# ---- rr_arbiter ----
## src/rtl/arbiter_pkg.sv

```systemverilog
// Shared arbiter definitions: arbitration mode selectors and FSM state encoding.
package arbiter_pkg;

  localparam int ARB_MODE_FIXED = 0;
  localparam int ARB_MODE_RR    = 1;

  typedef enum logic {
    ARB_IDLE  = 1'b0,
    ARB_GRANT = 1'b1
  } arb_state_e;

endpackage

```

## src/rtl/rr_pick.sv

```systemverilog
// Combinational N-wide priority encoder: lowest index first (fixed mode) or
// first set bit after i_last, wrapping modulo N (round-robin mode).
module rr_pick
  import arbiter_pkg::*;
#(
  parameter int N    = 4,
  parameter int MODE = ARB_MODE_RR,
  parameter int W    = $clog2(N)
) (
  input  logic [N-1:0] i_c,
  input  logic [W-1:0] i_last,
  output logic [W-1:0] o_idx,
  output logic         o_any
);

  logic [W-1:0] w_j;

  // Scan from the lowest priority to the highest so the last hit wins.
  always_comb begin
    o_idx = '0;
    w_j   = '0;
    o_any = |i_c;
    if (MODE == ARB_MODE_FIXED) begin
      for (int i = N - 1; i >= 0; i--) begin
        w_j = W'(i);
        if (i_c[w_j]) o_idx = w_j;
      end
    end else begin
      for (int k = N; k >= 1; k--) begin
        w_j = W'((int'(i_last) + k) % N);
        if (i_c[w_j]) o_idx = w_j;
      end
    end
  end

endmodule

```

## src/rtl/rr_arbiter.sv

```systemverilog
// N-requester arbiter with fixed-priority or round-robin selection, grant
// hold while requested, and an optional hold limit that forces rotation.
module rr_arbiter
  import arbiter_pkg::*;
#(
  parameter int N        = 4,
  parameter int MODE     = ARB_MODE_RR,
  parameter int MAX_HOLD = 8
) (
  input  logic                 i_clock,
  input  logic                 i_reset,
  input  logic [N-1:0]         i_req,
  output logic [N-1:0]         o_gnt,
  output logic [$clog2(N)-1:0] o_gnt_id,
  output logic                 o_busy
);

  localparam int W  = $clog2(N);
  localparam int HW = (MAX_HOLD > 0) ? $clog2(MAX_HOLD + 1) : 1;
  localparam logic [HW-1:0] HOLD_LIM = HW'(MAX_HOLD);
  localparam logic [N-1:0]  ONE_N    = {{(N-1){1'b0}}, 1'b1};

  arb_state_e      r_state;
  logic [W-1:0]    r_owner;
  logic [W-1:0]    r_last;
  logic [HW-1:0]   r_hold_cnt;
  logic [N-1:0]    r_gnt;
  logic            r_busy;

  logic            w_owner_req;
  logic            w_expire;
  logic [N-1:0]    w_cand;
  logic [W-1:0]    w_idx;
  logic            w_any;
  logic [N-1:0]    w_idx_oh;

  assign w_owner_req = i_req[r_owner];
  assign w_expire    = (r_state == ARB_GRANT) && (MAX_HOLD != 0) && w_owner_req &&
                       (r_hold_cnt == HOLD_LIM);
  // On expiry the owner is masked out so the single picker finds a contender.
  assign w_cand      = w_expire ? (i_req & ~(ONE_N << r_owner)) : i_req;
  assign w_idx_oh    = ONE_N << w_idx;

  rr_pick #(
    .N    (N),
    .MODE (MODE),
    .W    (W)
  ) u_pick (
    .i_c    (w_cand),
    .i_last (r_last),
    .o_idx  (w_idx),
    .o_any  (w_any)
  );

  always_ff @(posedge i_clock) begin
    if (!i_reset) begin
      r_state    <= ARB_IDLE;
      r_owner    <= '0;
      r_last     <= W'(N - 1);
      r_hold_cnt <= '0;
      r_gnt      <= '0;
      r_busy     <= 1'b0;
    end else begin
      case (r_state)
        ARB_IDLE: begin
          if (w_any) begin
            r_state    <= ARB_GRANT;
            r_owner    <= w_idx;
            r_last     <= w_idx;
            r_hold_cnt <= HW'(1);
            r_gnt      <= w_idx_oh;
            r_busy     <= 1'b1;
          end
        end
        ARB_GRANT: begin
          if (!w_owner_req || w_expire) begin
            if (w_any) begin
              r_owner    <= w_idx;
              r_last     <= w_idx;
              r_hold_cnt <= HW'(1);
              r_gnt      <= w_idx_oh;
            end else if (w_expire) begin
              r_hold_cnt <= HW'(1);
            end else begin
              r_state    <= ARB_IDLE;
              r_hold_cnt <= '0;
              r_gnt      <= '0;
              r_busy     <= 1'b0;
            end
          end else if ((MAX_HOLD != 0) && (r_hold_cnt != HOLD_LIM)) begin
            r_hold_cnt <= r_hold_cnt + HW'(1);
          end
        end
        default: r_state <= ARB_IDLE;
      endcase
    end
  end

  assign o_gnt    = r_gnt;
  assign o_gnt_id = r_owner;
  assign o_busy   = r_busy;

endmodule
```

## config.mk

```make
export PLATFORM = sky130hd
export DESIGN_NAME = rr_arbiter
export DESIGN_NICKNAME = d
export VERILOG_FILES = /design/src/rtl/arbiter_pkg.sv /design/src/rtl/rr_pick.sv /design/src/rtl/rr_arbiter.sv
export SDC_FILE = /design/constraint.sdc
export NUM_CORES = 1
export LEC_CHECK = 0
export CAP_MARGIN = 5
export CORE_MARGIN = 1.5
export CORE_UTILIZATION = 50
export CTS_BUF_LIST = sky130_fd_sc_hd__clkbuf_8
export DETAILED_ROUTE_END_ITERATION = 16
export GPL_TIMING_DRIVEN = 0
export PLACE_DENSITY = 0.85
export SYNTH_ARGS = -nofsm -noshare
export SYNTH_HDL_FRONTEND = slang
export SYNTH_SLANG_ARGS = --single-unit
```

## constraint.sdc

```tcl
create_clock -name i_clock -period 1.9 [get_ports i_clock]
set_clock_uncertainty 0.1 [all_clocks]
set_input_delay 0.38 -clock i_clock [delete_from_list [all_inputs] [get_ports i_clock]]
set_output_delay 0.38 -clock i_clock [all_outputs]
set_load 0.01 [all_outputs]
```

rr_arbiter/wires.png
Bar = 10 um.
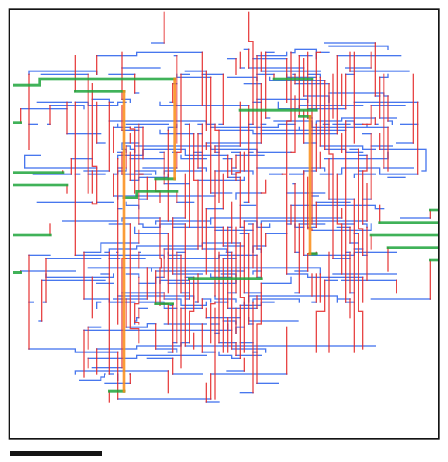
- metal 2: red (wire length 1150 um)
- metal 1: blue (wire length 1090 um)
- metal 3: green (wire length 93.8 um)
- metal 4: orange (wire length 58.5 um)

rr_arbiter/clk_routes.png
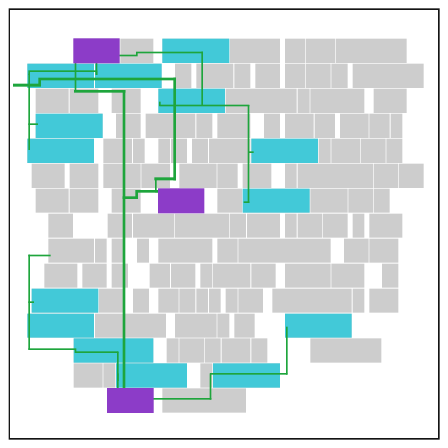
- clock drivers: purple (count 3)
- clock wires: green (length 201 um)
- flip-flops: cyan (count 14)
- routed clock nets: 4
Skew-Pair Late Insertion Delay: 0.25 ns
clock power share: 30.7%

==> report_table.html <==
<p>Metrics extracted from the flow reports.</p>
<table>
<tr><th>Metric</th><th>Value</th></tr>
<tr><th colspan="2">GRT</th></tr>
<tr><td>Wire length of the first global-routing pass</td><td>3620 um</td></tr>
<tr><td>Number of global-route vias before repair</td><td>822</td></tr>
<tr><td>Largest net degree at the start of global routing</td><td>11</td></tr>
<tr><td>Total global routing overflow</td><td>0</td></tr>
<tr><td>Number of antenna violations at the first check in global routing</td><td>0</td></tr>
<tr><th colspan="2">Cells and area</th></tr>
<tr><td>Largest cell class by area</td><td>logic gates</td></tr>
<tr><td>Non-clock buffer area fraction after layout</td><td>17.2%</td></tr>
<tr><td>Final std cells w/o fill</td><td>156</td></tr>
<tr><td>Sequential share of cell area</td><td>21.0%</td></tr>
<tr><td>Clock buffer and inverter area fraction after layout</td><td>4.06%</td></tr>
<tr><td>Total of clock buffers placed in the layout</td><td>4</td></tr>
<tr><td>Number of logic gates</td><td>79</td></tr>
<tr><td>Inverter count of the layout excluding clock inverters</td><td>6</td></tr>
<tr><th colspan="2">Synthesis</th></tr>
<tr><td>Share of synthesized registers carrying an async set or reset</td><td>0%</td></tr>
<tr><td>Yosys adder share</td><td>2.63%</td></tr>
<tr><td>Area share of the largest cell type after synthesis</td><td>29.5%</td></tr>
<tr><td>Xor-xnor portion of the synthesized cell area</td><td>0.921%</td></tr>
<tr><td>AND-OR/OR-AND share of the synthesized area</td><td>36.2%</td></tr>
<tr><td>AND/OR/NAND/NOR Cells, Area Fraction</td><td>18.7%</td></tr>
<tr><td>Cell Area, Synth</td><td>951 um^2</td></tr>
<tr><td>YS chip area</td><td>951 um^2</td></tr>
<tr><td>Number of cells in Yosys stat</td><td>105</td></tr>
<tr><td>Sequential element share of the synthesized area</td><td>29.5%</td></tr>
<tr><td>Number of flops mapped to enable cells by yosys</td><td>0</td></tr>
<tr><th colspan="2">Worst setup path</th></tr>
<tr><td>Number of buffer and inverter stages on the critical path</td><td>1</td></tr>
<tr><td>Arrival time of the worst setup path</td><td>2.05 ns</td></tr>
<tr><td>Required time of the critical path</td><td>1.94 ns</td></tr>
<tr><td>Critical R2R Launch</td><td>r_hold_cnt[0]</td></tr>
<tr><td>CP endpoint kind</td><td>flop</td></tr>
<tr><th colspan="2">Drt</th></tr>
<tr><td>Post-Route WL</td><td>2400 um</td></tr>
<tr><td>Number of remaining DRC errors</td><td>0</td></tr>
<tr><th colspan="2">Run</th></tr>
<tr><td>Number of logged tool warnings</td><td>30</td></tr>
<tr><th colspan="2">Final timing</th></tr>
<tr><td>Total negative slack</td><td>-0.631 ns</td></tr>
<tr><td>Tightest slew margin relative to the limit</td><td>71.9%</td></tr>
<tr><td>Final Hold Slack</td><td>0.280 ns</td></tr>
<tr><td>Peak clock frequency supported by timing</td><td>498 MHz</td></tr>
<tr><td>Unrepaired setup endpoints after global routing</td><td>true</td></tr>
<tr><td>Slack of the critical path</td><td>-0.109 ns</td></tr>
<tr><td>Final-report setup violation count</td><td>9</td></tr>
<tr><th colspan="2">Clocking</th></tr>
<tr><td>Post-cts hold-fix buffer tally</td><td>0</td></tr>
<tr><th colspan="2">Power and ir drop</th></tr>
<tr><td>Final Power</td><td>942 uW</td></tr>
<tr><td>Reported clock group power</td><td>289 uW</td></tr>
<tr><td>Total sequential power</td><td>341 uW</td></tr>
<tr><td>Leak pwr</td><td>0.504 nW</td></tr>
<tr><td>Logic power comb</td><td>313 uW</td></tr>
<tr><td>Largest vdd supply drop</td><td>0.504 mV</td></tr>
<tr><td>Switching power of the nets</td><td>292 uW</td></tr>
<tr><th colspan="2">Hold path</th></tr>
<tr><td>Hold_sp</td><td>i_reset</td></tr>
<tr><td>Cell depth of the worst min-delay path</td><td>2</td></tr>
<tr><th colspan="2">Place</th></tr>
<tr><td>Pre-CTS worst setup slack</td><td>-0.516 ns</td></tr>
<tr><td>Post-detail-place hpwl</td><td>1490 um</td></tr>
<tr><th colspan="2">Outcome</th></tr>
<tr><td>Failing checks</td><td>negative setup slack</td></tr>
<tr><td>Status</td><td>finished with violations</td></tr>
<tr><th colspan="2">Die</th></tr>
<tr><td>Std cell rows</td><td>15</td></tr>
<tr><td>Floorplan-stage core utilization</td><td>53.9%</td></tr>
</table>
rr_arbiter/io_placement.png
Pins as bars across the die edge, other pins in gray.
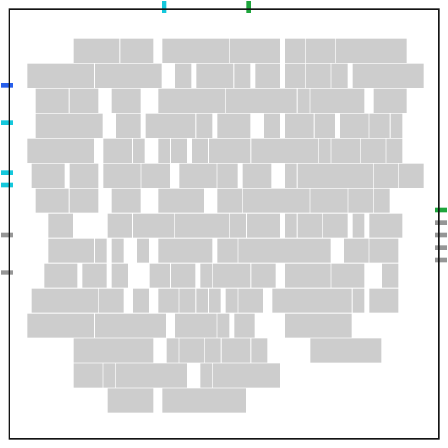
- o_gnt_id: green (pins 2; direction output; edge 1 right, 1 top)
- o_gnt: cyan (pins 4; direction output; edge 3 left, 1 top)
- i_clock: blue (pins 1; direction input; edge left)
- all pins by edge: 6 left, 5 right, 2 top
horizontal die dimension: 46.6 um
number of I/O port buffers: 11
overall die height: 46.6 um

-- flip-flops by register name, summed over array words and instances, names as in the netlist --
name	flops
o_gnt_id	2
r_hold_cnt	4
r_last	2
o_busy	1
r_state	1
o_gnt	4
-- routing by layer --
layer  wire, um  vias up  GRT usage [%]
met5          0        -              0
met4         58        0           13.3
met3         93        7           3.53
met2       1150       25           39.2
met1       1090      469           29.3
li1           -      459              -

# ---- lc3b_line_write_buffer_flat ----
lc3b_line_write_buffer_flat/clk_routes.png
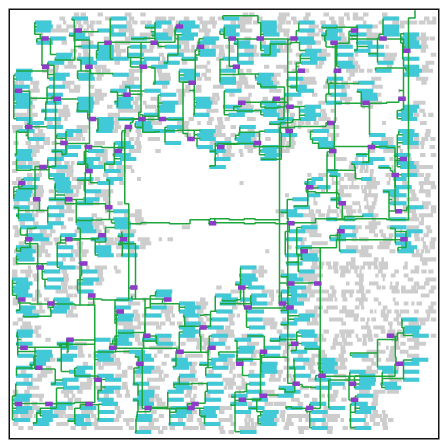
lc3b_line_write_buffer_flat/placement.png
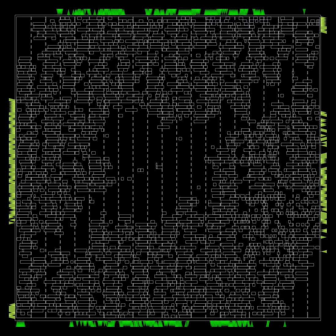
lc3b_line_write_buffer_flat/io_fan.png
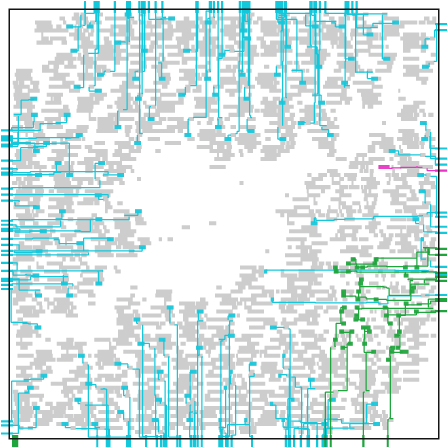
## config.mk

```make
export PLATFORM = sky130hd
export DESIGN_NAME = lc3b_line_write_buffer_flat
export DESIGN_NICKNAME = d
export VERILOG_FILES = /design/src/rtl/lc3b_line_write_buffer_if.sv /design/src/rtl/lc3b_line_write_buffer.sv /design/src/flat_wrapper.sv
export SDC_FILE = /design/constraint.sdc
export NUM_CORES = 1
export LEC_CHECK = 0
export CAP_MARGIN = 20
export CORE_UTILIZATION = 35
export CTS_BUF_LIST = sky130_fd_sc_hd__clkbuf_8
export DETAILED_ROUTE_END_ITERATION = 6
export PLACE_DENSITY_LB_ADDON = 0.15
export RECOVER_POWER = 25
export SLEW_MARGIN = 20
export SYNTH_ARGS = -nofsm -noshare
export SYNTH_HDL_FRONTEND = slang
export SYNTH_SLANG_ARGS = --single-unit
```

## constraint.sdc

```tcl
create_clock -name clk -period 24.2 [get_ports clk]
set_input_delay 2.42 -clock clk [delete_from_list [all_inputs] [get_ports clk]]
set_output_delay 2.42 -clock clk [all_outputs]
set_load 0.005 [all_outputs]
```

## src/rtl/lc3b_line_write_buffer_if.sv

```systemverilog
// lc3b_line_write_buffer_if: cache-side write/lookup and memory-side drain signals of the line write buffer
interface lc3b_line_write_buffer_if #(
  parameter int LINE_WIDTH = 128,
  parameter int ADDR_WIDTH = 16
);
  logic                  wb_write;
  logic [ADDR_WIDTH-1:0] wb_waddr;
  logic [LINE_WIDTH-1:0] wb_wdata;
  logic                  wb_accept;
  logic                  wb_full;
  logic                  wb_empty;
  logic [ADDR_WIDTH-1:0] lk_addr;
  logic                  lk_hit;
  logic [LINE_WIDTH-1:0] lk_data;
  logic                  hold;
  logic                  mem_write;
  logic [ADDR_WIDTH-1:0] mem_address;
  logic [LINE_WIDTH-1:0] mem_wdata;
  logic                  mem_resp;
  modport master (
    output wb_write, wb_waddr, wb_wdata, lk_addr, hold, mem_resp,
    input  wb_accept, wb_full, wb_empty, lk_hit, lk_data, mem_write, mem_address, mem_wdata
  );
  modport slave (
    input  wb_write, wb_waddr, wb_wdata, lk_addr, hold, mem_resp,
    output wb_accept, wb_full, wb_empty, lk_hit, lk_data, mem_write, mem_address, mem_wdata
  );
endinterface

```

## src/rtl/lc3b_line_write_buffer.sv

```systemverilog
// lc3b_line_write_buffer: FIFO of evicted dirty lines with coalescing, read forwarding and background drain
module lc3b_line_write_buffer #(
  parameter int LINE_WIDTH  = 128,
  parameter int ADDR_WIDTH  = 16,
  parameter int OFFSET_BITS = 4,
  parameter int DEPTH       = 4
) (
  input logic                    clk,
  input logic                    rst,
  lc3b_line_write_buffer_if.slave bus
);
  localparam int PW = $clog2(DEPTH);
  localparam int TW = ADDR_WIDTH - OFFSET_BITS;
  typedef enum logic {IDLE, WRITE} state_t;
  state_t                r_state, w_state_nxt;
  logic [TW-1:0]         r_tag  [DEPTH];
  logic [LINE_WIDTH-1:0] r_data [DEPTH];
  logic [DEPTH-1:0]      r_valid;
  logic [PW-1:0]         r_head, r_tail;
  logic [PW:0]           r_count, w_count_nxt;
  logic                  r_full, r_empty;
  logic [PW:0]           w_co, w_lk;
  logic                  w_room, w_enq, w_pop;
  // Walk oldest to newest so the last hit is the newest match
  function automatic logic [PW:0] find(input logic [TW-1:0] t, input logic excl_head);
    logic [PW:0]   r;
    logic [PW-1:0] k;
    r = '0;
    for (int i = 0; i < DEPTH; i++) begin
      k = r_head + PW'(i);
      if (r_valid[k] && r_tag[k] == t && !(excl_head && k == r_head)) r = {1'b1, k};
    end
    return r;
  endfunction
  assign w_co        = find(bus.wb_waddr[ADDR_WIDTH-1:OFFSET_BITS], r_state == WRITE);
  assign w_lk        = find(bus.lk_addr[ADDR_WIDTH-1:OFFSET_BITS], 1'b0);
  assign w_room      = r_count != (PW+1)'(DEPTH);
  assign w_enq       = bus.wb_write && !w_co[PW] && w_room;
  assign w_pop       = r_state == WRITE && bus.mem_resp;
  assign w_count_nxt = r_count + (PW+1)'(w_enq) - (PW+1)'(w_pop);
  assign bus.wb_accept = bus.wb_write && (w_co[PW] || w_room);
  assign bus.wb_full   = r_full;
  assign bus.wb_empty  = r_empty;
  assign bus.lk_hit    = w_lk[PW];
  assign bus.lk_data   = w_lk[PW] ? r_data[w_lk[PW-1:0]] : '0;
  always_ff @(posedge clk) begin
    if (rst) begin
      r_valid <= '0;
      r_head  <= '0;
      r_tail  <= '0;
      r_count <= '0;
      r_full  <= 1'b0;
      r_empty <= 1'b1;
    end else begin
      if (bus.wb_write && w_co[PW]) r_data[w_co[PW-1:0]] <= bus.wb_wdata;
      if (w_enq) begin
        r_tag[r_tail]   <= bus.wb_waddr[ADDR_WIDTH-1:OFFSET_BITS];
        r_data[r_tail]  <= bus.wb_wdata;
        r_valid[r_tail] <= 1'b1;
        r_tail          <= r_tail + 1'b1;
      end
      if (w_pop) begin
        r_valid[r_head] <= 1'b0;
        r_head          <= r_head + 1'b1;
      end
      r_count <= w_count_nxt;
      r_full  <= w_count_nxt == (PW+1)'(DEPTH);
      r_empty <= w_count_nxt == '0;
    end
  end
  always_ff @(posedge clk) begin
    if (rst) r_state <= IDLE;
    else     r_state <= w_state_nxt;
  end
  always_comb begin
    w_state_nxt = r_state;
    if (r_state == IDLE) w_state_nxt = (r_count != '0 && !bus.hold) ? WRITE : IDLE;
    else                 w_state_nxt = bus.mem_resp ? IDLE : WRITE;
  end
  always_comb begin
    bus.mem_write   = r_state == WRITE;
    bus.mem_address = (r_state == WRITE) ? {r_tag[r_head], {OFFSET_BITS{1'b0}}} : '0;
    bus.mem_wdata   = (r_state == WRITE) ? r_data[r_head] : '0;
  end
endmodule
```

## src/flat_wrapper.sv

```systemverilog
// flat-port wrapper written by rule: the top's interface ports become plain ports
module lc3b_line_write_buffer_flat 
#(
  parameter int LINE_WIDTH  = 128,
  parameter int ADDR_WIDTH  = 16,
  parameter int OFFSET_BITS = 4,
  parameter int DEPTH       = 4
)
  (clk, rst, bus_wb_write, bus_wb_waddr, bus_wb_wdata, bus_lk_addr, bus_hold, bus_mem_resp, bus_wb_accept, bus_wb_full, bus_wb_empty, bus_lk_hit, bus_lk_data, bus_mem_write, bus_mem_address, bus_mem_wdata);
  lc3b_line_write_buffer_if #(.LINE_WIDTH(LINE_WIDTH), .ADDR_WIDTH(ADDR_WIDTH)) bus_i ();
  input logic clk;
  input logic rst;
  input wire logic [$bits(bus_i.wb_write)-1:0] bus_wb_write;
  input wire logic [$bits(bus_i.wb_waddr)-1:0] bus_wb_waddr;
  input wire logic [$bits(bus_i.wb_wdata)-1:0] bus_wb_wdata;
  input wire logic [$bits(bus_i.lk_addr)-1:0] bus_lk_addr;
  input wire logic [$bits(bus_i.hold)-1:0] bus_hold;
  input wire logic [$bits(bus_i.mem_resp)-1:0] bus_mem_resp;
  output wire logic [$bits(bus_i.wb_accept)-1:0] bus_wb_accept;
  output wire logic [$bits(bus_i.wb_full)-1:0] bus_wb_full;
  output wire logic [$bits(bus_i.wb_empty)-1:0] bus_wb_empty;
  output wire logic [$bits(bus_i.lk_hit)-1:0] bus_lk_hit;
  output wire logic [$bits(bus_i.lk_data)-1:0] bus_lk_data;
  output wire logic [$bits(bus_i.mem_write)-1:0] bus_mem_write;
  output wire logic [$bits(bus_i.mem_address)-1:0] bus_mem_address;
  output wire logic [$bits(bus_i.mem_wdata)-1:0] bus_mem_wdata;
  assign bus_i.wb_write = bus_wb_write;
  assign bus_i.wb_waddr = bus_wb_waddr;
  assign bus_i.wb_wdata = bus_wb_wdata;
  assign bus_i.lk_addr = bus_lk_addr;
  assign bus_i.hold = bus_hold;
  assign bus_i.mem_resp = bus_mem_resp;
  assign bus_wb_accept = bus_i.wb_accept;
  assign bus_wb_full = bus_i.wb_full;
  assign bus_wb_empty = bus_i.wb_empty;
  assign bus_lk_hit = bus_i.lk_hit;
  assign bus_lk_data = bus_i.lk_data;
  assign bus_mem_write = bus_i.mem_write;
  assign bus_mem_address = bus_i.mem_address;
  assign bus_mem_wdata = bus_i.mem_wdata;
  lc3b_line_write_buffer #(.LINE_WIDTH(LINE_WIDTH), .ADDR_WIDTH(ADDR_WIDTH), .OFFSET_BITS(OFFSET_BITS), .DEPTH(DEPTH)) u_core (.clk(clk), .rst(rst), .bus(bus_i));
endmodule
```

==> report_table.html <==
<p>Metrics extracted from the flow reports.</p>
<table>
<tr><th>Metric</th><th>Value</th></tr>
<tr><th colspan="2">GRT</th></tr>
<tr><td>Number of global-route vias before repair</td><td>18.7k</td></tr>
<tr><td>Largest net degree at the start of global routing</td><td>141</td></tr>
<tr><td>Met2 track utilization from global routing</td><td>33.2%</td></tr>
<tr><td>Total Routing Usage GR</td><td>19.3%</td></tr>
<tr><td>Global Route met1 Usage</td><td>22.9%</td></tr>
<tr><th colspan="2">Power and ir drop</th></tr>
<tr><td>Final Power</td><td>2.46 mW</td></tr>
<tr><td>Switching power of the nets</td><td>645 uW</td></tr>
<tr><td>Leak pwr</td><td>10.9 nW</td></tr>
<tr><th colspan="2">Clocking</th></tr>
<tr><td>Number of buffers inserted to repair setup after CTS</td><td>0</td></tr>
<tr><td>Buffer depth of the longest clock path</td><td>3</td></tr>
<tr><td>CTS tree</td><td>done</td></tr>
<tr><th colspan="2">Drt</th></tr>
<tr><td>Met3 wirelength from detailed routing</td><td>5050 um</td></tr>
<tr><td>Met1 WL</td><td>32700 um</td></tr>
<tr><td>Number of remaining DRC errors</td><td>0</td></tr>
<tr><td>Top Metal Used</td><td>met5</td></tr>
<tr><th colspan="2">Worst setup path</th></tr>
<tr><td>Number of buffer and inverter stages on the critical path</td><td>6</td></tr>
<tr><td>Kind of launch point of the worst setup path</td><td>flop</td></tr>
<tr><td>Critical path class</td><td>flop to output pin</td></tr>
<tr><td>Required time of the critical path</td><td>21.78 ns</td></tr>
<tr><td>Most numerous cell on the critical path</td><td>buf_4</td></tr>
<tr><th colspan="2">Synthesis</th></tr>
<tr><td>Share of synthesized registers carrying an async set or reset</td><td>0%</td></tr>
<tr><td>Fraction of synthesized area in multiplexers</td><td>22.8%</td></tr>
<tr><th colspan="2">Final timing</th></tr>
<tr><td>Peak clock frequency supported by timing</td><td>97.5 MHz</td></tr>
<tr><td>Final Hold Slack</td><td>0.555 ns</td></tr>
<tr><td>Final-report setup violation count</td><td>0</td></tr>
<tr><td>Tightest slew margin relative to the limit</td><td>27.7%</td></tr>
<tr><td>Min Clock Period, post-route</td><td>10.25 ns</td></tr>
<tr><td>Unrepaired setup endpoints after global routing</td><td>false</td></tr>
<tr><th colspan="2">Outcome</th></tr>
<tr><td>Status</td><td>completed</td></tr>
<tr><th colspan="2">Place</th></tr>
<tr><td>RePlAce Congestion</td><td>0.871</td></tr>
<tr><th colspan="2">Cells and area</th></tr>
<tr><td>Cell area after layout</td><td>36000 um^2</td></tr>
</table>
## Picture notes: lc3b_line_write_buffer_flat/clk_routes.png
- clock wires: green (length 7960 um)
- clock drivers: purple (count 105)
- flip-flops: cyan (count 576)
- routed clock nets: 106
clock skew: 0.0547 ns
clock power share: 35.3%
Skew-Pair Late Insertion Delay: 0.71 ns
reported clock group power: 868 uW

## Picture notes: lc3b_line_write_buffer_flat/placement.png
floorplan core area: 82100 um^2
std cell rows: 105

## Picture notes: lc3b_line_write_buffer_flat/io_fan.png
- bus_wb_full: magenta (bits 1; direction output; edge right; end cells 1; buffers 1; wire 32.1 um)
- bus_lk_addr: green (bits 16; direction input; edge 8 bottom, 8 right; end cells 51; buffers 12; wire 984 um)
- bus_lk_data: cyan (bits 128; direction output; edge 48 top, 38 bottom, 30 left, 12 right; end cells 128; buffers 128; wire 6480 um)
top-level port count: 442
number of I/O port buffers: 429

## layout make-up
class / count / area, um^2
antenna: 12 / 30.0
clock buffer: 110 / 1510
clock inverter: 79 / 462
fill: 7260 / 46100
inverter: 11 / 41.3
multi-input combinational: 979 / 10900
sequential: 576 / 17100
tap: 1070 / 1340
timing repair buffer: 459 / 4550
## flip-flops by register name, summed over array words and instances, names as in the netlist, named ones only
register and flops:
u_core.r_count 3, u_core.r_data 512, u_core.r_valid 4, u_core.r_head 2
u_core.r_tag 48, u_core.r_tail 2, u_core.bus.wb_empty 1, u_core.bus.mem_write 1
u_core.bus.wb_full 1

# ---- fwd_scoreboard_flat ----
==> src/rtl/fwd_scoreboard_if.sv <==
// Decode-stage bundle for the forwarding/scoreboard block: regfile operands,
// bypass sources and the resolved operands/stall going back to the pipeline.
interface fwd_scoreboard_if #(
    parameter int NREAD = 2,
    parameter int NSRC  = 2,
    parameter int DW    = 32,
    parameter int LATW  = 4,
    parameter int PCW   = 32
);
    logic                  id_valid;
    logic [NREAD*5-1:0]    id_rs;
    logic [NREAD*DW-1:0]   id_rdata;
    logic                  id_wen;
    logic [4:0]            id_rd;
    logic [LATW-1:0]       id_lat;
    logic [NSRC-1:0]       src_wen;
    logic [NSRC*5-1:0]     src_rd;
    logic [NSRC*DW-1:0]    src_data;
    logic [NSRC-1:0]       src_ready;
    logic                  flush;
    logic [NREAD*DW-1:0]   op_data;
    logic                  stall;
    logic                  issue_fire;
    logic [PCW-1:0]        stall_cycles;

    // Flow control: an instruction moves from decode into ID/EX exactly when
    // issue_fire is high (id_valid && !stall && !flush); otherwise it is held.
    modport master (
        output id_valid, id_rs, id_rdata, id_wen, id_rd, id_lat,
        output src_wen, src_rd, src_data, src_ready, flush,
        input  op_data, stall, issue_fire, stall_cycles
    );

    modport slave (
        input  id_valid, id_rs, id_rdata, id_wen, id_rd, id_lat,
        input  src_wen, src_rd, src_data, src_ready, flush,
        output op_data, stall, issue_fire, stall_cycles
    );
endinterface

==> src/rtl/fwd_scoreboard.sv <==
// Operand forwarding with prioritised bypass sources, a per-register countdown
// scoreboard for multi-cycle producers, a single stall and a stall counter.
module fwd_scoreboard #(
    parameter int NREAD = 2,
    parameter int NSRC  = 2,
    parameter int DW    = 32,
    parameter int LATW  = 4,
    parameter int PCW   = 32
) (
    input  logic              clk,
    input  logic              rst_n,
    fwd_scoreboard_if.slave   bus
);

    logic [LATW-1:0]     r_cnt [32];
    logic [PCW-1:0]      r_stall_cycles;

    logic [NREAD*DW-1:0] w_op_data;
    logic                w_lu_hazard;
    logic                w_raw_hazard;
    logic                w_waw_hazard;
    logic                w_stall;
    logic                w_issue_fire;
    logic                w_track;

    // The first matching source decides both the value and readiness, so a
    // ready lower-priority source can never mask a pending younger one.
    always_comb begin : fwd_resolve
        logic [4:0] rs;
        logic       hit;
        w_op_data    = '0;
        w_lu_hazard  = 1'b0;
        w_raw_hazard = 1'b0;
        rs           = '0;
        hit          = 1'b0;
        for (int i = 0; i < NREAD; i++) begin
            rs  = bus.id_rs[5*i +: 5];
            hit = 1'b0;
            w_op_data[DW*i +: DW] = bus.id_rdata[DW*i +: DW];
            if (rs == 5'd0) begin
                w_op_data[DW*i +: DW] = '0;
            end else begin
                if (r_cnt[rs] != '0)
                    w_raw_hazard = 1'b1;
                for (int s = 0; s < NSRC; s++) begin
                    if (!hit && bus.src_wen[s] && (bus.src_rd[5*s +: 5] != 5'd0) &&
                        (bus.src_rd[5*s +: 5] == rs)) begin
                        hit = 1'b1;
                        if (bus.src_ready[s])
                            w_op_data[DW*i +: DW] = bus.src_data[DW*s +: DW];
                        else
                            w_lu_hazard = 1'b1;
                    end
                end
            end
        end
    end

    // A pending producer finishing no later than the new one is harmless.
    assign w_waw_hazard = bus.id_wen && (bus.id_rd != 5'd0) && (r_cnt[bus.id_rd] > bus.id_lat);
    assign w_stall      = bus.id_valid && (w_lu_hazard || w_raw_hazard || w_waw_hazard);
    assign w_issue_fire = bus.id_valid && !w_stall && !bus.flush;
    assign w_track      = w_issue_fire && bus.id_wen && (bus.id_rd != 5'd0) && (bus.id_lat != '0);

    always_ff @(posedge clk or negedge rst_n) begin
        if (!rst_n) begin
            for (int i = 0; i < 32; i++)
                r_cnt[i] <= '0;
        end else if (bus.flush) begin
            for (int i = 0; i < 32; i++)
                r_cnt[i] <= '0;
        end else begin
            for (int i = 1; i < 32; i++) begin
                if (w_track && (bus.id_rd == 5'(i)))
                    r_cnt[i] <= bus.id_lat;
                else if (r_cnt[i] != '0)
                    r_cnt[i] <= r_cnt[i] - LATW'(1);
            end
        end
    end

    always_ff @(posedge clk or negedge rst_n) begin
        if (!rst_n)
            r_stall_cycles <= '0;
        else if (w_stall && (r_stall_cycles != {PCW{1'b1}}))
            r_stall_cycles <= r_stall_cycles + PCW'(1);
    end

    assign bus.op_data      = w_op_data;
    assign bus.stall        = w_stall;
    assign bus.issue_fire   = w_issue_fire;
    assign bus.stall_cycles = r_stall_cycles;

endmodule

==> src/flat_wrapper.sv <==
// flat-port wrapper written by rule: the top's interface ports become plain ports
module fwd_scoreboard_flat 
#(
    parameter int NREAD = 2,
    parameter int NSRC  = 2,
    parameter int DW    = 32,
    parameter int LATW  = 4,
    parameter int PCW   = 32
)
  (clk, rst_n, bus_id_valid, bus_id_rs, bus_id_rdata, bus_id_wen, bus_id_rd, bus_id_lat, bus_src_wen, bus_src_rd, bus_src_data, bus_src_ready, bus_flush, bus_op_data, bus_stall, bus_issue_fire, bus_stall_cycles);
  fwd_scoreboard_if #(.NREAD(NREAD), .NSRC(NSRC), .DW(DW), .LATW(LATW), .PCW(PCW)) bus_i ();
  input  logic clk;
  input  logic rst_n;
  input wire logic [$bits(bus_i.id_valid)-1:0] bus_id_valid;
  input wire logic [$bits(bus_i.id_rs)-1:0] bus_id_rs;
  input wire logic [$bits(bus_i.id_rdata)-1:0] bus_id_rdata;
  input wire logic [$bits(bus_i.id_wen)-1:0] bus_id_wen;
  input wire logic [$bits(bus_i.id_rd)-1:0] bus_id_rd;
  input wire logic [$bits(bus_i.id_lat)-1:0] bus_id_lat;
  input wire logic [$bits(bus_i.src_wen)-1:0] bus_src_wen;
  input wire logic [$bits(bus_i.src_rd)-1:0] bus_src_rd;
  input wire logic [$bits(bus_i.src_data)-1:0] bus_src_data;
  input wire logic [$bits(bus_i.src_ready)-1:0] bus_src_ready;
  input wire logic [$bits(bus_i.flush)-1:0] bus_flush;
  output wire logic [$bits(bus_i.op_data)-1:0] bus_op_data;
  output wire logic [$bits(bus_i.stall)-1:0] bus_stall;
  output wire logic [$bits(bus_i.issue_fire)-1:0] bus_issue_fire;
  output wire logic [$bits(bus_i.stall_cycles)-1:0] bus_stall_cycles;
  assign bus_i.id_valid = bus_id_valid;
  assign bus_i.id_rs = bus_id_rs;
  assign bus_i.id_rdata = bus_id_rdata;
  assign bus_i.id_wen = bus_id_wen;
  assign bus_i.id_rd = bus_id_rd;
  assign bus_i.id_lat = bus_id_lat;
  assign bus_i.src_wen = bus_src_wen;
  assign bus_i.src_rd = bus_src_rd;
  assign bus_i.src_data = bus_src_data;
  assign bus_i.src_ready = bus_src_ready;
  assign bus_i.flush = bus_flush;
  assign bus_op_data = bus_i.op_data;
  assign bus_stall = bus_i.stall;
  assign bus_issue_fire = bus_i.issue_fire;
  assign bus_stall_cycles = bus_i.stall_cycles;
  fwd_scoreboard #(.NREAD(NREAD), .NSRC(NSRC), .DW(DW), .LATW(LATW), .PCW(PCW)) u_core (.clk(clk), .rst_n(rst_n), .bus(bus_i));
endmodule
==> config.mk <==
export PLATFORM = sky130hd
export DESIGN_NAME = fwd_scoreboard_flat
export DESIGN_NICKNAME = d
export VERILOG_FILES = /design/src/rtl/fwd_scoreboard_if.sv /design/src/rtl/fwd_scoreboard.sv /design/src/flat_wrapper.sv
export SDC_FILE = /design/constraint.sdc
export NUM_CORES = 1
export LEC_CHECK = 0
export ABC_AREA = 1
export CORE_MARGIN = 3
export CORE_UTILIZATION = 50
export CTS_CLUSTER_DIAMETER = 60
export DETAILED_ROUTE_END_ITERATION = 10
export PLACE_DENSITY = 0.77
export SYNTH_ARGS = -nofsm -noshare
export SYNTH_HDL_FRONTEND = slang
export SYNTH_SLANG_ARGS = --single-unit
==> constraint.sdc <==
create_clock -name clk -period 4.8 [get_ports clk]
set_input_delay 0.72 -clock clk [delete_from_list [all_inputs] [get_ports clk]]
set_output_delay 0.72 -clock clk [all_outputs]
set_load 0.02 [all_outputs]
fwd_scoreboard_flat/io_fan.png
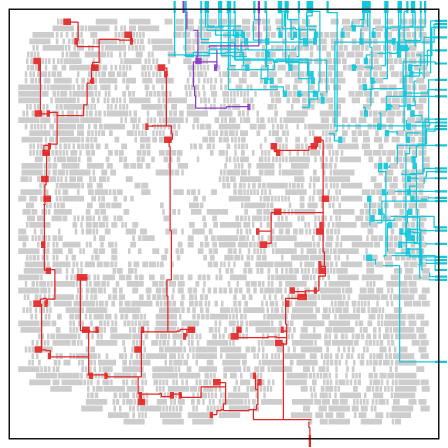
- bus_src_wen: purple (bits 2; direction input; edge top; end cells 3; buffers 2; wire 121 um)
- bus_flush: red (bits 1; direction input; edge bottom; end cells 64; buffers 2; wire 905 um)
- bus_op_data: cyan (bits 64; direction output; edge 34 top, 30 right; end cells 64; buffers 64; wire 2280 um)
top-level port count: 264
number of I/O port buffers: 263

fwd_scoreboard_flat/placement.png
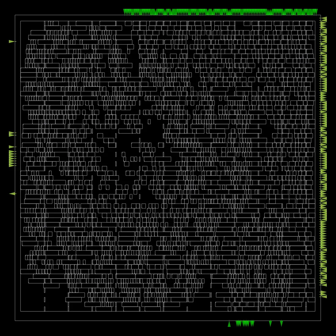
number of inserted filler cells in the final layout: 2636
number of tap cells added at floorplan: 384
std cell rows: 62
sequential share of cell area: 20.8%
final std cells w/o fill: 2939

==> report_table.html <==
<p>Metrics extracted from the flow reports.</p>
<table>
<tr><th>Metric</th><th>Value</th></tr>
<tr><th colspan="2">Cells and area</th></tr>
<tr><td>Inverter count of the layout excluding clock inverters</td><td>235</td></tr>
<tr><td>Top cells excl fill/tap</td><td>nand2_1, clkdlybuf4s50_1, inv_1, nor2_1, dfrtp_1</td></tr>
<tr><td>Net count, final</td><td>2743</td></tr>
<tr><td>Post-layout utilization of the core</td><td>65.1%</td></tr>
<tr><th colspan="2">Synthesis</th></tr>
<tr><td>Cells taking the most area after synthesis</td><td>dfrtp_1, nand2_1, inv_1</td></tr>
<tr><td>Number of flops mapped to enable cells by yosys</td><td>0</td></tr>
<tr><td>AND-OR/OR-AND share of the synthesized area</td><td>15.8%</td></tr>
<tr><td>YS chip area</td><td>14700 um^2</td></tr>
<tr><td>Synth Net Count</td><td>2476</td></tr>
<tr><th colspan="2">Drt</th></tr>
<tr><td>Met1 WL</td><td>23100 um</td></tr>
<tr><td>Via count</td><td>17.3k</td></tr>
<tr><td>Top Metal Used</td><td>met4</td></tr>
<tr><td>Final antenna-violating net count</td><td>0</td></tr>
<tr><th colspan="2">Power and ir drop</th></tr>
<tr><td>Leak pwr</td><td>9.14 nW</td></tr>
<tr><td>Switching power of the nets</td><td>4.19 mW</td></tr>
<tr><td>Reported clock group power</td><td>1.48 mW</td></tr>
<tr><td>Largest vdd supply drop</td><td>0.405 mV</td></tr>
<tr><th colspan="2">Clocking</th></tr>
<tr><td>Number of sinks handled by clock tree synthesis</td><td>156</td></tr>
<tr><td>H-tree lvl count</td><td>4</td></tr>
<tr><td>Buffer depth of the longest clock path</td><td>2</td></tr>
<tr><th colspan="2">Hold path</th></tr>
<tr><td>Min-delay worst type</td><td>input port to asynchronous set/reset pin</td></tr>
<tr><th colspan="2">Run</th></tr>
<tr><td>Number of logged tool warnings</td><td>26</td></tr>
<tr><th colspan="2">Worst setup path</th></tr>
<tr><td>Reg2reg end</td><td>u_core.r_cnt[12]</td></tr>
<tr><td>Critical-path cell with the highest stage delay</td><td>clkdlybuf4s50_1</td></tr>
<tr><td>Kind of launch point of the worst setup path</td><td>input port</td></tr>
<tr><td>Slowest cell delay on critical path</td><td>0.55 ns</td></tr>
<tr><th colspan="2">Place</th></tr>
<tr><td>Cells after DPL</td><td>2906</td></tr>
<tr><th colspan="2">GRT</th></tr>
<tr><td>Total Routing Usage GR</td><td>36.0%</td></tr>
<tr><td>Largest net degree at the start of global routing</td><td>95</td></tr>
<tr><td>Number of global-route vias before repair</td><td>16.2k</td></tr>
<tr><th colspan="2">Outcome</th></tr>
<tr><td>Status</td><td>completed</td></tr>
<tr><th colspan="2">Die</th></tr>
<tr><td>Floorplan core area</td><td>28900 um^2</td></tr>
</table>
==> worst min-delay path by stage <==
stage                                  from                         end  slack [ns]
final                                 rst_n  u_core.bus.stall_cycles[2]        0.36
after detailed placement  u_core.r_cnt[109]           u_core.r_cnt[109]        0.47
after global routing                  rst_n  u_core.bus.stall_cycles[2]        0.42
after CTS                             rst_n  u_core.bus.stall_cycles[2]        0.41
after global placement     u_core.r_cnt[29]            u_core.r_cnt[29]        0.47
after floorplan                       rst_n  u_core.bus.stall_cycles[0]        0.42
==> repair_timing <==
action | CTS | global route
pin swaps | 0 | 2
endpoints found under the setup margin | 2 | 3
resized | 3 | 18

# ---- sysarray_feed_sched ----
===== config.mk =====
export PLATFORM = sky130hd
export DESIGN_NAME = sysarray_feed_sched
export DESIGN_NICKNAME = d
export VERILOG_FILES = /design/src/rtl/sysarray_feed_sched.sv
export SDC_FILE = /design/constraint.sdc
export NUM_CORES = 1
export LEC_CHECK = 0
export CAP_MARGIN = 20
export CELL_PAD_IN_SITES_DETAIL_PLACEMENT = 1
export CELL_PAD_IN_SITES_GLOBAL_PLACEMENT = 2
export CORE_UTILIZATION = 36
export CTS_CLUSTER_SIZE = 28
export DETAILED_ROUTE_END_ITERATION = 12
export HOLD_SLACK_MARGIN = 0.12
export PLACE_DENSITY_LB_ADDON = 0.25
export SETUP_SLACK_MARGIN = 0.2
export SYNTH_ARGS = -nofsm -noshare
export SYNTH_HDL_FRONTEND = slang
export SYNTH_SLANG_ARGS = --single-unit

===== constraint.sdc =====
create_clock -name clk_i -period 20.7 [get_ports clk_i]
set_input_delay 5.175 -clock clk_i [delete_from_list [all_inputs] [get_ports clk_i]]
set_output_delay 5.175 -clock clk_i [all_outputs]
set_load 0.005 [all_outputs]

===== src/rtl/sysarray_feed_sched.sv =====
// sysarray_feed_sched: row feeder for the triangular systolic array.
// Accepts one N_DIM-element row per handshake and injects element i into
// lane i after i+1 register stages (diagonal skew). Counts rows, flushes
// the skew tail plus DRAIN_CYC cycles, then pulses done_o for one cycle.
// freeze_i stalls everything and masks the outputs.
// Build option SYSARRAY_FEED_ZERO_PAD_EN: while busy and not frozen, all
// lanes present valid tokens and bubbles become zero-valued tokens.
//
// state     | meaning
// ST_IDLE   | waiting for start_i
// ST_STREAM | accepting rows until rows_cfg_q have been taken
// ST_FLUSH  | draining the skew tail plus DRAIN_CYC cycles
// ST_DONE   | one-cycle done pulse (held while frozen)
module sysarray_feed_sched #(
  parameter int N_DIM     = 3,
  parameter int DW        = 32,
  parameter int RW        = 8,
  parameter int DRAIN_CYC = 0
) (
  input  logic                  clk_i,
  input  logic                  rst_i,
  input  logic                  freeze_i,
  input  logic                  start_i,
  input  logic [RW-1:0]         cfg_rows_i,
  input  logic                  in_valid_i,
  output logic                  in_ready_o,
  input  logic [N_DIM*DW-1:0]   in_data_i,
  output logic [N_DIM-1:0]      lane_valid_o,
  output logic [N_DIM*DW-1:0]   lane_data_o,
  output logic                  busy_o,
  output logic                  done_o
);

  localparam int FLUSH_LEN = N_DIM + DRAIN_CYC;
  localparam int FW        = $clog2(FLUSH_LEN + 1);

  typedef enum logic [1:0] {
    ST_IDLE   = 2'd0,
    ST_STREAM = 2'd1,
    ST_FLUSH  = 2'd2,
    ST_DONE   = 2'd3
  } state_t;

  state_t          state_q, state_d;
  logic [RW-1:0]   rows_cfg_q, rows_cfg_d;
  logic [RW-1:0]   rows_acc_q, rows_acc_d;
  logic [FW-1:0]   flush_cnt_q, flush_cnt_d;
  logic            accept;

  logic [N_DIM-1:0]    tail_v;
  logic [N_DIM*DW-1:0] tail_d;

  // Ready only counts against the row total captured at start.
  assign in_ready_o = (state_q == ST_STREAM) && !freeze_i && (rows_acc_q < rows_cfg_q);
  assign accept     = in_valid_i && in_ready_o;
  assign busy_o     = (state_q == ST_STREAM) || (state_q == ST_FLUSH);
  assign done_o     = (state_q == ST_DONE) && !freeze_i;

  // Control state register; freeze holds everything.
  always_ff @(posedge clk_i) begin
    if (rst_i) begin
      state_q     <= ST_IDLE;
      rows_cfg_q  <= '0;
      rows_acc_q  <= '0;
      flush_cnt_q <= '0;
    end else if (!freeze_i) begin
      state_q     <= state_d;
      rows_cfg_q  <= rows_cfg_d;
      rows_acc_q  <= rows_acc_d;
      flush_cnt_q <= flush_cnt_d;
    end
  end

  // Next-state logic: row counting and flush down-counter.
  always_comb begin
    state_d     = state_q;
    rows_cfg_d  = rows_cfg_q;
    rows_acc_d  = rows_acc_q;
    flush_cnt_d = flush_cnt_q;
    case (state_q)
      ST_IDLE: begin
        if (start_i) begin
          rows_cfg_d = cfg_rows_i;
          rows_acc_d = '0;
          state_d    = (cfg_rows_i == '0) ? ST_DONE : ST_STREAM;
        end
      end
      ST_STREAM: begin
        if (accept) begin
          rows_acc_d = rows_acc_q + 1'b1;
          if (rows_acc_d == rows_cfg_q) begin
            state_d     = ST_FLUSH;
            flush_cnt_d = FW'(FLUSH_LEN - 1);
          end
        end
      end
      ST_FLUSH: begin
        if (flush_cnt_q == '0) state_d = ST_DONE;
        else                   flush_cnt_d = flush_cnt_q - 1'b1;
      end
      ST_DONE: state_d = ST_IDLE;
      default: state_d = ST_IDLE;
    endcase
  end

  // One skew line per lane: lane g has g+1 stages.
  for (genvar g = 0; g < N_DIM; g++) begin : g_lane
    logic [g:0]    v_q;
    logic [DW-1:0] d_q [0:g];

    // Shift a token (or a zero bubble when nothing is accepted) each unfrozen cycle.
    always_ff @(posedge clk_i) begin
      if (rst_i) begin
        v_q <= '0;
        for (int s = 0; s <= g; s++) d_q[s] <= '0;
      end else if (!freeze_i) begin
        v_q[0] <= accept;
        d_q[0] <= accept ? in_data_i[g*DW +: DW] : '0;
        for (int s = g; s >= 1; s--) begin
          v_q[s] <= v_q[s-1];
          d_q[s] <= d_q[s-1];
        end
      end
    end

    assign tail_v[g]            = v_q[g];
    assign tail_d[g*DW +: DW]   = d_q[g];
  end

  // Lane outputs: masked by freeze, data forced to 0 whenever not a real token.
  always_comb begin
    lane_valid_o = '0;
    lane_data_o  = '0;
    for (int i = 0; i < N_DIM; i++) begin
      if (!freeze_i) begin
`ifdef SYSARRAY_FEED_ZERO_PAD_EN
        if (busy_o) begin
          lane_valid_o[i] = 1'b1;
          if (tail_v[i]) lane_data_o[i*DW +: DW] = tail_d[i*DW +: DW];
        end
`else
        if (tail_v[i]) begin
          lane_valid_o[i]         = 1'b1;
          lane_data_o[i*DW +: DW] = tail_d[i*DW +: DW];
        end
`endif
      end
    end
  end

endmodule


==> report_table.html <==
<p>Metrics extracted from the flow reports.</p>
<table>
<tr><th>Metric</th><th>Value</th></tr>
<tr><th colspan="2">GRT</th></tr>
<tr><td>Met3 capacity usage during global routing</td><td>2.88%</td></tr>
<tr><td>Number of global-route vias before repair</td><td>6278</td></tr>
<tr><th colspan="2">Power and ir drop</th></tr>
<tr><td>Switching power of the nets</td><td>197 uW</td></tr>
<tr><td>Share of total power in sequential cells</td><td>54.0%</td></tr>
<tr><td>Final Power</td><td>923 uW</td></tr>
<tr><th colspan="2">Synthesis</th></tr>
<tr><td>Synthesized netlist cell count</td><td>721</td></tr>
<tr><td>Sequential element share of the synthesized area</td><td>66.8%</td></tr>
<tr><th colspan="2">Drt</th></tr>
<tr><td>Top Metal Used</td><td>met4</td></tr>
<tr><td>Met2 wire length</td><td>10200 um</td></tr>
<tr><td>Number of remaining DRC errors</td><td>0</td></tr>
<tr><td>WL/cell</td><td>16.5 um</td></tr>
<tr><th colspan="2">Worst setup path</th></tr>
<tr><td>Required time of the critical path</td><td>15.53 ns</td></tr>
<tr><td>Critical R2R Launch</td><td>rows_cfg_q[1]</td></tr>
<tr><th colspan="2">Run</th></tr>
<tr><td>Number of logged tool warnings</td><td>31</td></tr>
<tr><th colspan="2">Clocking</th></tr>
<tr><td>Post-cts hold-fix buffer tally</td><td>0</td></tr>
<tr><th colspan="2">Cells and area</th></tr>
<tr><td>Share of post-route cells with drive strength above 1</td><td>5.37%</td></tr>
<tr><td>Top cells excl fill/tap</td><td>clkdlybuf4s50_1, and2_1, edfxtp_1, and3_1, nor2_1</td></tr>
<tr><th colspan="2">Outcome</th></tr>
<tr><td>Status</td><td>completed</td></tr>
<tr><th colspan="2">Final timing</th></tr>
<tr><td>Final Hold Slack</td><td>0.452 ns</td></tr>
</table>
## final cells by class
cell class / instances / share of cell area (%)
Timing Repair Buffer: 220 / 17.9
Multi-Input combinational cell: 439 / 22.9
Sequential cell: 215 / 50.1
Clock buffer: 26 / 4.72
Clock inverter: 15 / 0.614
Tap cell: 330 / 3.32
Inverter: 16 / 0.483
Antenna cell: 1 / 0.0201
## sequential cells by signal, indices dropped and copies added, names as in the netlist
| name | count |
|---|---|
| g_lane.d_q | 192 |
| rows_acc_q | 8 |
| rows_cfg_q | 8 |
| g_lane.v_q | 3 |
| flush_cnt_q | 2 |
| state_q | 2 |
sysarray_feed_sched/clk_routes.png
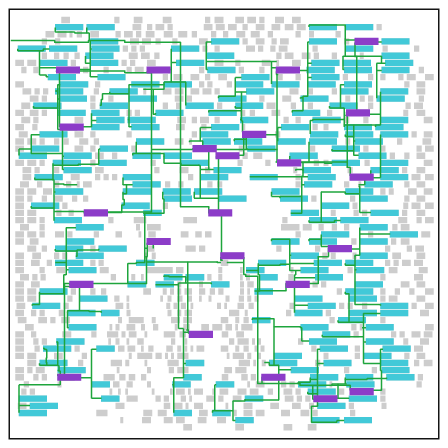
- flip-flops: cyan (count 215)
- clock wires: green (length 2660 um)
- clock drivers: purple (count 23)
- routed clock nets: 24


# ---- time_reg_ctrl ----
time_reg_ctrl/io_fan.png
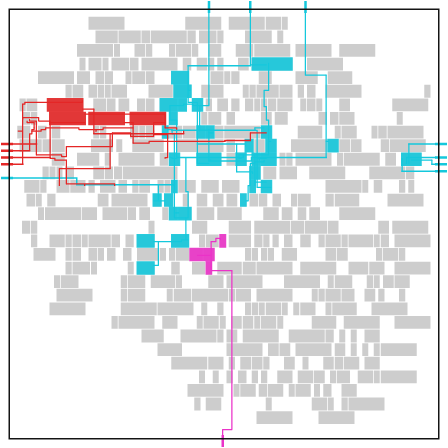
time_reg_ctrl/io_placement.png
Pins as bars across the die edge, other pins in gray.
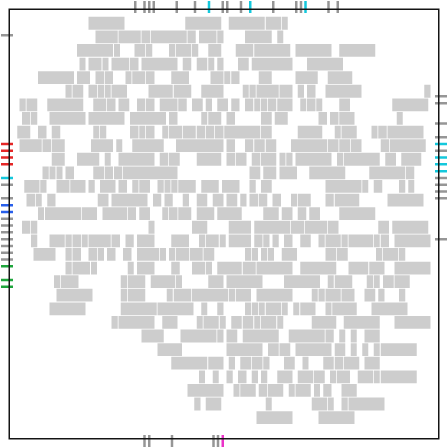
--- config.mk ---
export PLATFORM = sky130hd
export DESIGN_NAME = time_reg_ctrl
export DESIGN_NICKNAME = d
export VERILOG_FILES = /design/src/rtl/time_reg_ctrl.sv
export SDC_FILE = /design/constraint.sdc
export NUM_CORES = 1
export LEC_CHECK = 0
export CORE_UTILIZATION = 50
export DETAILED_ROUTE_END_ITERATION = 6
export DONT_BUFFER_PORTS = 1
export PLACE_DENSITY = 0.74
export SLEW_MARGIN = 15
export SYNTH_ARGS = -nofsm -noshare
export SYNTH_HDL_FRONTEND = slang
export SYNTH_SLANG_ARGS = --single-unit
--- constraint.sdc ---
create_clock -name clk -period 3.6 [get_ports clk]
set_input_delay 0.72 -clock clk [delete_from_list [all_inputs] [get_ports clk]]
set_output_delay 0.72 -clock clk [all_outputs]
set_load 0.01 [all_outputs]
--- src/rtl/time_reg_ctrl.sv ---
// BCD time/colour register block: one update class per cycle (write > adjust > tick), reads in parallel.
// All outputs registered; updates and read data appear 1 cycle after the strobe or terminal count.
module time_reg_ctrl #(
    parameter int TICKS_PER_SEC = 31_500_000,
    parameter int PRESC_W       = 25
) (
    input  logic       clk,
    input  logic       reset_n,
    input  logic       adj_sec_pulse,
    input  logic       adj_min_pulse,
    input  logic       adj_hrs_pulse,
    input  logic       cmd_write,
    input  logic       cmd_read,
    input  logic [7:0] cmd_addr,
    input  logic [7:0] cmd_wdata,
    output logic [7:0] rd_data,
    output logic       rd_valid,
    output logic [3:0] sec_u,
    output logic [2:0] sec_d,
    output logic [3:0] min_u,
    output logic [2:0] min_d,
    output logic [3:0] hrs_u,
    output logic [1:0] hrs_d,
    output logic [3:0] color_offset,
    output logic       sec_tick
);

    localparam logic [7:0] ADDR_SEC    = 8'h00;
    localparam logic [7:0] ADDR_MIN    = 8'h01;
    localparam logic [7:0] ADDR_HRS    = 8'h02;
    localparam logic [7:0] ADDR_CTRL   = 8'h03;
    localparam logic [7:0] ADDR_COLOR  = 8'h04;
    localparam logic [7:0] ADDR_STATUS = 8'h05;

    localparam logic [PRESC_W-1:0] PRESC_LAST = PRESC_W'(TICKS_PER_SEC - 1);

    logic [PRESC_W-1:0] r_presc;
    logic               r_run;
    logic               r_wr_err;
    logic               r_tick_pending;

    logic       w_tc;
    logic       w_adj;
    logic       w_tick_apply;
    logic       w_bcd60_ok;
    logic       w_hrs_ok;
    logic       w_wr_reject;
    logic       w_sec_wr_ok;
    logic       w_presc_clr;
    logic       w_sec_wrap;
    logic       w_min_wrap;
    logic [7:0] w_rd_mux;

    // Increment a 00..59 BCD field, wrapping 59 -> 00.
    function automatic logic [6:0] f_inc60(input logic [2:0] d, input logic [3:0] u);
        logic [6:0] res;
        if (d == 3'd5 && u == 4'd9) begin
            res = 7'h00;
        end else if (u == 4'd9) begin
            res = {d + 3'd1, 4'd0};
        end else begin
            res = {d, u + 4'd1};
        end
        return res;
    endfunction

    // Increment a 00..23 BCD hour, wrapping 23 -> 00.
    function automatic logic [5:0] f_inc24(input logic [1:0] d, input logic [3:0] u);
        logic [5:0] res;
        if (d == 2'd2 && u == 4'd3) begin
            res = 6'h00;
        end else if (u == 4'd9) begin
            res = {d + 2'd1, 4'd0};
        end else begin
            res = {d, u + 4'd1};
        end
        return res;
    endfunction

    assign w_tc         = r_run && (r_presc == PRESC_LAST);
    assign w_adj        = adj_sec_pulse || adj_min_pulse || adj_hrs_pulse;
    // A tick (fresh or deferred) only lands on a cycle free of writes and adjusts.
    assign w_tick_apply = !cmd_write && !w_adj && (w_tc || r_tick_pending);

    assign w_bcd60_ok  = (cmd_wdata[6:4] <= 3'd5) && (cmd_wdata[3:0] <= 4'd9);
    assign w_hrs_ok    = (cmd_wdata <= 8'h23) && (cmd_wdata[3:0] <= 4'd9);
    assign w_wr_reject = cmd_write &&
                         ((((cmd_addr == ADDR_SEC) || (cmd_addr == ADDR_MIN)) && !w_bcd60_ok) ||
                          ((cmd_addr == ADDR_HRS) && !w_hrs_ok));
    assign w_sec_wr_ok = cmd_write && (cmd_addr == ADDR_SEC) && w_bcd60_ok;
    assign w_presc_clr = w_sec_wr_ok ||
                         (cmd_write && (cmd_addr == ADDR_CTRL) && cmd_wdata[1]);

    assign w_sec_wrap = (sec_d == 3'd5) && (sec_u == 4'd9);
    assign w_min_wrap = (min_d == 3'd5) && (min_u == 4'd9);

    always_comb begin
        w_rd_mux = 8'h00;
        case (cmd_addr)
            ADDR_SEC:    w_rd_mux = {1'b0, sec_d, sec_u};
            ADDR_MIN:    w_rd_mux = {1'b0, min_d, min_u};
            ADDR_HRS:    w_rd_mux = {2'b00, hrs_d, hrs_u};
            ADDR_CTRL:   w_rd_mux = {7'd0, r_run};
            ADDR_COLOR:  w_rd_mux = {4'd0, color_offset};
            ADDR_STATUS: w_rd_mux = {6'd0, r_wr_err, r_run};
            default:     w_rd_mux = 8'h00;
        endcase
    end

    always_ff @(posedge clk) begin
        if (!reset_n) begin
            r_presc        <= '0;
            r_run          <= 1'b1;
            r_wr_err       <= 1'b0;
            r_tick_pending <= 1'b0;
            rd_data        <= 8'h00;
            rd_valid       <= 1'b0;
            sec_u          <= 4'd0;
            sec_d          <= 3'd0;
            min_u          <= 4'd0;
            min_d          <= 3'd0;
            hrs_u          <= 4'd0;
            hrs_d          <= 2'd0;
            color_offset   <= 4'd0;
            sec_tick       <= 1'b0;
        end else begin
            rd_valid <= cmd_read;
            if (cmd_read) begin
                rd_data <= w_rd_mux;
            end

            sec_tick <= w_tick_apply;

            // Deferral never touches the prescaler, so tick phase is preserved.
            if (w_presc_clr) begin
                r_presc <= '0;
            end else if (r_run) begin
                r_presc <= w_tc ? '0 : r_presc + 1'b1;
            end

            if (w_presc_clr || w_tick_apply) begin
                r_tick_pending <= 1'b0;
            end else if (w_tc) begin
                r_tick_pending <= 1'b1;
            end

            // A same-cycle STATUS read saw the old flag; a new error must survive it.
            if (w_wr_reject) begin
                r_wr_err <= 1'b1;
            end else if (cmd_read && (cmd_addr == ADDR_STATUS)) begin
                r_wr_err <= 1'b0;
            end

            if (cmd_write) begin
                case (cmd_addr)
                    ADDR_SEC: begin
                        if (w_bcd60_ok) begin
                            {sec_d, sec_u} <= cmd_wdata[6:0];
                        end
                    end
                    ADDR_MIN: begin
                        if (w_bcd60_ok) begin
                            {min_d, min_u} <= cmd_wdata[6:0];
                        end
                    end
                    ADDR_HRS: begin
                        if (w_hrs_ok) begin
                            {hrs_d, hrs_u} <= cmd_wdata[5:0];
                        end
                    end
                    ADDR_CTRL:  r_run        <= cmd_wdata[0];
                    ADDR_COLOR: color_offset <= cmd_wdata[3:0];
                    default: ;
                endcase
            end else if (w_adj) begin
                if (adj_sec_pulse) begin
                    {sec_d, sec_u} <= f_inc60(sec_d, sec_u);
                end
                if (adj_min_pulse) begin
                    {min_d, min_u} <= f_inc60(min_d, min_u);
                    color_offset   <= color_offset + 4'd1;
                end
                if (adj_hrs_pulse) begin
                    {hrs_d, hrs_u} <= f_inc24(hrs_d, hrs_u);
                end
            end else if (w_tick_apply) begin
                {sec_d, sec_u} <= f_inc60(sec_d, sec_u);
                if (w_sec_wrap) begin
                    {min_d, min_u} <= f_inc60(min_d, min_u);
                    color_offset   <= color_offset + 4'd1;
                    if (w_min_wrap) begin
                        {hrs_d, hrs_u} <= f_inc24(hrs_d, hrs_u);
                    end
                end
            end
        end
    end

endmodule
==> report_table.html <==
<p>Metrics extracted from the flow reports.</p>
<table>
<tr><th>Metric</th><th>Value</th></tr>
<tr><th colspan="2">Outcome</th></tr>
<tr><td>Status</td><td>completed</td></tr>
<tr><th colspan="2">Synthesis</th></tr>
<tr><td>Unique cell types</td><td>66</td></tr>
<tr><td>Yosys adder share</td><td>4.65%</td></tr>
<tr><td>Share of synthesized registers carrying an async set or reset</td><td>0%</td></tr>
<tr><td>Yosys reg bits</td><td>61</td></tr>
<tr><td>Number of cells in Yosys stat</td><td>439</td></tr>
<tr><td>Average footprint of a synthesized cell</td><td>7.96 um^2</td></tr>
<tr><td>Fraction of synthesized area in multiplexers</td><td>4.37%</td></tr>
<tr><td>Number of flops mapped to enable cells by yosys</td><td>0</td></tr>
<tr><th colspan="2">Cells and area</th></tr>
<tr><td>Share of post-route cells with drive strength above 1</td><td>7.99%</td></tr>
<tr><td>Sequential share of cell area</td><td>32.6%</td></tr>
<tr><td>Top cells excl fill/tap</td><td>dfxtp_1, nor2_1, nand2_1, o21ai_0, a21oi_1</td></tr>
<tr><td>Net count, final</td><td>469</td></tr>
<tr><td>Commonest Layout Cell</td><td>dfxtp_1</td></tr>
<tr><td>Clock buffer and inverter area fraction after layout</td><td>5.65%</td></tr>
<tr><td>Number of logic gates</td><td>341</td></tr>
<tr><td>Final std cells w/o fill</td><td>518</td></tr>
<tr><td>Non-clock buffer area fraction after layout</td><td>0.401%</td></tr>
<tr><td>Largest cell class by area</td><td>logic gates</td></tr>
<tr><th colspan="2">GRT</th></tr>
<tr><td>Total Routing Usage GR</td><td>24.7%</td></tr>
<tr><td>Largest net degree at the start of global routing</td><td>32</td></tr>
<tr><td>Number of global-route vias before repair</td><td>2912</td></tr>
<tr><td>Total global routing overflow</td><td>0</td></tr>
<tr><td>Number of antenna violations at the first check in global routing</td><td>0</td></tr>
<tr><th colspan="2">Power and ir drop</th></tr>
<tr><td>Power per Cell Area</td><td>400 nW/um^2</td></tr>
<tr><td>Logic power comb</td><td>126 uW</td></tr>
<tr><td>Total sequential power</td><td>727 uW</td></tr>
<tr><td>Final Power</td><td>1.50 mW</td></tr>
<tr><td>Switching power of the nets</td><td>377 uW</td></tr>
<tr><td>Sw Share</td><td>25.2%</td></tr>
<tr><td>Reported clock group power</td><td>644 uW</td></tr>
<tr><td>Clock power share</td><td>43.0%</td></tr>
<tr><th colspan="2">Worst setup path</th></tr>
<tr><td>Arrival time of the worst setup path</td><td>2.79 ns</td></tr>
<tr><td>Critical path endpoint</td><td>min_d[1]</td></tr>
<tr><td>Launching element of the worst setup path</td><td>cmd_addr[6]</td></tr>
<tr><td>Dominant delay contributor by cell family on the critical path</td><td>simple AND/OR/NAND/NOR gates</td></tr>
<tr><td>CP endpoint kind</td><td>flop</td></tr>
<tr><td>Cell-by-cell trace of the critical path</td><td>or4_4 -&gt; nor3_1 -&gt; a41o_1 -&gt; nand3_2 -&gt; a21oi_2 -&gt; mux2i_1</td></tr>
<tr><th colspan="2">Hold path</th></tr>
<tr><td>Min-delay worst type</td><td>input port to flop</td></tr>
<tr><td>Cell depth of the worst min-delay path</td><td>1</td></tr>
<tr><th colspan="2">Clocking</th></tr>
<tr><td>CTS tree</td><td>done</td></tr>
<tr><td>Number of sinks handled by clock tree synthesis</td><td>61</td></tr>
<tr><td>Clock-pin slew on the worst setup and hold paths</td><td>0.07 ns</td></tr>
<tr><td>Post-CTS resize count</td><td>0</td></tr>
<tr><td>Post-cts hold-fix buffer tally</td><td>0</td></tr>
<tr><td>Master cell of the clock root buffer</td><td>clkbuf_8</td></tr>
<tr><th colspan="2">Final timing</th></tr>
<tr><td>Final-report setup violation count</td><td>0</td></tr>
<tr><td>Clock skew</td><td>0.0105 ns</td></tr>
<tr><td>Unrepaired setup endpoints after global routing</td><td>false</td></tr>
<tr><td>Hold violation count in the final report</td><td>0</td></tr>
<tr><td>Final Hold Slack</td><td>0.441 ns</td></tr>
<tr><td>Period utilisation layout</td><td>70.0%</td></tr>
<tr><td>Total negative slack</td><td>0 ns</td></tr>
<tr><td>Final number of max-transition violations</td><td>0</td></tr>
<tr><th colspan="2">Drt</th></tr>
<tr><td>Final antenna-violating net count</td><td>0</td></tr>
<tr><td>Detailed-route vias per instance</td><td>6.08</td></tr>
<tr><td>Number of remaining DRC errors</td><td>0</td></tr>
<tr><th colspan="2">Die</th></tr>
<tr><td>Die outline area</td><td>7330 um^2</td></tr>
</table>
## Picture notes: time_reg_ctrl/io_fan.png
- cmd_addr: cyan (bits 8; direction input; edge 4 right, 3 top, 1 left; end cells 32; buffers 0; wire 404 um)
- adj_min_pulse: magenta (bits 1; direction input; edge bottom; end cells 4; buffers 0; wire 50.5 um)
- hrs_u: red (bits 4; direction output; edge left; end cells 4; buffers 0; wire 266 um)

## Picture notes: time_reg_ctrl/io_placement.png
- sec_d: green (pins 3; direction output; edge left)
- cmd_addr: cyan (pins 8; direction input; edge 4 right, 3 top, 1 left)
- hrs_d: blue (pins 2; direction output; edge left)
- hrs_u: red (pins 4; direction output; edge left)
- adj_min_pulse: magenta (pins 1; direction input; edge bottom)
horizontal die dimension: 85.6 um
overall die height: 85.6 um
number of I/O port buffers: 0

## flip-flops by register name (all words and copies together), names as in the netlist
| name | cells |
|---|---|
| color_offset | 4 |
| sec_tick | 1 |
| hrs_u | 4 |
| min_u | 4 |
| sec_u | 4 |
| r_wr_err | 1 |
| sec_d | 3 |
| rd_valid | 1 |
| hrs_d | 2 |
| r_tick_pending | 1 |
| rd_data | 7 |
| min_d | 3 |
| r_run | 1 |
| r_presc | 25 |
## layer usage
metal	vias to the layer above	part of all wire, %	global-route usage [%]
met5	-	0	0
met4	0	1.5	9.09
met3	16	8.6	6.74
met2	139	44	36.3
met1	1459	46	34.5
li1	1538	-	-

# ---- shift_reg_seq_flat ----
## config.mk

```make
export PLATFORM = sky130hd
export DESIGN_NAME = shift_reg_seq_flat
export DESIGN_NICKNAME = d
export VERILOG_FILES = /design/src/rtl/shift_reg_seq_if.sv /design/src/rtl/shift_reg_seq.sv /design/src/flat_wrapper.sv
export SDC_FILE = /design/constraint.sdc
export NUM_CORES = 1
export LEC_CHECK = 0
export CAP_MARGIN = 20
export CELL_PAD_IN_SITES_DETAIL_PLACEMENT = 1
export CELL_PAD_IN_SITES_GLOBAL_PLACEMENT = 2
export CORE_MARGIN = 3
export CORE_UTILIZATION = 28
export CTS_BUF_LIST = sky130_fd_sc_hd__clkbuf_2
export DETAILED_ROUTE_END_ITERATION = 10
export PLACE_DENSITY = 0.86
export SYNTH_ARGS = -nofsm -noshare
export SYNTH_HDL_FRONTEND = slang
export SYNTH_SLANG_ARGS = --single-unit
```

## constraint.sdc

```tcl
create_clock -name clk -period 2.1 [get_ports clk]
set_input_delay 0.21 -clock clk [delete_from_list [all_inputs] [get_ports clk]]
set_output_delay 0.21 -clock clk [all_outputs]
set_load 0.05 [all_outputs]
```

## src/rtl/shift_reg_seq_if.sv

```systemverilog
// Bus bundle for shift_reg_seq: control strobes, load data and status/data outputs.
// The parity signal exists only when SHIFT_REG_SEQ_PARITY_EN is defined.
interface shift_reg_seq_if #(
  parameter int WIDTH = 8,
  parameter int STEP  = 1,
  parameter int CNT_W = 8
);
  logic             cl;
  logic             w;
  logic [WIDTH-1:0] din;
  logic [1:0]       mode;
  logic             dir;
  logic [STEP-1:0]  shift_in;
  logic             shift;
  logic             start;
  logic [CNT_W-1:0] count;
  logic             busy;
  logic             done;
  logic [WIDTH-1:0] dout;
  logic [STEP-1:0]  shift_out;
`ifdef SHIFT_REG_SEQ_PARITY_EN
  logic             parity;

  modport master (
    output cl, w, din, mode, dir, shift_in, shift, start, count,
    input  busy, done, dout, shift_out, parity
  );
  modport slave (
    input  cl, w, din, mode, dir, shift_in, shift, start, count,
    output busy, done, dout, shift_out, parity
  );
`else
  modport master (
    output cl, w, din, mode, dir, shift_in, shift, start, count,
    input  busy, done, dout, shift_out
  );
  modport slave (
    input  cl, w, din, mode, dir, shift_in, shift, start, count,
    output busy, done, dout, shift_out
  );
`endif
endinterface

```

## src/rtl/shift_reg_seq.sv

```systemverilog
// Multi-mode shift register (logical/rotate/arithmetic/fill) with an auto-sequenced
// N-step shift and busy/done handshake. Define SHIFT_REG_SEQ_PARITY_EN for a parity output.
module shift_reg_seq #(
  parameter int WIDTH = 8,
  parameter int STEP  = 1,
  parameter int CNT_W = 8
) (
  input logic            clk,
  input logic            rst_n,
  shift_reg_seq_if.slave bus
);
  typedef enum logic [0:0] {ST_IDLE = 1'b0, ST_RUN = 1'b1} state_t;

  localparam logic [1:0]       MODE_ROT = 2'b01;
  localparam logic [1:0]       MODE_ARI = 2'b10;
  localparam logic [1:0]       MODE_FIL = 2'b11;
  localparam logic [CNT_W-1:0] CNT_ZERO = {CNT_W{1'b0}};
  localparam logic [CNT_W-1:0] CNT_ONE  = {{(CNT_W-1){1'b0}}, 1'b1};

  state_t           r_state, w_state_nxt;
  logic [WIDTH-1:0] r_dout, w_dout_nxt;
  logic [STEP-1:0]  r_sout, w_sout_nxt;
  logic             r_busy, w_busy_nxt;
  logic             r_done, w_done_nxt;
  logic [CNT_W-1:0] r_rem, w_rem_nxt;
  logic [1:0]       r_mode, w_mode_nxt;
  logic             r_dir, w_dir_nxt;
  logic [1:0]       w_step_mode;
  logic             w_step_dir;

  function automatic logic [WIDTH-1:0] f_step(input logic [WIDTH-1:0] old, input logic [1:0] md,
                                               input logic dr, input logic [STEP-1:0] fill);
    logic [WIDTH-1:0] res;
    res = {WIDTH{1'b0}};
    if (dr) begin
      case (md)
        MODE_ROT: res = {old[WIDTH-1-STEP:0], old[WIDTH-1:WIDTH-STEP]};
        MODE_FIL: res = {old[WIDTH-1-STEP:0], fill};
        default:  res = {old[WIDTH-1-STEP:0], {STEP{1'b0}}};
      endcase
    end else begin
      case (md)
        MODE_ROT: res = {old[STEP-1:0], old[WIDTH-1:STEP]};
        MODE_ARI: res = {{STEP{old[WIDTH-1]}}, old[WIDTH-1:STEP]};
        MODE_FIL: res = {fill, old[WIDTH-1:STEP]};
        default:  res = {{STEP{1'b0}}, old[WIDTH-1:STEP]};
      endcase
    end
    return res;
  endfunction

  function automatic logic [STEP-1:0] f_expelled(input logic [WIDTH-1:0] old, input logic dr);
    return dr ? old[WIDTH-1:WIDTH-STEP] : old[STEP-1:0];
  endfunction

  // A running sequence uses the controls captured at start; single shifts use live ones.
  assign w_step_mode = (r_state == ST_RUN) ? r_mode : bus.mode;
  assign w_step_dir  = (r_state == ST_RUN) ? r_dir  : bus.dir;

  // Next-state and next-output logic; cl outranks everything, w/start/shift only in IDLE.
  always_comb begin
    w_state_nxt = r_state;
    w_dout_nxt  = r_dout;
    w_sout_nxt  = r_sout;
    w_busy_nxt  = r_busy;
    w_done_nxt  = 1'b0;
    w_rem_nxt   = r_rem;
    w_mode_nxt  = r_mode;
    w_dir_nxt   = r_dir;
    if (bus.cl) begin
      w_state_nxt = ST_IDLE;
      w_dout_nxt  = {WIDTH{1'b0}};
      w_sout_nxt  = {STEP{1'b0}};
      w_busy_nxt  = 1'b0;
      w_rem_nxt   = CNT_ZERO;
    end else begin
      case (r_state)
        ST_IDLE: begin
          if (bus.w) begin
            w_dout_nxt = bus.din;
          end else if (bus.start) begin
            if (bus.count == CNT_ZERO) begin
              w_done_nxt = 1'b1;
            end else begin
              w_state_nxt = ST_RUN;
              w_busy_nxt  = 1'b1;
              w_rem_nxt   = bus.count;
              w_mode_nxt  = bus.mode;
              w_dir_nxt   = bus.dir;
            end
          end else if (bus.shift) begin
            w_dout_nxt = f_step(r_dout, w_step_mode, w_step_dir, bus.shift_in);
            w_sout_nxt = f_expelled(r_dout, w_step_dir);
          end else begin
            w_dout_nxt = r_dout;
          end
        end
        ST_RUN: begin
          w_dout_nxt = f_step(r_dout, w_step_mode, w_step_dir, bus.shift_in);
          w_sout_nxt = f_expelled(r_dout, w_step_dir);
          // The last step lands here; the counter floors at zero.
          if (r_rem <= CNT_ONE) begin
            w_state_nxt = ST_IDLE;
            w_busy_nxt  = 1'b0;
            w_done_nxt  = 1'b1;
            w_rem_nxt   = CNT_ZERO;
          end else begin
            w_rem_nxt = r_rem - CNT_ONE;
          end
        end
        default: begin
          w_state_nxt = ST_IDLE;
          w_busy_nxt  = 1'b0;
          w_rem_nxt   = CNT_ZERO;
        end
      endcase
    end
  end

  // FSM state register.
  always_ff @(posedge clk) begin
    if (!rst_n) begin
      r_state <= ST_IDLE;
    end else begin
      r_state <= w_state_nxt;
    end
  end

  // Datapath and status registers.
  always_ff @(posedge clk) begin
    if (!rst_n) begin
      r_dout <= {WIDTH{1'b0}};
      r_sout <= {STEP{1'b0}};
      r_busy <= 1'b0;
      r_done <= 1'b0;
      r_rem  <= CNT_ZERO;
      r_mode <= 2'b00;
      r_dir  <= 1'b0;
    end else begin
      r_dout <= w_dout_nxt;
      r_sout <= w_sout_nxt;
      r_busy <= w_busy_nxt;
      r_done <= w_done_nxt;
      r_rem  <= w_rem_nxt;
      r_mode <= w_mode_nxt;
      r_dir  <= w_dir_nxt;
    end
  end

  assign bus.dout      = r_dout;
  assign bus.shift_out = r_sout;
  assign bus.busy      = r_busy;
  assign bus.done      = r_done;

`ifdef SHIFT_REG_SEQ_PARITY_EN
  logic r_parity;

  function automatic logic f_parity(input logic [WIDTH-1:0] v);
    return ^v;
  endfunction

  // Parity tracks the value dout takes on the same edge.
  always_ff @(posedge clk) begin
    if (!rst_n) begin
      r_parity <= 1'b0;
    end else begin
      r_parity <= f_parity(w_dout_nxt);
    end
  end

  assign bus.parity = r_parity;
`endif
endmodule

```

## src/flat_wrapper.sv

```systemverilog
// flat-port wrapper written by rule: the top's interface ports become plain ports
module shift_reg_seq_flat 
#(
  parameter int WIDTH = 8,
  parameter int STEP  = 1,
  parameter int CNT_W = 8
)
  (clk, rst_n, bus_cl, bus_w, bus_din, bus_mode, bus_dir, bus_shift_in, bus_shift, bus_start, bus_count, bus_busy, bus_done, bus_dout, bus_shift_out);
  shift_reg_seq_if #(.WIDTH(WIDTH), .STEP(STEP), .CNT_W(CNT_W)) bus_i ();
  input logic clk;
  input logic rst_n;
  input wire logic [$bits(bus_i.cl)-1:0] bus_cl;
  input wire logic [$bits(bus_i.w)-1:0] bus_w;
  input wire logic [$bits(bus_i.din)-1:0] bus_din;
  input wire logic [$bits(bus_i.mode)-1:0] bus_mode;
  input wire logic [$bits(bus_i.dir)-1:0] bus_dir;
  input wire logic [$bits(bus_i.shift_in)-1:0] bus_shift_in;
  input wire logic [$bits(bus_i.shift)-1:0] bus_shift;
  input wire logic [$bits(bus_i.start)-1:0] bus_start;
  input wire logic [$bits(bus_i.count)-1:0] bus_count;
  output wire logic [$bits(bus_i.busy)-1:0] bus_busy;
  output wire logic [$bits(bus_i.done)-1:0] bus_done;
  output wire logic [$bits(bus_i.dout)-1:0] bus_dout;
  output wire logic [$bits(bus_i.shift_out)-1:0] bus_shift_out;
  assign bus_i.cl = bus_cl;
  assign bus_i.w = bus_w;
  assign bus_i.din = bus_din;
  assign bus_i.mode = bus_mode;
  assign bus_i.dir = bus_dir;
  assign bus_i.shift_in = bus_shift_in;
  assign bus_i.shift = bus_shift;
  assign bus_i.start = bus_start;
  assign bus_i.count = bus_count;
  assign bus_busy = bus_i.busy;
  assign bus_done = bus_i.done;
  assign bus_dout = bus_i.dout;
  assign bus_shift_out = bus_i.shift_out;
  shift_reg_seq #(.WIDTH(WIDTH), .STEP(STEP), .CNT_W(CNT_W)) u_core (.clk(clk), .rst_n(rst_n), .bus(bus_i));
endmodule
```

shift_reg_seq_flat/io_placement.png
Pins as bars across the die edge, other pins in gray.
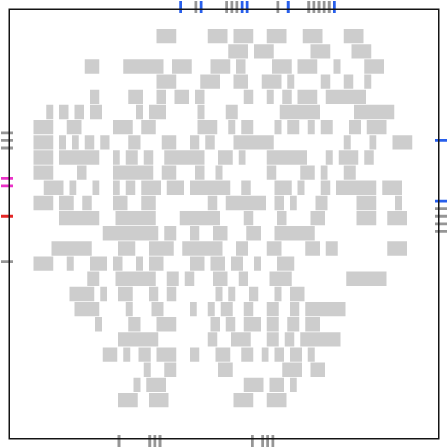
- bus_mode: magenta (pins 2; direction input; edge left)
- bus_din: blue (pins 8; direction input; edge 6 top, 2 right)
- bus_shift_in: red (pins 1; direction input; edge left)
- all pins by edge: 16 top, 8 bottom, 7 left, 6 right

shift_reg_seq_flat/io_fan.png
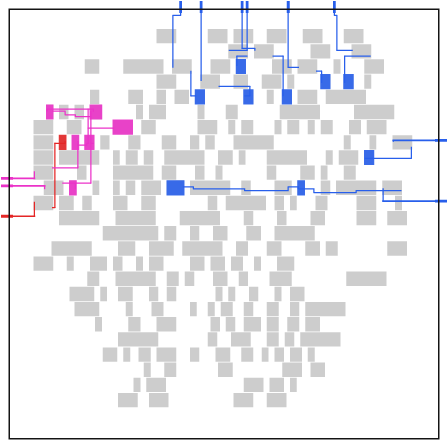
- bus_shift_in: red (bits 1; direction input; edge left; end cells 1; buffers 1; wire 20.7 um)
- bus_mode: magenta (bits 2; direction input; edge left; end cells 6; buffers 2; wire 70.0 um)
- bus_din: blue (bits 8; direction input; edge 6 top, 2 right; end cells 9; buffers 8; wire 175 um)

shift_reg_seq_flat/wires.png
Bar = 20 um.
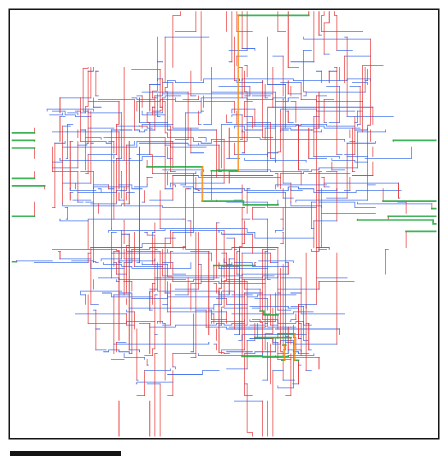
- metal 3: green (wire length 144 um)
- metal 2: red (wire length 2020 um)
- metal 1: blue (wire length 2080 um)
- metal 4: orange (wire length 41.5 um)
WL/cell: 14.8 um
via count: 1519
Total Routing Usage GR: 14.6%
Post-Route WL: 4290 um

==> report_table.html <==
<p>Metrics extracted from the flow reports.</p>
<table>
<tr><th>Metric</th><th>Value</th></tr>
<tr><th colspan="2">Clocking</th></tr>
<tr><td>Post-cts hold-fix buffer tally</td><td>0</td></tr>
<tr><td>Clock-pin slew on the worst setup and hold paths</td><td>0.22 ns</td></tr>
<tr><td>CTS buffer count</td><td>3</td></tr>
<tr><th colspan="2">Die</th></tr>
<tr><td>Floorplan core area</td><td>4790 um^2</td></tr>
<tr><td>Horizontal die dimension</td><td>76.8 um</td></tr>
<tr><td>Die outline area</td><td>5890 um^2</td></tr>
<tr><td>Std cell rows</td><td>25</td></tr>
<tr><td>Floorplan-stage core utilization</td><td>29.3%</td></tr>
<tr><td>Number of tap cells added at floorplan</td><td>67</td></tr>
<tr><th colspan="2">Power and ir drop</th></tr>
<tr><td>Power per Cell Area</td><td>493 nW/um^2</td></tr>
<tr><td>Internal power of the cells</td><td>635 uW</td></tr>
<tr><th colspan="2">Worst setup path</th></tr>
<tr><td>Critical-path cell with the highest stage delay</td><td>clkdlybuf4s50_1</td></tr>
<tr><td>Reg-to-reg setup timing slack</td><td>0.19 ns</td></tr>
<tr><td>Cell-by-cell trace of the critical path</td><td>clkdlybuf4s50_1</td></tr>
<tr><td>Logic depth of the worst path, buffers included</td><td>1</td></tr>
<tr><td>CP endpoint kind</td><td>output pin</td></tr>
<tr><th colspan="2">Final timing</th></tr>
<tr><td>Tightest slew margin relative to the limit</td><td>55.3%</td></tr>
<tr><td>Min Clock Period, post-route</td><td>1.93 ns</td></tr>
<tr><th colspan="2">Run</th></tr>
<tr><td>Number of logged tool warnings</td><td>27</td></tr>
<tr><td>Number of violations of the max-capacitance limit</td><td>0</td></tr>
<tr><th colspan="2">Cells and area</th></tr>
<tr><td>Sequential share of cell area</td><td>24.1%</td></tr>
<tr><td>Final std cells w/o fill</td><td>290</td></tr>
<tr><td>Top cells excl fill/tap</td><td>clkdlybuf4s50_1, dfxtp_1, nand2_1, o21ai_0, buf_4</td></tr>
<tr><th colspan="2">Place</th></tr>
<tr><td>Area after detailed placement</td><td>1890 um^2</td></tr>
<tr><td>Number of I/O port buffers</td><td>36</td></tr>
<tr><td>RePlAce Congestion</td><td>0.816</td></tr>
<tr><th colspan="2">GRT</th></tr>
<tr><td>Wire length of the first global-routing pass</td><td>7160 um</td></tr>
<tr><td>Met2 track utilization from global routing</td><td>23.2%</td></tr>
<tr><td>Met3 capacity usage during global routing</td><td>2.23%</td></tr>
<tr><th colspan="2">Drt</th></tr>
<tr><td>Met1 WL</td><td>2080 um</td></tr>
<tr><td>Final antenna-violating net count</td><td>0</td></tr>
<tr><th colspan="2">Outcome</th></tr>
<tr><td>Status</td><td>completed</td></tr>
<tr><th colspan="2">Synthesis</th></tr>
<tr><td>AND-OR/OR-AND share of the synthesized area</td><td>29.0%</td></tr>
<tr><td>Warnings, synthesis</td><td>0</td></tr>
<tr><td>Dominant synthesized flop cell</td><td>dfxtp_1</td></tr>
<tr><th colspan="2">Hold path</th></tr>
<tr><td>Hold_sp</td><td>bus_count[3]</td></tr>
</table>
[power by group through the flow]
stage / sequential (mW) / combinational (mW) / clock [mW]
final: 0.473 / 0.284 / 0.187
after detailed placement: 0.481 / 0.282 / 0
after global placement: 0.481 / 0.281 / 0
after global routing: 0.476 / 0.309 / 0.211
after floorplan: 0.505 / 0.132 / 0
after CTS: 0.473 / 0.283 / 0.193
[sequential cells by signal (all words and copies together), names as in the netlist]
signal,count
u_core.bus.busy,1
u_core.bus.done,1
u_core.bus.dout,8
u_core.bus.shift_out,1
u_core.r_dir,1
u_core.r_mode,2
u_core.r_rem,8
u_core.r_state,1

# ---- lcd_ctrl_param ----
lcd_ctrl_param/clk_routes.png
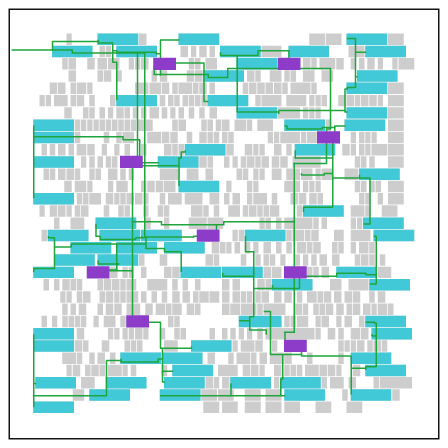
lcd_ctrl_param/placement.png
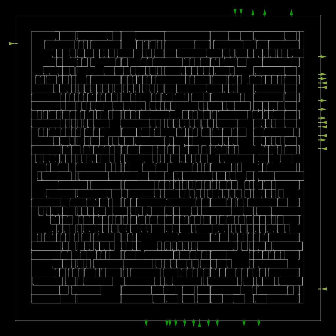
lcd_ctrl_param/io_placement.png
Pins as bars across the die edge, other pins in gray.
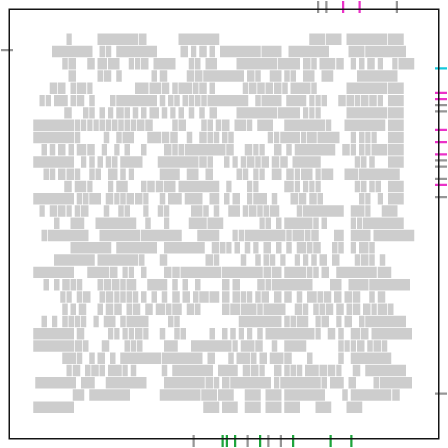
File: src/rtl/lcd_ctrl_param.sv
// HD44780 character LCD controller: power-up init, then full-panel refresh
// from an external character source. Everything runs on clk, paced by a tick enable.
module lcd_ctrl_param #(
  parameter int TICK_DIV   = 2500,
  parameter int ROWS       = 2,
  parameter int COLS       = 16,
  parameter int BUS4       = 0,
  parameter int INIT_WAIT  = 40,
  parameter int CLEAR_WAIT = 4,
  parameter int ADDR_W     = 7
) (
  input  logic              clk,
  input  logic              reset,
  input  logic              update,
  input  logic [7:0]        char_data,
  output logic [ADDR_W-1:0] char_addr,
  output logic              busy,
  output logic              done,
  output logic              lcd_rs,
  output logic              lcd_rw,
  output logic              lcd_e,
  output logic [7:0]        lcd_data
);

  if (TICK_DIV < 2 || TICK_DIV > 65535) begin : g_bad_tick
    $error("lcd_ctrl_param: TICK_DIV out of range 2..65535");
  end
  if (ROWS != 1 && ROWS != 2 && ROWS != 4) begin : g_bad_rows
    $error("lcd_ctrl_param: ROWS must be 1, 2 or 4");
  end
  if (COLS < 1 || COLS > 40) begin : g_bad_cols
    $error("lcd_ctrl_param: COLS out of range 1..40");
  end
  if (BUS4 != 0 && BUS4 != 1) begin : g_bad_bus
    $error("lcd_ctrl_param: BUS4 must be 0 or 1");
  end
  if (ADDR_W < 1 || ADDR_W > 16 || ROWS * COLS > (1 << ADDR_W)) begin : g_bad_addr
    $error("lcd_ctrl_param: ROWS*COLS does not fit in ADDR_W");
  end
  if (INIT_WAIT < 0 || INIT_WAIT > 65536 || CLEAR_WAIT < 0 || CLEAR_WAIT > 65536) begin : g_bad_wait
    $error("lcd_ctrl_param: INIT_WAIT/CLEAR_WAIT out of range 0..65536");
  end

  localparam logic [7:0]  FS       = ((BUS4 != 0) ? 8'h20 : 8'h30) | ((ROWS > 1) ? 8'h08 : 8'h00);
  localparam logic [15:0] TICK_LAST = 16'(TICK_DIV - 1);
  localparam logic [15:0] IW_LAST  = (INIT_WAIT > 0) ? 16'(INIT_WAIT - 1) : 16'd0;
  localparam logic [15:0] CW_LAST  = (CLEAR_WAIT > 0) ? 16'(CLEAR_WAIT - 1) : 16'd0;
  localparam logic [1:0]  ROW_LAST = 2'(ROWS - 1);
  localparam logic [5:0]  COL_LAST = 6'(COLS - 1);

  typedef enum logic [2:0] {
    S_POWERUP, S_INIT_NIB, S_INIT_CMD, S_CLR_WAIT, S_IDLE, S_REF_ADDR, S_REF_DATA
  } state_t;

  state_t      st;
  logic [15:0] tcnt, wcnt;
  logic        tick;
  logic [1:0]  phase, idx, row;
  logic [5:0]  col;
  logic        half, pending;
  logic [3:0]  lo_q;
  logic        cur_rs;
  logic [7:0]  cur_byte, base;

  assign tick   = (tcnt == TICK_LAST);
  assign lcd_rw = 1'b0;
  // Rows 2/3 sit right after rows 0/1 in DDRAM, offset by the panel width.
  assign base   = (row[0] ? 8'h40 : 8'h00) + (row[1] ? 8'(COLS) : 8'h00);

  always_ff @(posedge clk or negedge reset) begin
    if (!reset) tcnt <= '0;
    else        tcnt <= tick ? '0 : tcnt + 16'd1;
  end

  always_comb begin
    cur_rs   = 1'b0;
    cur_byte = 8'h00;
    case (st)
      S_INIT_NIB: cur_byte = (idx == 2'd3) ? 8'h20 : 8'h30;
      S_INIT_CMD: case (idx)
                    2'd0:    cur_byte = FS;
                    2'd1:    cur_byte = 8'h0C;
                    2'd2:    cur_byte = 8'h01;
                    default: cur_byte = 8'h06;
                  endcase
      S_REF_ADDR: cur_byte = 8'h80 | base;
      S_REF_DATA: begin cur_rs = 1'b1; cur_byte = char_data; end
      default: ;
    endcase
  end

  always_ff @(posedge clk or negedge reset) begin
    if (!reset) begin
      st <= S_POWERUP;  wcnt <= '0;  phase <= '0;  idx <= '0;
      row <= '0;  col <= '0;  half <= 1'b0;  lo_q <= '0;  pending <= 1'b0;
      char_addr <= '0;  busy <= 1'b1;  done <= 1'b0;
      lcd_rs <= 1'b0;  lcd_e <= 1'b0;  lcd_data <= 8'h00;
    end else begin
      done <= 1'b0;
      if (update) pending <= 1'b1;
      if (tick) begin
        case (st)
          S_POWERUP: begin
            if (wcnt == IW_LAST) begin
              wcnt <= '0;
              idx  <= '0;
              st   <= (BUS4 != 0) ? S_INIT_NIB : S_INIT_CMD;
            end else wcnt <= wcnt + 16'd1;
          end
          S_CLR_WAIT: begin
            if (wcnt == CW_LAST) st <= S_INIT_CMD;
            else                 wcnt <= wcnt + 16'd1;
          end
          S_IDLE: begin
            if (update || pending) begin
              pending <= 1'b0;
              busy    <= 1'b1;
              row     <= '0;
              col     <= '0;
              st      <= S_REF_ADDR;
            end
          end
          default: begin
            case (phase)
              2'd0: begin
                lcd_rs <= cur_rs;
                if (half) lcd_data <= {lo_q, 4'h0};
                else begin
                  lo_q     <= cur_byte[3:0];
                  lcd_data <= (BUS4 != 0) ? {cur_byte[7:4], 4'h0} : cur_byte;
                end
                phase <= 2'd1;
              end
              2'd1: begin
                lcd_e <= 1'b1;
                phase <= 2'd2;
              end
              default: begin
                lcd_e <= 1'b0;
                phase <= 2'd0;
                // Init nibbles are single writes; every other 4-bit item is two.
                if (BUS4 != 0 && !half && st != S_INIT_NIB) half <= 1'b1;
                else begin
                  half <= 1'b0;
                  case (st)
                    S_INIT_NIB: begin
                      if (idx == 2'd3) begin idx <= '0; st <= S_INIT_CMD; end
                      else idx <= idx + 2'd1;
                    end
                    S_INIT_CMD: begin
                      if (idx == 2'd3) begin
                        st   <= S_IDLE;
                        busy <= 1'b0;
                      end else if (idx == 2'd2 && CLEAR_WAIT > 0) begin
                        idx  <= 2'd3;
                        wcnt <= '0;
                        st   <= S_CLR_WAIT;
                      end else idx <= idx + 2'd1;
                    end
                    S_REF_ADDR: begin
                      col <= '0;
                      st  <= S_REF_DATA;
                    end
                    default: begin
                      if (col == COL_LAST) begin
                        col <= '0;
                        if (row == ROW_LAST) begin
                          done      <= 1'b1;
                          busy      <= 1'b0;
                          char_addr <= '0;
                          st        <= S_IDLE;
                        end else begin
                          row       <= row + 2'd1;
                          char_addr <= char_addr + 1'b1;
                          st        <= S_REF_ADDR;
                        end
                      end else begin
                        col       <= col + 6'd1;
                        char_addr <= char_addr + 1'b1;
                      end
                    end
                  endcase
                end
              end
            endcase
          end
        endcase
      end
    end
  end

endmodule

File: config.mk
export PLATFORM = sky130hd
export DESIGN_NAME = lcd_ctrl_param
export DESIGN_NICKNAME = d
export VERILOG_FILES = /design/src/rtl/lcd_ctrl_param.sv
export SDC_FILE = /design/constraint.sdc
export NUM_CORES = 1
export LEC_CHECK = 0
export ABC_AREA = 1
export CAP_MARGIN = 10
export CORE_MARGIN = 5
export CORE_UTILIZATION = 59
export CTS_CLUSTER_DIAMETER = 60
export CTS_CLUSTER_SIZE = 10
export DETAILED_ROUTE_END_ITERATION = 10
export PLACE_DENSITY_LB_ADDON = 0.08
export SYNTH_ARGS = -nofsm -noshare
export SYNTH_HDL_FRONTEND = slang
export SYNTH_SLANG_ARGS = --single-unit
File: constraint.sdc
create_clock -name clk -period 2.05 [get_ports clk]
set_input_delay 0.41 -clock clk [delete_from_list [all_inputs] [get_ports clk]]
set_output_delay 0.41 -clock clk [all_outputs]
set_load 0.02 [all_outputs]
==> report_table.html <==
<p>Metrics extracted from the flow reports.</p>
<table>
<tr><th>Metric</th><th>Value</th></tr>
<tr><th colspan="2">Outcome</th></tr>
<tr><td>Status</td><td>completed</td></tr>
<tr><th colspan="2">Cells and area</th></tr>
<tr><td>Inverter count of the layout excluding clock inverters</td><td>62</td></tr>
<tr><td>Share of post-route cells with drive strength above 1</td><td>8.05%</td></tr>
<tr><td>Cell area after layout</td><td>4910 um^2</td></tr>
<tr><td>Post-layout utilization of the core</td><td>68.8%</td></tr>
<tr><th colspan="2">Synthesis</th></tr>
<tr><td>Sequential element share of the synthesized area</td><td>39.5%</td></tr>
<tr><td>Fraction of synthesized area in multiplexers</td><td>0%</td></tr>
<tr><td>Post-synthesis cell type with the largest combined area</td><td>dfrtp_1</td></tr>
<tr><td>Average footprint of a synthesized cell</td><td>6.91 um^2</td></tr>
<tr><td>Synth Net Count</td><td>636</td></tr>
<tr><td>AND-OR/OR-AND share of the synthesized area</td><td>10.5%</td></tr>
<tr><td>Synthesized netlist cell count</td><td>615</td></tr>
<tr><td>Dominant synthesized flop cell</td><td>dfrtp_1</td></tr>
<tr><th colspan="2">Worst setup path</th></tr>
<tr><td>Critical R2R Launch</td><td>tcnt[0]</td></tr>
<tr><td>Critical-path cell with the highest stage delay</td><td>clkdlybuf4s50_1</td></tr>
<tr><td>Logic depth of the worst path, buffers included</td><td>1</td></tr>
<tr><td>Required time of the critical path</td><td>1.64 ns</td></tr>
<tr><td>Dominant delay contributor by cell family on the critical path</td><td>buffers and inverters</td></tr>
<tr><td>Launching element of the worst setup path</td><td>busy</td></tr>
<tr><td>Kind of launch point of the worst setup path</td><td>flop</td></tr>
<tr><th colspan="2">GRT</th></tr>
<tr><td>Number of global-route vias before repair</td><td>3803</td></tr>
<tr><td>Total global routing overflow</td><td>0</td></tr>
<tr><td>Met2 track utilization from global routing</td><td>39.9%</td></tr>
<tr><th colspan="2">Drt</th></tr>
<tr><td>Drt pass-1 iters</td><td>5</td></tr>
<tr><td>WL/cell</td><td>13.5 um</td></tr>
<tr><td>Post-Route WL</td><td>10200 um</td></tr>
<tr><th colspan="2">Run</th></tr>
<tr><td>Number of violations of the max-capacitance limit</td><td>0</td></tr>
<tr><th colspan="2">Die</th></tr>
<tr><td>Overall die height</td><td>94.9 um</td></tr>
<tr><td>Horizontal die dimension</td><td>94.9 um</td></tr>
<tr><th colspan="2">Clocking</th></tr>
<tr><td>CTS buffer count</td><td>9</td></tr>
<tr><td>Post-CTS resize count</td><td>0</td></tr>
<tr><th colspan="2">Power and ir drop</th></tr>
<tr><td>Largest vdd supply drop</td><td>0.402 mV</td></tr>
<tr><th colspan="2">Final timing</th></tr>
<tr><td>Hold violation count in the final report</td><td>0</td></tr>
<tr><td>Final-report setup violation count</td><td>0</td></tr>
<tr><th colspan="2">Place</th></tr>
<tr><td>Pre-CTS worst setup slack</td><td>0.202 ns</td></tr>
</table>
## Picture notes: lcd_ctrl_param/clk_routes.png
- clock wires: green (length 960 um)
- flip-flops: cyan (count 67)
- clock drivers: purple (count 9)
- flops lie: widely spread
Skew-Pair Late Insertion Delay: 0.35 ns
reported clock group power: 1.14 mW
clock power share: 45.5%
clock skew: 0.00769 ns

## Picture notes: lcd_ctrl_param/placement.png
std cell rows: 31
number of inserted filler cells in the final layout: 664

## Picture notes: lcd_ctrl_param/io_placement.png
- char_addr: green (pins 7; direction output; edge bottom)
- lcd_data: magenta (pins 8; direction output; edge 6 right, 2 top)
- lcd_rs: cyan (pins 1; direction output; edge right)

-- cells by family after synthesis --
| group | after synthesis |
|---|---|
| AND-OR/OR-AND | 83 |
| XOR/XNOR | 16 |
| adder cells (fa/ha/maj) | 10 |
| buffers and inverters | 74 |
| flip-flops | 67 |
| other | 1 |
| AND/OR/NAND/NOR | 364 |
-- state kept, by name, summed over array words and instances, names as in the netlist --
signal     count
tcnt          16
lcd_rs         1
row            2
lcd_e          1
idx            2
phase          2
char_addr      7
col            6
done           1
lcd_data       8
st             3
pending        1
busy           1
wcnt          16

# ---- imem_loader ----
imem_loader/wires.png
Bar = 20 um.
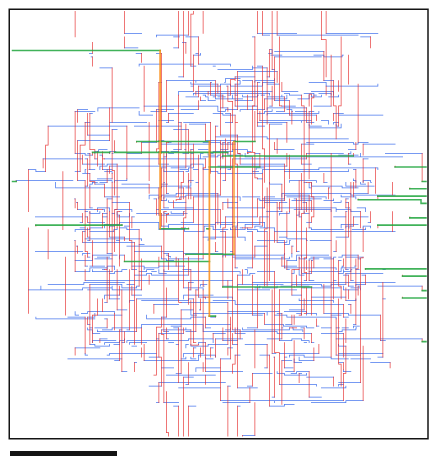
imem_loader/io_fan.png
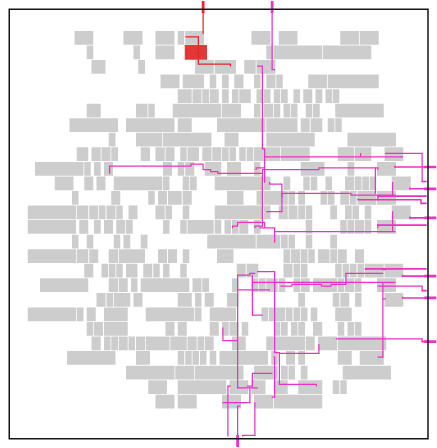
## src/rtl/cpu_pkg.sv

```systemverilog
// ============================================================================
//  Module      : cpu_pkg
//  Description : Shared constants and the loader state encoding for the
//                instruction-memory download path.
//  Revision    : 1.0  initial release
// ============================================================================
`default_nettype none

package cpu_pkg;

  // Instruction-memory byte-address width (fetch path uses 8-bit addresses)
  localparam int ADDR_W = 8;

  // Frame start byte
  localparam logic [7:0] SYNC = 8'hA5;

  // Loader frame states
  typedef enum logic [2:0] {
    IDLE     = 3'd0,
    GET_LEN  = 3'd1,
    GET_ADDR = 3'd2,
    DATA     = 3'd3,
    GET_CSUM = 3'd4
  } state_t;

endpackage : cpu_pkg

`default_nettype wire

```

## src/rtl/imem_loader.sv

```systemverilog
// ============================================================================
//  Module      : imem_loader
//  Description : Writer side of the instruction memory. Receives a framed
//                byte stream (SYNC, LEN, ADDR, payload, CSUM) over a
//                valid/ready handshake, writes payload bytes into the
//                byte-addressed instruction memory and holds the core until
//                a frame passes its checksum.
//  Ports       : clk, rst            clock, async active-high reset
//                in_data/in_valid/in_ready   download stream handshake
//                mem_ready/mem_we/mem_addr/mem_wdata  memory write port
//                core_hold          stall PC/fetch (registered)
//                busy               frame in progress
//                load_done          one-cycle pulse on good checksum
//                load_err           sticky bad-checksum flag
//  Revision    : 1.0  initial release
// ============================================================================
`default_nettype none

module imem_loader
  import cpu_pkg::*;
#(
  parameter int         ADDR_W = cpu_pkg::ADDR_W,
  parameter logic [7:0] SYNC   = cpu_pkg::SYNC
) (
  input  logic              clk,
  input  logic              rst,
  input  logic [7:0]        in_data,
  input  logic              in_valid,
  output logic              in_ready,
  input  logic              mem_ready,
  output logic              mem_we,
  output logic [ADDR_W-1:0] mem_addr,
  output logic [7:0]        mem_wdata,
  output logic              core_hold,
  output logic              busy,
  output logic              load_done,
  output logic              load_err
);

  state_t            r_state;
  state_t            w_state_next;
  logic [8:0]        r_cnt;      // payload bytes remaining (1..256)
  logic [ADDR_W-1:0] r_addr;     // next write address
  logic [7:0]        r_sum;      // running ADDR + payload sum
  logic              w_xfer;
  logic [7:0]        w_sum_chk;

  // Only the payload phase is throttled by the memory; header and checksum
  // bytes are always accepted.
  assign in_ready  = (r_state == DATA) ? mem_ready : 1'b1;
  assign w_xfer    = in_valid && in_ready;
  assign mem_addr  = r_addr;
  assign mem_wdata = in_data;
  assign busy      = (r_state != IDLE);
  assign w_sum_chk = r_sum + in_data;

  // State register
  always_ff @(posedge clk or posedge rst) begin
    if (rst) begin
      r_state <= IDLE;
    end else begin
      r_state <= w_state_next;
    end
  end

  // Next-state and write strobe
  always_comb begin
    w_state_next = r_state;
    mem_we       = 1'b0;
    case (r_state)
      IDLE: begin
        // Non-SYNC bytes are accepted and dropped
        if (w_xfer && (in_data == SYNC)) w_state_next = GET_LEN;
      end
      GET_LEN: begin
        if (w_xfer) w_state_next = GET_ADDR;
      end
      GET_ADDR: begin
        if (w_xfer) w_state_next = DATA;
      end
      DATA: begin
        if (w_xfer) begin
          mem_we = 1'b1;
          if (r_cnt == 9'd1) w_state_next = GET_CSUM;
        end
      end
      GET_CSUM: begin
        if (w_xfer) w_state_next = IDLE;
      end
      default: w_state_next = IDLE;
    endcase
  end

  // Counters, checksum and status flags
  always_ff @(posedge clk or posedge rst) begin
    if (rst) begin
      r_cnt     <= 9'd0;
      r_addr    <= '0;
      r_sum     <= 8'd0;
      core_hold <= 1'b1;   // never run an unloaded image
      load_done <= 1'b0;
      load_err  <= 1'b0;
    end else begin
      load_done <= 1'b0;
      if (w_xfer) begin
        case (r_state)
          IDLE: begin
            if (in_data == SYNC) begin
              core_hold <= 1'b1;
              load_err  <= 1'b0;
            end
          end
          GET_LEN: begin
            // LEN of zero encodes a full 256-byte payload
            r_cnt <= (in_data == 8'd0) ? 9'd256 : {1'b0, in_data};
          end
          GET_ADDR: begin
            r_addr <= ADDR_W'(in_data);
            r_sum  <= in_data;
          end
          DATA: begin
            r_addr <= r_addr + ADDR_W'(1);
            r_sum  <= w_sum_chk;
            r_cnt  <= r_cnt - 9'd1;
          end
          GET_CSUM: begin
            if (w_sum_chk == 8'd0) begin
              load_done <= 1'b1;
              core_hold <= 1'b0;
            end else begin
              load_err  <= 1'b1;
            end
          end
          default: ;
        endcase
      end
    end
  end

endmodule : imem_loader

`default_nettype wire

```

## config.mk

```make
export PLATFORM = sky130hd
export DESIGN_NAME = imem_loader
export DESIGN_NICKNAME = d
export VERILOG_FILES = /design/src/rtl/cpu_pkg.sv /design/src/rtl/imem_loader.sv
export SDC_FILE = /design/constraint.sdc
export NUM_CORES = 1
export LEC_CHECK = 0
export ABC_AREA = 1
export CAP_MARGIN = 20
export CORE_AREA = 3 3 75 77
export DETAILED_ROUTE_END_ITERATION = 12
export DIE_AREA = 0 0 78 80
export PLACE_DENSITY = 0.65
export SYNTH_ARGS = -nofsm -noshare
export SYNTH_HDL_FRONTEND = slang
export SYNTH_SLANG_ARGS = --single-unit
```

## constraint.sdc

```tcl
create_clock -name clk -period 2.75 [get_ports clk]
set_input_delay 0.4125 -clock clk [delete_from_list [all_inputs] [get_ports clk]]
set_output_delay 0.4125 -clock clk [all_outputs]
set_load 0.02 [all_outputs]
```

==> report_table.html <==
<p>Metrics extracted from the flow reports.</p>
<table>
<tr><th>Metric</th><th>Value</th></tr>
<tr><th colspan="2">Worst setup path</th></tr>
<tr><td>Required time of the critical path</td><td>2.34 ns</td></tr>
<tr><td>Critical-path cell with the highest stage delay</td><td>clkdlybuf4s50_1</td></tr>
<tr><td>Critical path endpoint</td><td>mem_we</td></tr>
<tr><td>Biggest fanout along the worst timing path</td><td>6</td></tr>
<tr><td>CP endpoint kind</td><td>output pin</td></tr>
<tr><td>Logic depth of the worst path, buffers included</td><td>9</td></tr>
<tr><td>Slowest cell delay on critical path</td><td>0.52 ns</td></tr>
<tr><th colspan="2">Cells and area</th></tr>
<tr><td>Antenna diode count</td><td>0</td></tr>
<tr><td>Area delta synth-&gt;final</td><td>19.9%</td></tr>
<tr><td>Clock buffer and inverter area fraction after layout</td><td>3.14%</td></tr>
<tr><td>Total of clock buffers placed in the layout</td><td>5</td></tr>
<tr><td>Inverter count of the layout excluding clock inverters</td><td>54</td></tr>
<tr><td>Post-layout utilization of the core</td><td>52.7%</td></tr>
<tr><td>Cell area after layout</td><td>2670 um^2</td></tr>
<tr><td>Sequential share of cell area</td><td>29.1%</td></tr>
<tr><td>Commonest Layout Cell</td><td>nand2_1</td></tr>
<tr><th colspan="2">Synthesis</th></tr>
<tr><td>Synth Net Count</td><td>336</td></tr>
<tr><td>Warnings, synthesis</td><td>0</td></tr>
<tr><td>Sequential element share of the synthesized area</td><td>34.9%</td></tr>
<tr><td>Synthesized netlist cell count</td><td>313</td></tr>
<tr><th colspan="2">Run</th></tr>
<tr><td>Number of logged tool warnings</td><td>27</td></tr>
<tr><td>Number of violations of the max-capacitance limit</td><td>0</td></tr>
<tr><th colspan="2">Clocking</th></tr>
<tr><td>Number of buffers inserted to repair setup after CTS</td><td>0</td></tr>
<tr><td>Clock-pin slew on the worst setup and hold paths</td><td>0.07 ns</td></tr>
<tr><th colspan="2">Power and ir drop</th></tr>
<tr><td>Final Power</td><td>2.85 mW</td></tr>
<tr><td>Internal power of the cells</td><td>1.51 mW</td></tr>
<tr><td>Logic power comb</td><td>1.67 mW</td></tr>
<tr><th colspan="2">Drt</th></tr>
<tr><td>Detailed-route vias per instance</td><td>4.85</td></tr>
<tr><td>Number of design-rule violations left by the first detailed-router iteration</td><td>102</td></tr>
<tr><td>WL/cell</td><td>12.2 um</td></tr>
<tr><th colspan="2">GRT</th></tr>
<tr><td>Wire length of the first global-routing pass</td><td>8800 um</td></tr>
<tr><td>Total Routing Usage GR</td><td>18.1%</td></tr>
<tr><th colspan="2">Outcome</th></tr>
<tr><td>Status</td><td>completed</td></tr>
<tr><th colspan="2">Place</th></tr>
<tr><td>Pre-CTS worst setup slack</td><td>0.270 ns</td></tr>
<tr><th colspan="2">Final timing</th></tr>
<tr><td>Final Hold Slack</td><td>0.463 ns</td></tr>
<tr><td>Slack of the critical path</td><td>0.399 ns</td></tr>
<tr><td>Tightest slew margin relative to the limit</td><td>73.5%</td></tr>
<tr><th colspan="2">Hold path</th></tr>
<tr><td>Min-delay worst type</td><td>flop to flop</td></tr>
<tr><th colspan="2">Die</th></tr>
<tr><td>Horizontal die dimension</td><td>78 um</td></tr>
</table>
## Picture notes: imem_loader/wires.png
- metal 2: red (wire length 2260 um)
- metal 1: blue (wire length 2490 um)
- metal 3: green (wire length 233 um)
- metal 4: orange (wire length 87.0 um)

## Picture notes: imem_loader/io_fan.png
- in_ready: red (bits 1; direction output; edge top; end cells 1; buffers 1; wire 18.3 um)
- mem_wdata: magenta (bits 8; direction output; edge 6 right, 1 bottom, 1 top; end cells 0; buffers 18; wire 516 um)

-- per-layer routing --
metal  vias up  GRT usage, %  part of all wire [%]
met5         -             0                     0
met4         0          6.12                   1.7
met3         9          4.06                   4.6
met2        33          28.9                    45
met1       908          24.1                    49
li1       1067             -                     -
-- logic make-up after synthesis --
| group | synth area share (%) |
|---|---|
| AND-OR/OR-AND | 15.4 |
| flip-flops | 34.9 |
| AND/OR/NAND/NOR | 28.1 |
| buffers and inverters | 13.5 |
| adder cells (fa/ha/maj) | 6.51 |
| XOR/XNOR | 1.57 |

# ---- tlk2711_tx_framer ----
<file path="config.mk">
export PLATFORM = sky130hd
export DESIGN_NAME = tlk2711_tx_framer
export DESIGN_NICKNAME = d
export VERILOG_FILES = /design/src/rtl/tlk2711_tx_framer.sv
export SDC_FILE = /design/constraint.sdc
export NUM_CORES = 1
export LEC_CHECK = 0
export CAP_MARGIN = 20
export CORE_UTILIZATION = 40
export DETAILED_ROUTE_END_ITERATION = 16
export PLACE_DENSITY = 0.67
export SYNTH_ARGS = -nofsm -noshare
export SYNTH_HDL_FRONTEND = slang
export SYNTH_SLANG_ARGS = --single-unit
</file>
<file path="constraint.sdc">
create_clock -name clk -period 3 [get_ports clk]
set_input_delay 0.3 -clock clk [delete_from_list [all_inputs] [get_ports clk]]
set_output_delay 0.3 -clock clk [all_outputs]
set_load 0.01 [all_outputs]
</file>
<file path="src/rtl/tlk2711_tx_framer.sv">
// TLK2711 transmit framer: wraps a 16-bit payload stream as SOF, HDR(seq), payload,
// checksum, EOF, with idle fill between frames and on payload underrun.
module tlk2711_tx_framer #(
    parameter int MAX_LEN   = 1024,
    parameter int GAP_WORDS = 4
) (
    input  logic        clk,
    input  logic        rst,
    input  logic        i_tx_en,
    input  logic [15:0] s_data,
    input  logic        s_valid,
    input  logic        s_last,
    output logic        s_ready,
    output logic [15:0] o_txd,
    output logic        o_tkmsb,
    output logic        o_tklsb,
    output logic        o_frame_done,
    output logic        o_underrun,
    output logic        o_len_err,
    output logic [15:0] o_seq
);

    typedef enum logic [2:0] {
        ST_IDLE, ST_SOF, ST_HDR, ST_PAYLOAD, ST_CSUM, ST_EOF, ST_GAP, ST_DROP
    } state_t;

    localparam logic [15:0] W_IDLE    = 16'hC5BC;
    localparam logic [15:0] W_SOF     = 16'h50FB;
    localparam logic [15:0] W_EOF     = 16'h50FD;
    localparam logic [16:0] MAX_LEN_W = 17'(MAX_LEN);
    localparam logic [15:0] GAP_W     = 16'(GAP_WORDS);

    state_t      state, state_nxt;
    logic [15:0] csum, csum_nxt;
    logic [15:0] wcnt, wcnt_nxt;
    logic [15:0] gap_cnt, gap_nxt;
    logic        drop, drop_nxt;
    logic [15:0] seq, seq_nxt;
    logic [15:0] txd_nxt;
    logic        tkmsb_nxt, tklsb_nxt;
    logic        done_nxt, under_nxt, len_err_nxt;
    logic        start_ok;

    assign start_ok = i_tx_en & s_valid;
    assign s_ready  = (state == ST_PAYLOAD) || (state == ST_DROP);
    assign o_seq    = seq;

    always_comb begin
        state_nxt   = state;
        csum_nxt    = csum;
        wcnt_nxt    = wcnt;
        gap_nxt     = (gap_cnt != 16'd0) ? gap_cnt - 16'd1 : gap_cnt;
        drop_nxt    = drop;
        seq_nxt     = seq;
        txd_nxt     = W_IDLE;
        tkmsb_nxt   = 1'b0;
        tklsb_nxt   = 1'b1;
        done_nxt    = 1'b0;
        under_nxt   = 1'b0;
        len_err_nxt = 1'b0;
        case (state)
            ST_IDLE: begin
                if (start_ok && gap_cnt == 16'd0)
                    state_nxt = ST_SOF;
            end
            ST_SOF: begin
                txd_nxt   = W_SOF;
                state_nxt = ST_HDR;
            end
            ST_HDR: begin
                txd_nxt   = seq;
                tklsb_nxt = 1'b0;
                state_nxt = ST_PAYLOAD;
            end
            ST_PAYLOAD: begin
                if (s_valid) begin
                    txd_nxt   = s_data;
                    tklsb_nxt = 1'b0;
                    csum_nxt  = csum + s_data;
                    wcnt_nxt  = wcnt + 16'd1;
                    if (s_last) begin
                        state_nxt = ST_CSUM;
                    end else if ({1'b0, wcnt} + 17'd1 == MAX_LEN_W) begin
                        state_nxt   = ST_CSUM;
                        len_err_nxt = 1'b1;
                        drop_nxt    = 1'b1;
                    end
                end else begin
                    under_nxt = 1'b1;
                end
            end
            ST_CSUM: begin
                txd_nxt   = csum;
                tklsb_nxt = 1'b0;
                state_nxt = ST_EOF;
            end
            ST_EOF: begin
                txd_nxt   = W_EOF;
                done_nxt  = 1'b1;
                seq_nxt   = seq + 16'd1;
                csum_nxt  = 16'd0;
                wcnt_nxt  = 16'd0;
                gap_nxt   = GAP_W;
                drop_nxt  = 1'b0;
                state_nxt = drop ? ST_DROP : ST_GAP;
            end
            ST_DROP: begin
                if (s_valid && s_last)
                    state_nxt = ST_GAP;
            end
            ST_GAP: begin
                // The GAP word on the last count is itself the final idle, so a ready
                // frame launches straight to SOF to keep the gap at exactly GAP_WORDS.
                if (gap_cnt <= 16'd1)
                    state_nxt = start_ok ? ST_SOF : ST_IDLE;
            end
            default: state_nxt = ST_IDLE;
        endcase
    end

    always_ff @(posedge clk) begin
        if (rst) begin
            state        <= ST_IDLE;
            csum         <= 16'd0;
            wcnt         <= 16'd0;
            gap_cnt      <= 16'd0;
            drop         <= 1'b0;
            seq          <= 16'd0;
            o_txd        <= W_IDLE;
            o_tkmsb      <= 1'b0;
            o_tklsb      <= 1'b1;
            o_frame_done <= 1'b0;
            o_underrun   <= 1'b0;
            o_len_err    <= 1'b0;
        end else begin
            state        <= state_nxt;
            csum         <= csum_nxt;
            wcnt         <= wcnt_nxt;
            gap_cnt      <= gap_nxt;
            drop         <= drop_nxt;
            seq          <= seq_nxt;
            o_txd        <= txd_nxt;
            o_tkmsb      <= tkmsb_nxt;
            o_tklsb      <= tklsb_nxt;
            o_frame_done <= done_nxt;
            o_underrun   <= under_nxt;
            o_len_err    <= len_err_nxt;
        end
    end

endmodule

</file>
==> report_table.html <==
<p>Metrics extracted from the flow reports.</p>
<table>
<tr><th>Metric</th><th>Value</th></tr>
<tr><th colspan="2">Synthesis</th></tr>
<tr><td>Top logic cell family in the synthesized netlist</td><td>simple AND/OR/NAND/NOR gates</td></tr>
<tr><td>YS chip area</td><td>4910 um^2</td></tr>
<tr><td>AND-OR/OR-AND share of the synthesized area</td><td>21.1%</td></tr>
<tr><td>Number of flops mapped to enable cells by yosys</td><td>0</td></tr>
<tr><th colspan="2">Die</th></tr>
<tr><td>Top-level port count</td><td>59</td></tr>
<tr><td>Floorplan-stage core utilization</td><td>41.0%</td></tr>
<tr><th colspan="2">Worst setup path</th></tr>
<tr><td>Kind of launch point of the worst setup path</td><td>input port</td></tr>
<tr><td>Required time of the critical path</td><td>3.24 ns</td></tr>
<tr><td>Critical R2R Launch</td><td>wcnt[0]</td></tr>
<tr><td>CP endpoint kind</td><td>flop</td></tr>
<tr><td>Critical path class</td><td>input port to flop</td></tr>
<tr><th colspan="2">GRT</th></tr>
<tr><td>Total Routing Usage GR</td><td>20.9%</td></tr>
<tr><td>Number of antenna violations at the first check in global routing</td><td>0</td></tr>
<tr><td>Wire length of the first global-routing pass</td><td>21300 um</td></tr>
<tr><td>Global Route met1 Usage</td><td>25.9%</td></tr>
<tr><td>Largest net degree at the start of global routing</td><td>31</td></tr>
<tr><td>Total global routing overflow</td><td>0</td></tr>
<tr><th colspan="2">Drt</th></tr>
<tr><td>Met1 WL</td><td>5720 um</td></tr>
<tr><td>Number of design-rule violations left by the first detailed-router iteration</td><td>290</td></tr>
<tr><td>Final antenna-violating net count</td><td>0</td></tr>
<tr><th colspan="2">Clocking</th></tr>
<tr><td>CTS tree</td><td>done</td></tr>
<tr><td>Number of sinks handled by clock tree synthesis</td><td>88</td></tr>
<tr><th colspan="2">Cells and area</th></tr>
<tr><td>Antenna diode count</td><td>0</td></tr>
<tr><td>Post-layout utilization of the core</td><td>49.8%</td></tr>
<tr><td>Cell area after layout</td><td>5960 um^2</td></tr>
<tr><th colspan="2">Final timing</th></tr>
<tr><td>Peak clock frequency supported by timing</td><td>369 MHz</td></tr>
<tr><td>Transition time at the pin with the least slew margin</td><td>0.785 ns</td></tr>
<tr><td>Min Clock Period, post-route</td><td>2.71 ns</td></tr>
<tr><td>Final Hold Slack</td><td>0.346 ns</td></tr>
<tr><th colspan="2">Place</th></tr>
<tr><td>RePlAce Congestion</td><td>0.888</td></tr>
<tr><td>Pre-CTS worst setup slack</td><td>-0.0224 ns</td></tr>
<tr><td>Area after detailed placement</td><td>5650 um^2</td></tr>
<tr><th colspan="2">Power and ir drop</th></tr>
<tr><td>Internal power of the cells</td><td>2.50 mW</td></tr>
<tr><td>Share of total power in sequential cells</td><td>38.1%</td></tr>
<tr><th colspan="2">Hold path</th></tr>
<tr><td>Hold_sp</td><td>rst</td></tr>
<tr><td>Cell depth of the worst min-delay path</td><td>2</td></tr>
<tr><th colspan="2">Outcome</th></tr>
<tr><td>Status</td><td>completed</td></tr>
</table>
[sequential cells by signal (all words and copies together) (netlist names), named ones only]
name and count:
o_tklsb 1, gap_cnt 16, wcnt 16, o_txd 16
o_len_err 1, csum 16, drop 1, o_frame_done 1
o_seq 16, o_underrun 1, state 2
[worst max-delay path, cell delays in order]
cell	delay [ns]
clkdlybuf4s50_1	0.54
ha_1	0.21
inv_1	0.07
fa_1	0.38
nor2b_1	0.16
o21ai_0	0.11
a21boi_0	0.24
o21ai_0	0.24
a311o_1	0.38
xnor2_1	0.13
a22o_1	0.17
tlk2711_tx_framer/clk_routes.png
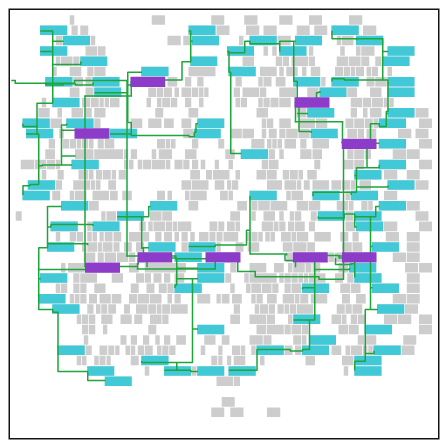
- clock drivers: purple (count 9)
- clock wires: green (length 1160 um)
- flip-flops: cyan (count 88)
- routed clock nets: 10

tlk2711_tx_framer/io_fan.png
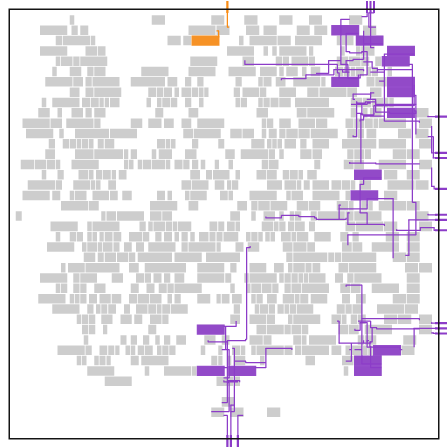
- o_len_err: orange (bits 1; direction output; edge top; end cells 1; buffers 1; wire 6.90 um)
- o_seq: purple (bits 16; direction output; edge 10 right, 3 bottom, 3 top; end cells 16; buffers 16; wire 869 um)

tlk2711_tx_framer/placement.png
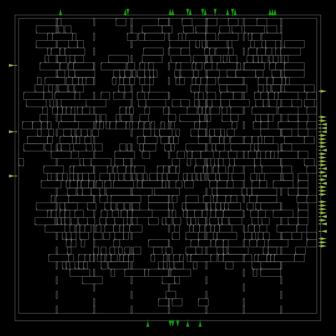
number of tap cells added at floorplan: 147
final std cells w/o fill: 816
floorplan core area: 12000 um^2
number of inserted filler cells in the final layout: 1137



==> gallery <==
Port wiring.
Plate I
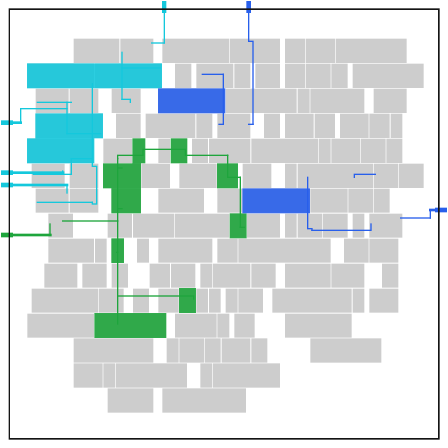
Plate II
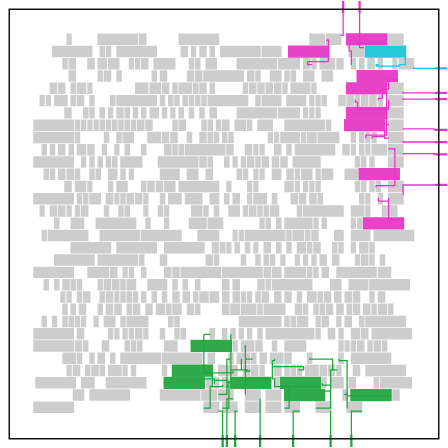
Plate III
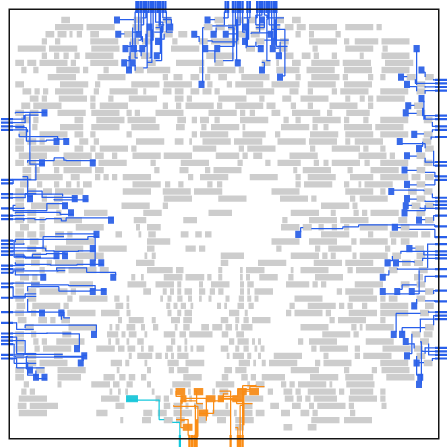
Of these, fewest cells: Plate I
Of these, most cells: Plate III
Plate III -> sysarray_feed_sched
Plate I -> rr_arbiter
Plate II -> lcd_ctrl_param

Key to Plate III:
- lane_data_o: blue (bits 96; direction output; edge 35 right, 31 top, 30 left; end cells 96; buffers 96; wire 2060 um)
- busy_o: cyan (bits 1; direction output; edge bottom; end cells 1; buffers 1; wire 30.1 um)
- cfg_rows_i: orange (bits 8; direction input; edge bottom; end cells 10; buffers 8; wire 247 um)


## Gallery

Signal wires by layer.
(a)
Bar = 20 um.
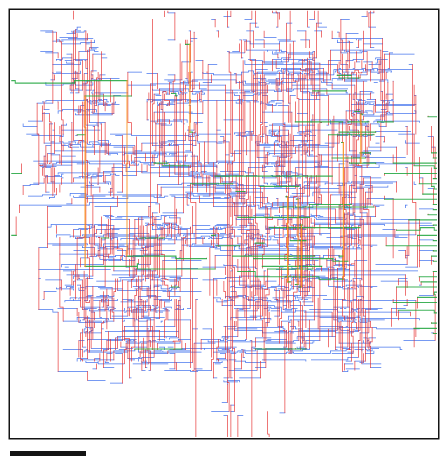
(b)
Bar = 20 um.
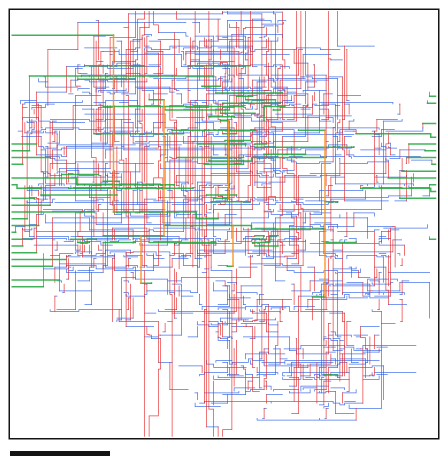
(c)
Bar = 50 um.
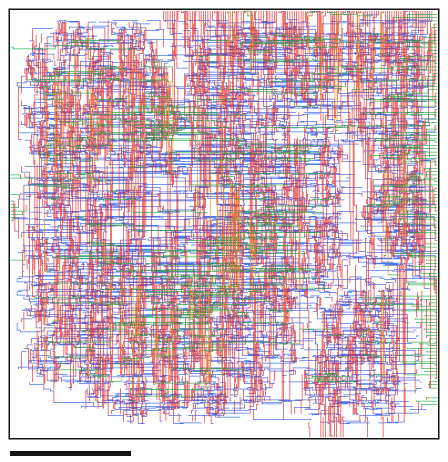
(d)
Bar = 20 um.
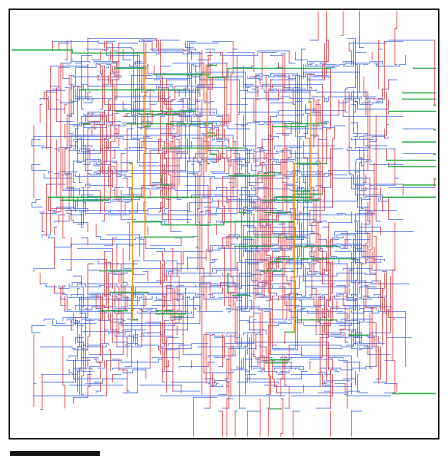
(e)
Bar = 100 um.
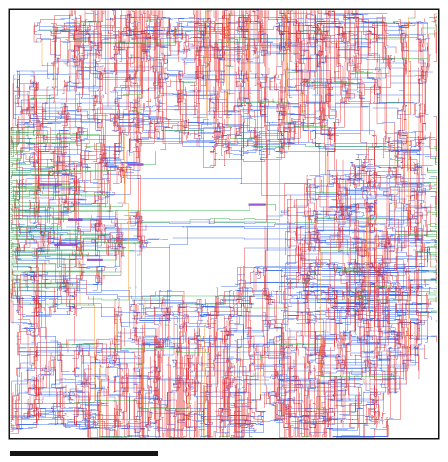
(f)
Bar = 50 um.
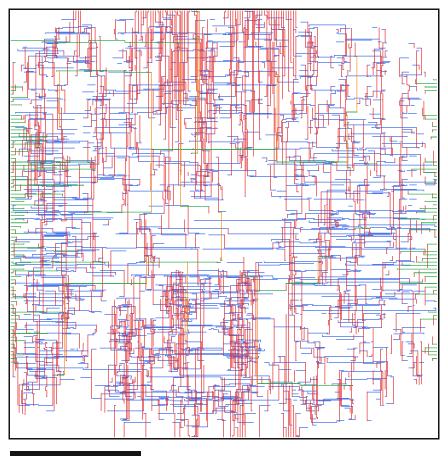
fwd_scoreboard_flat is (c).
lc3b_line_write_buffer_flat is (e).
lcd_ctrl_param is (d).
sysarray_feed_sched is (f).
tlk2711_tx_framer is (a).
time_reg_ctrl is (b).
- most wire: (e)
- smallest die: (b)

Power figures rest on the tool's default switching activity, not on a simulated workload.
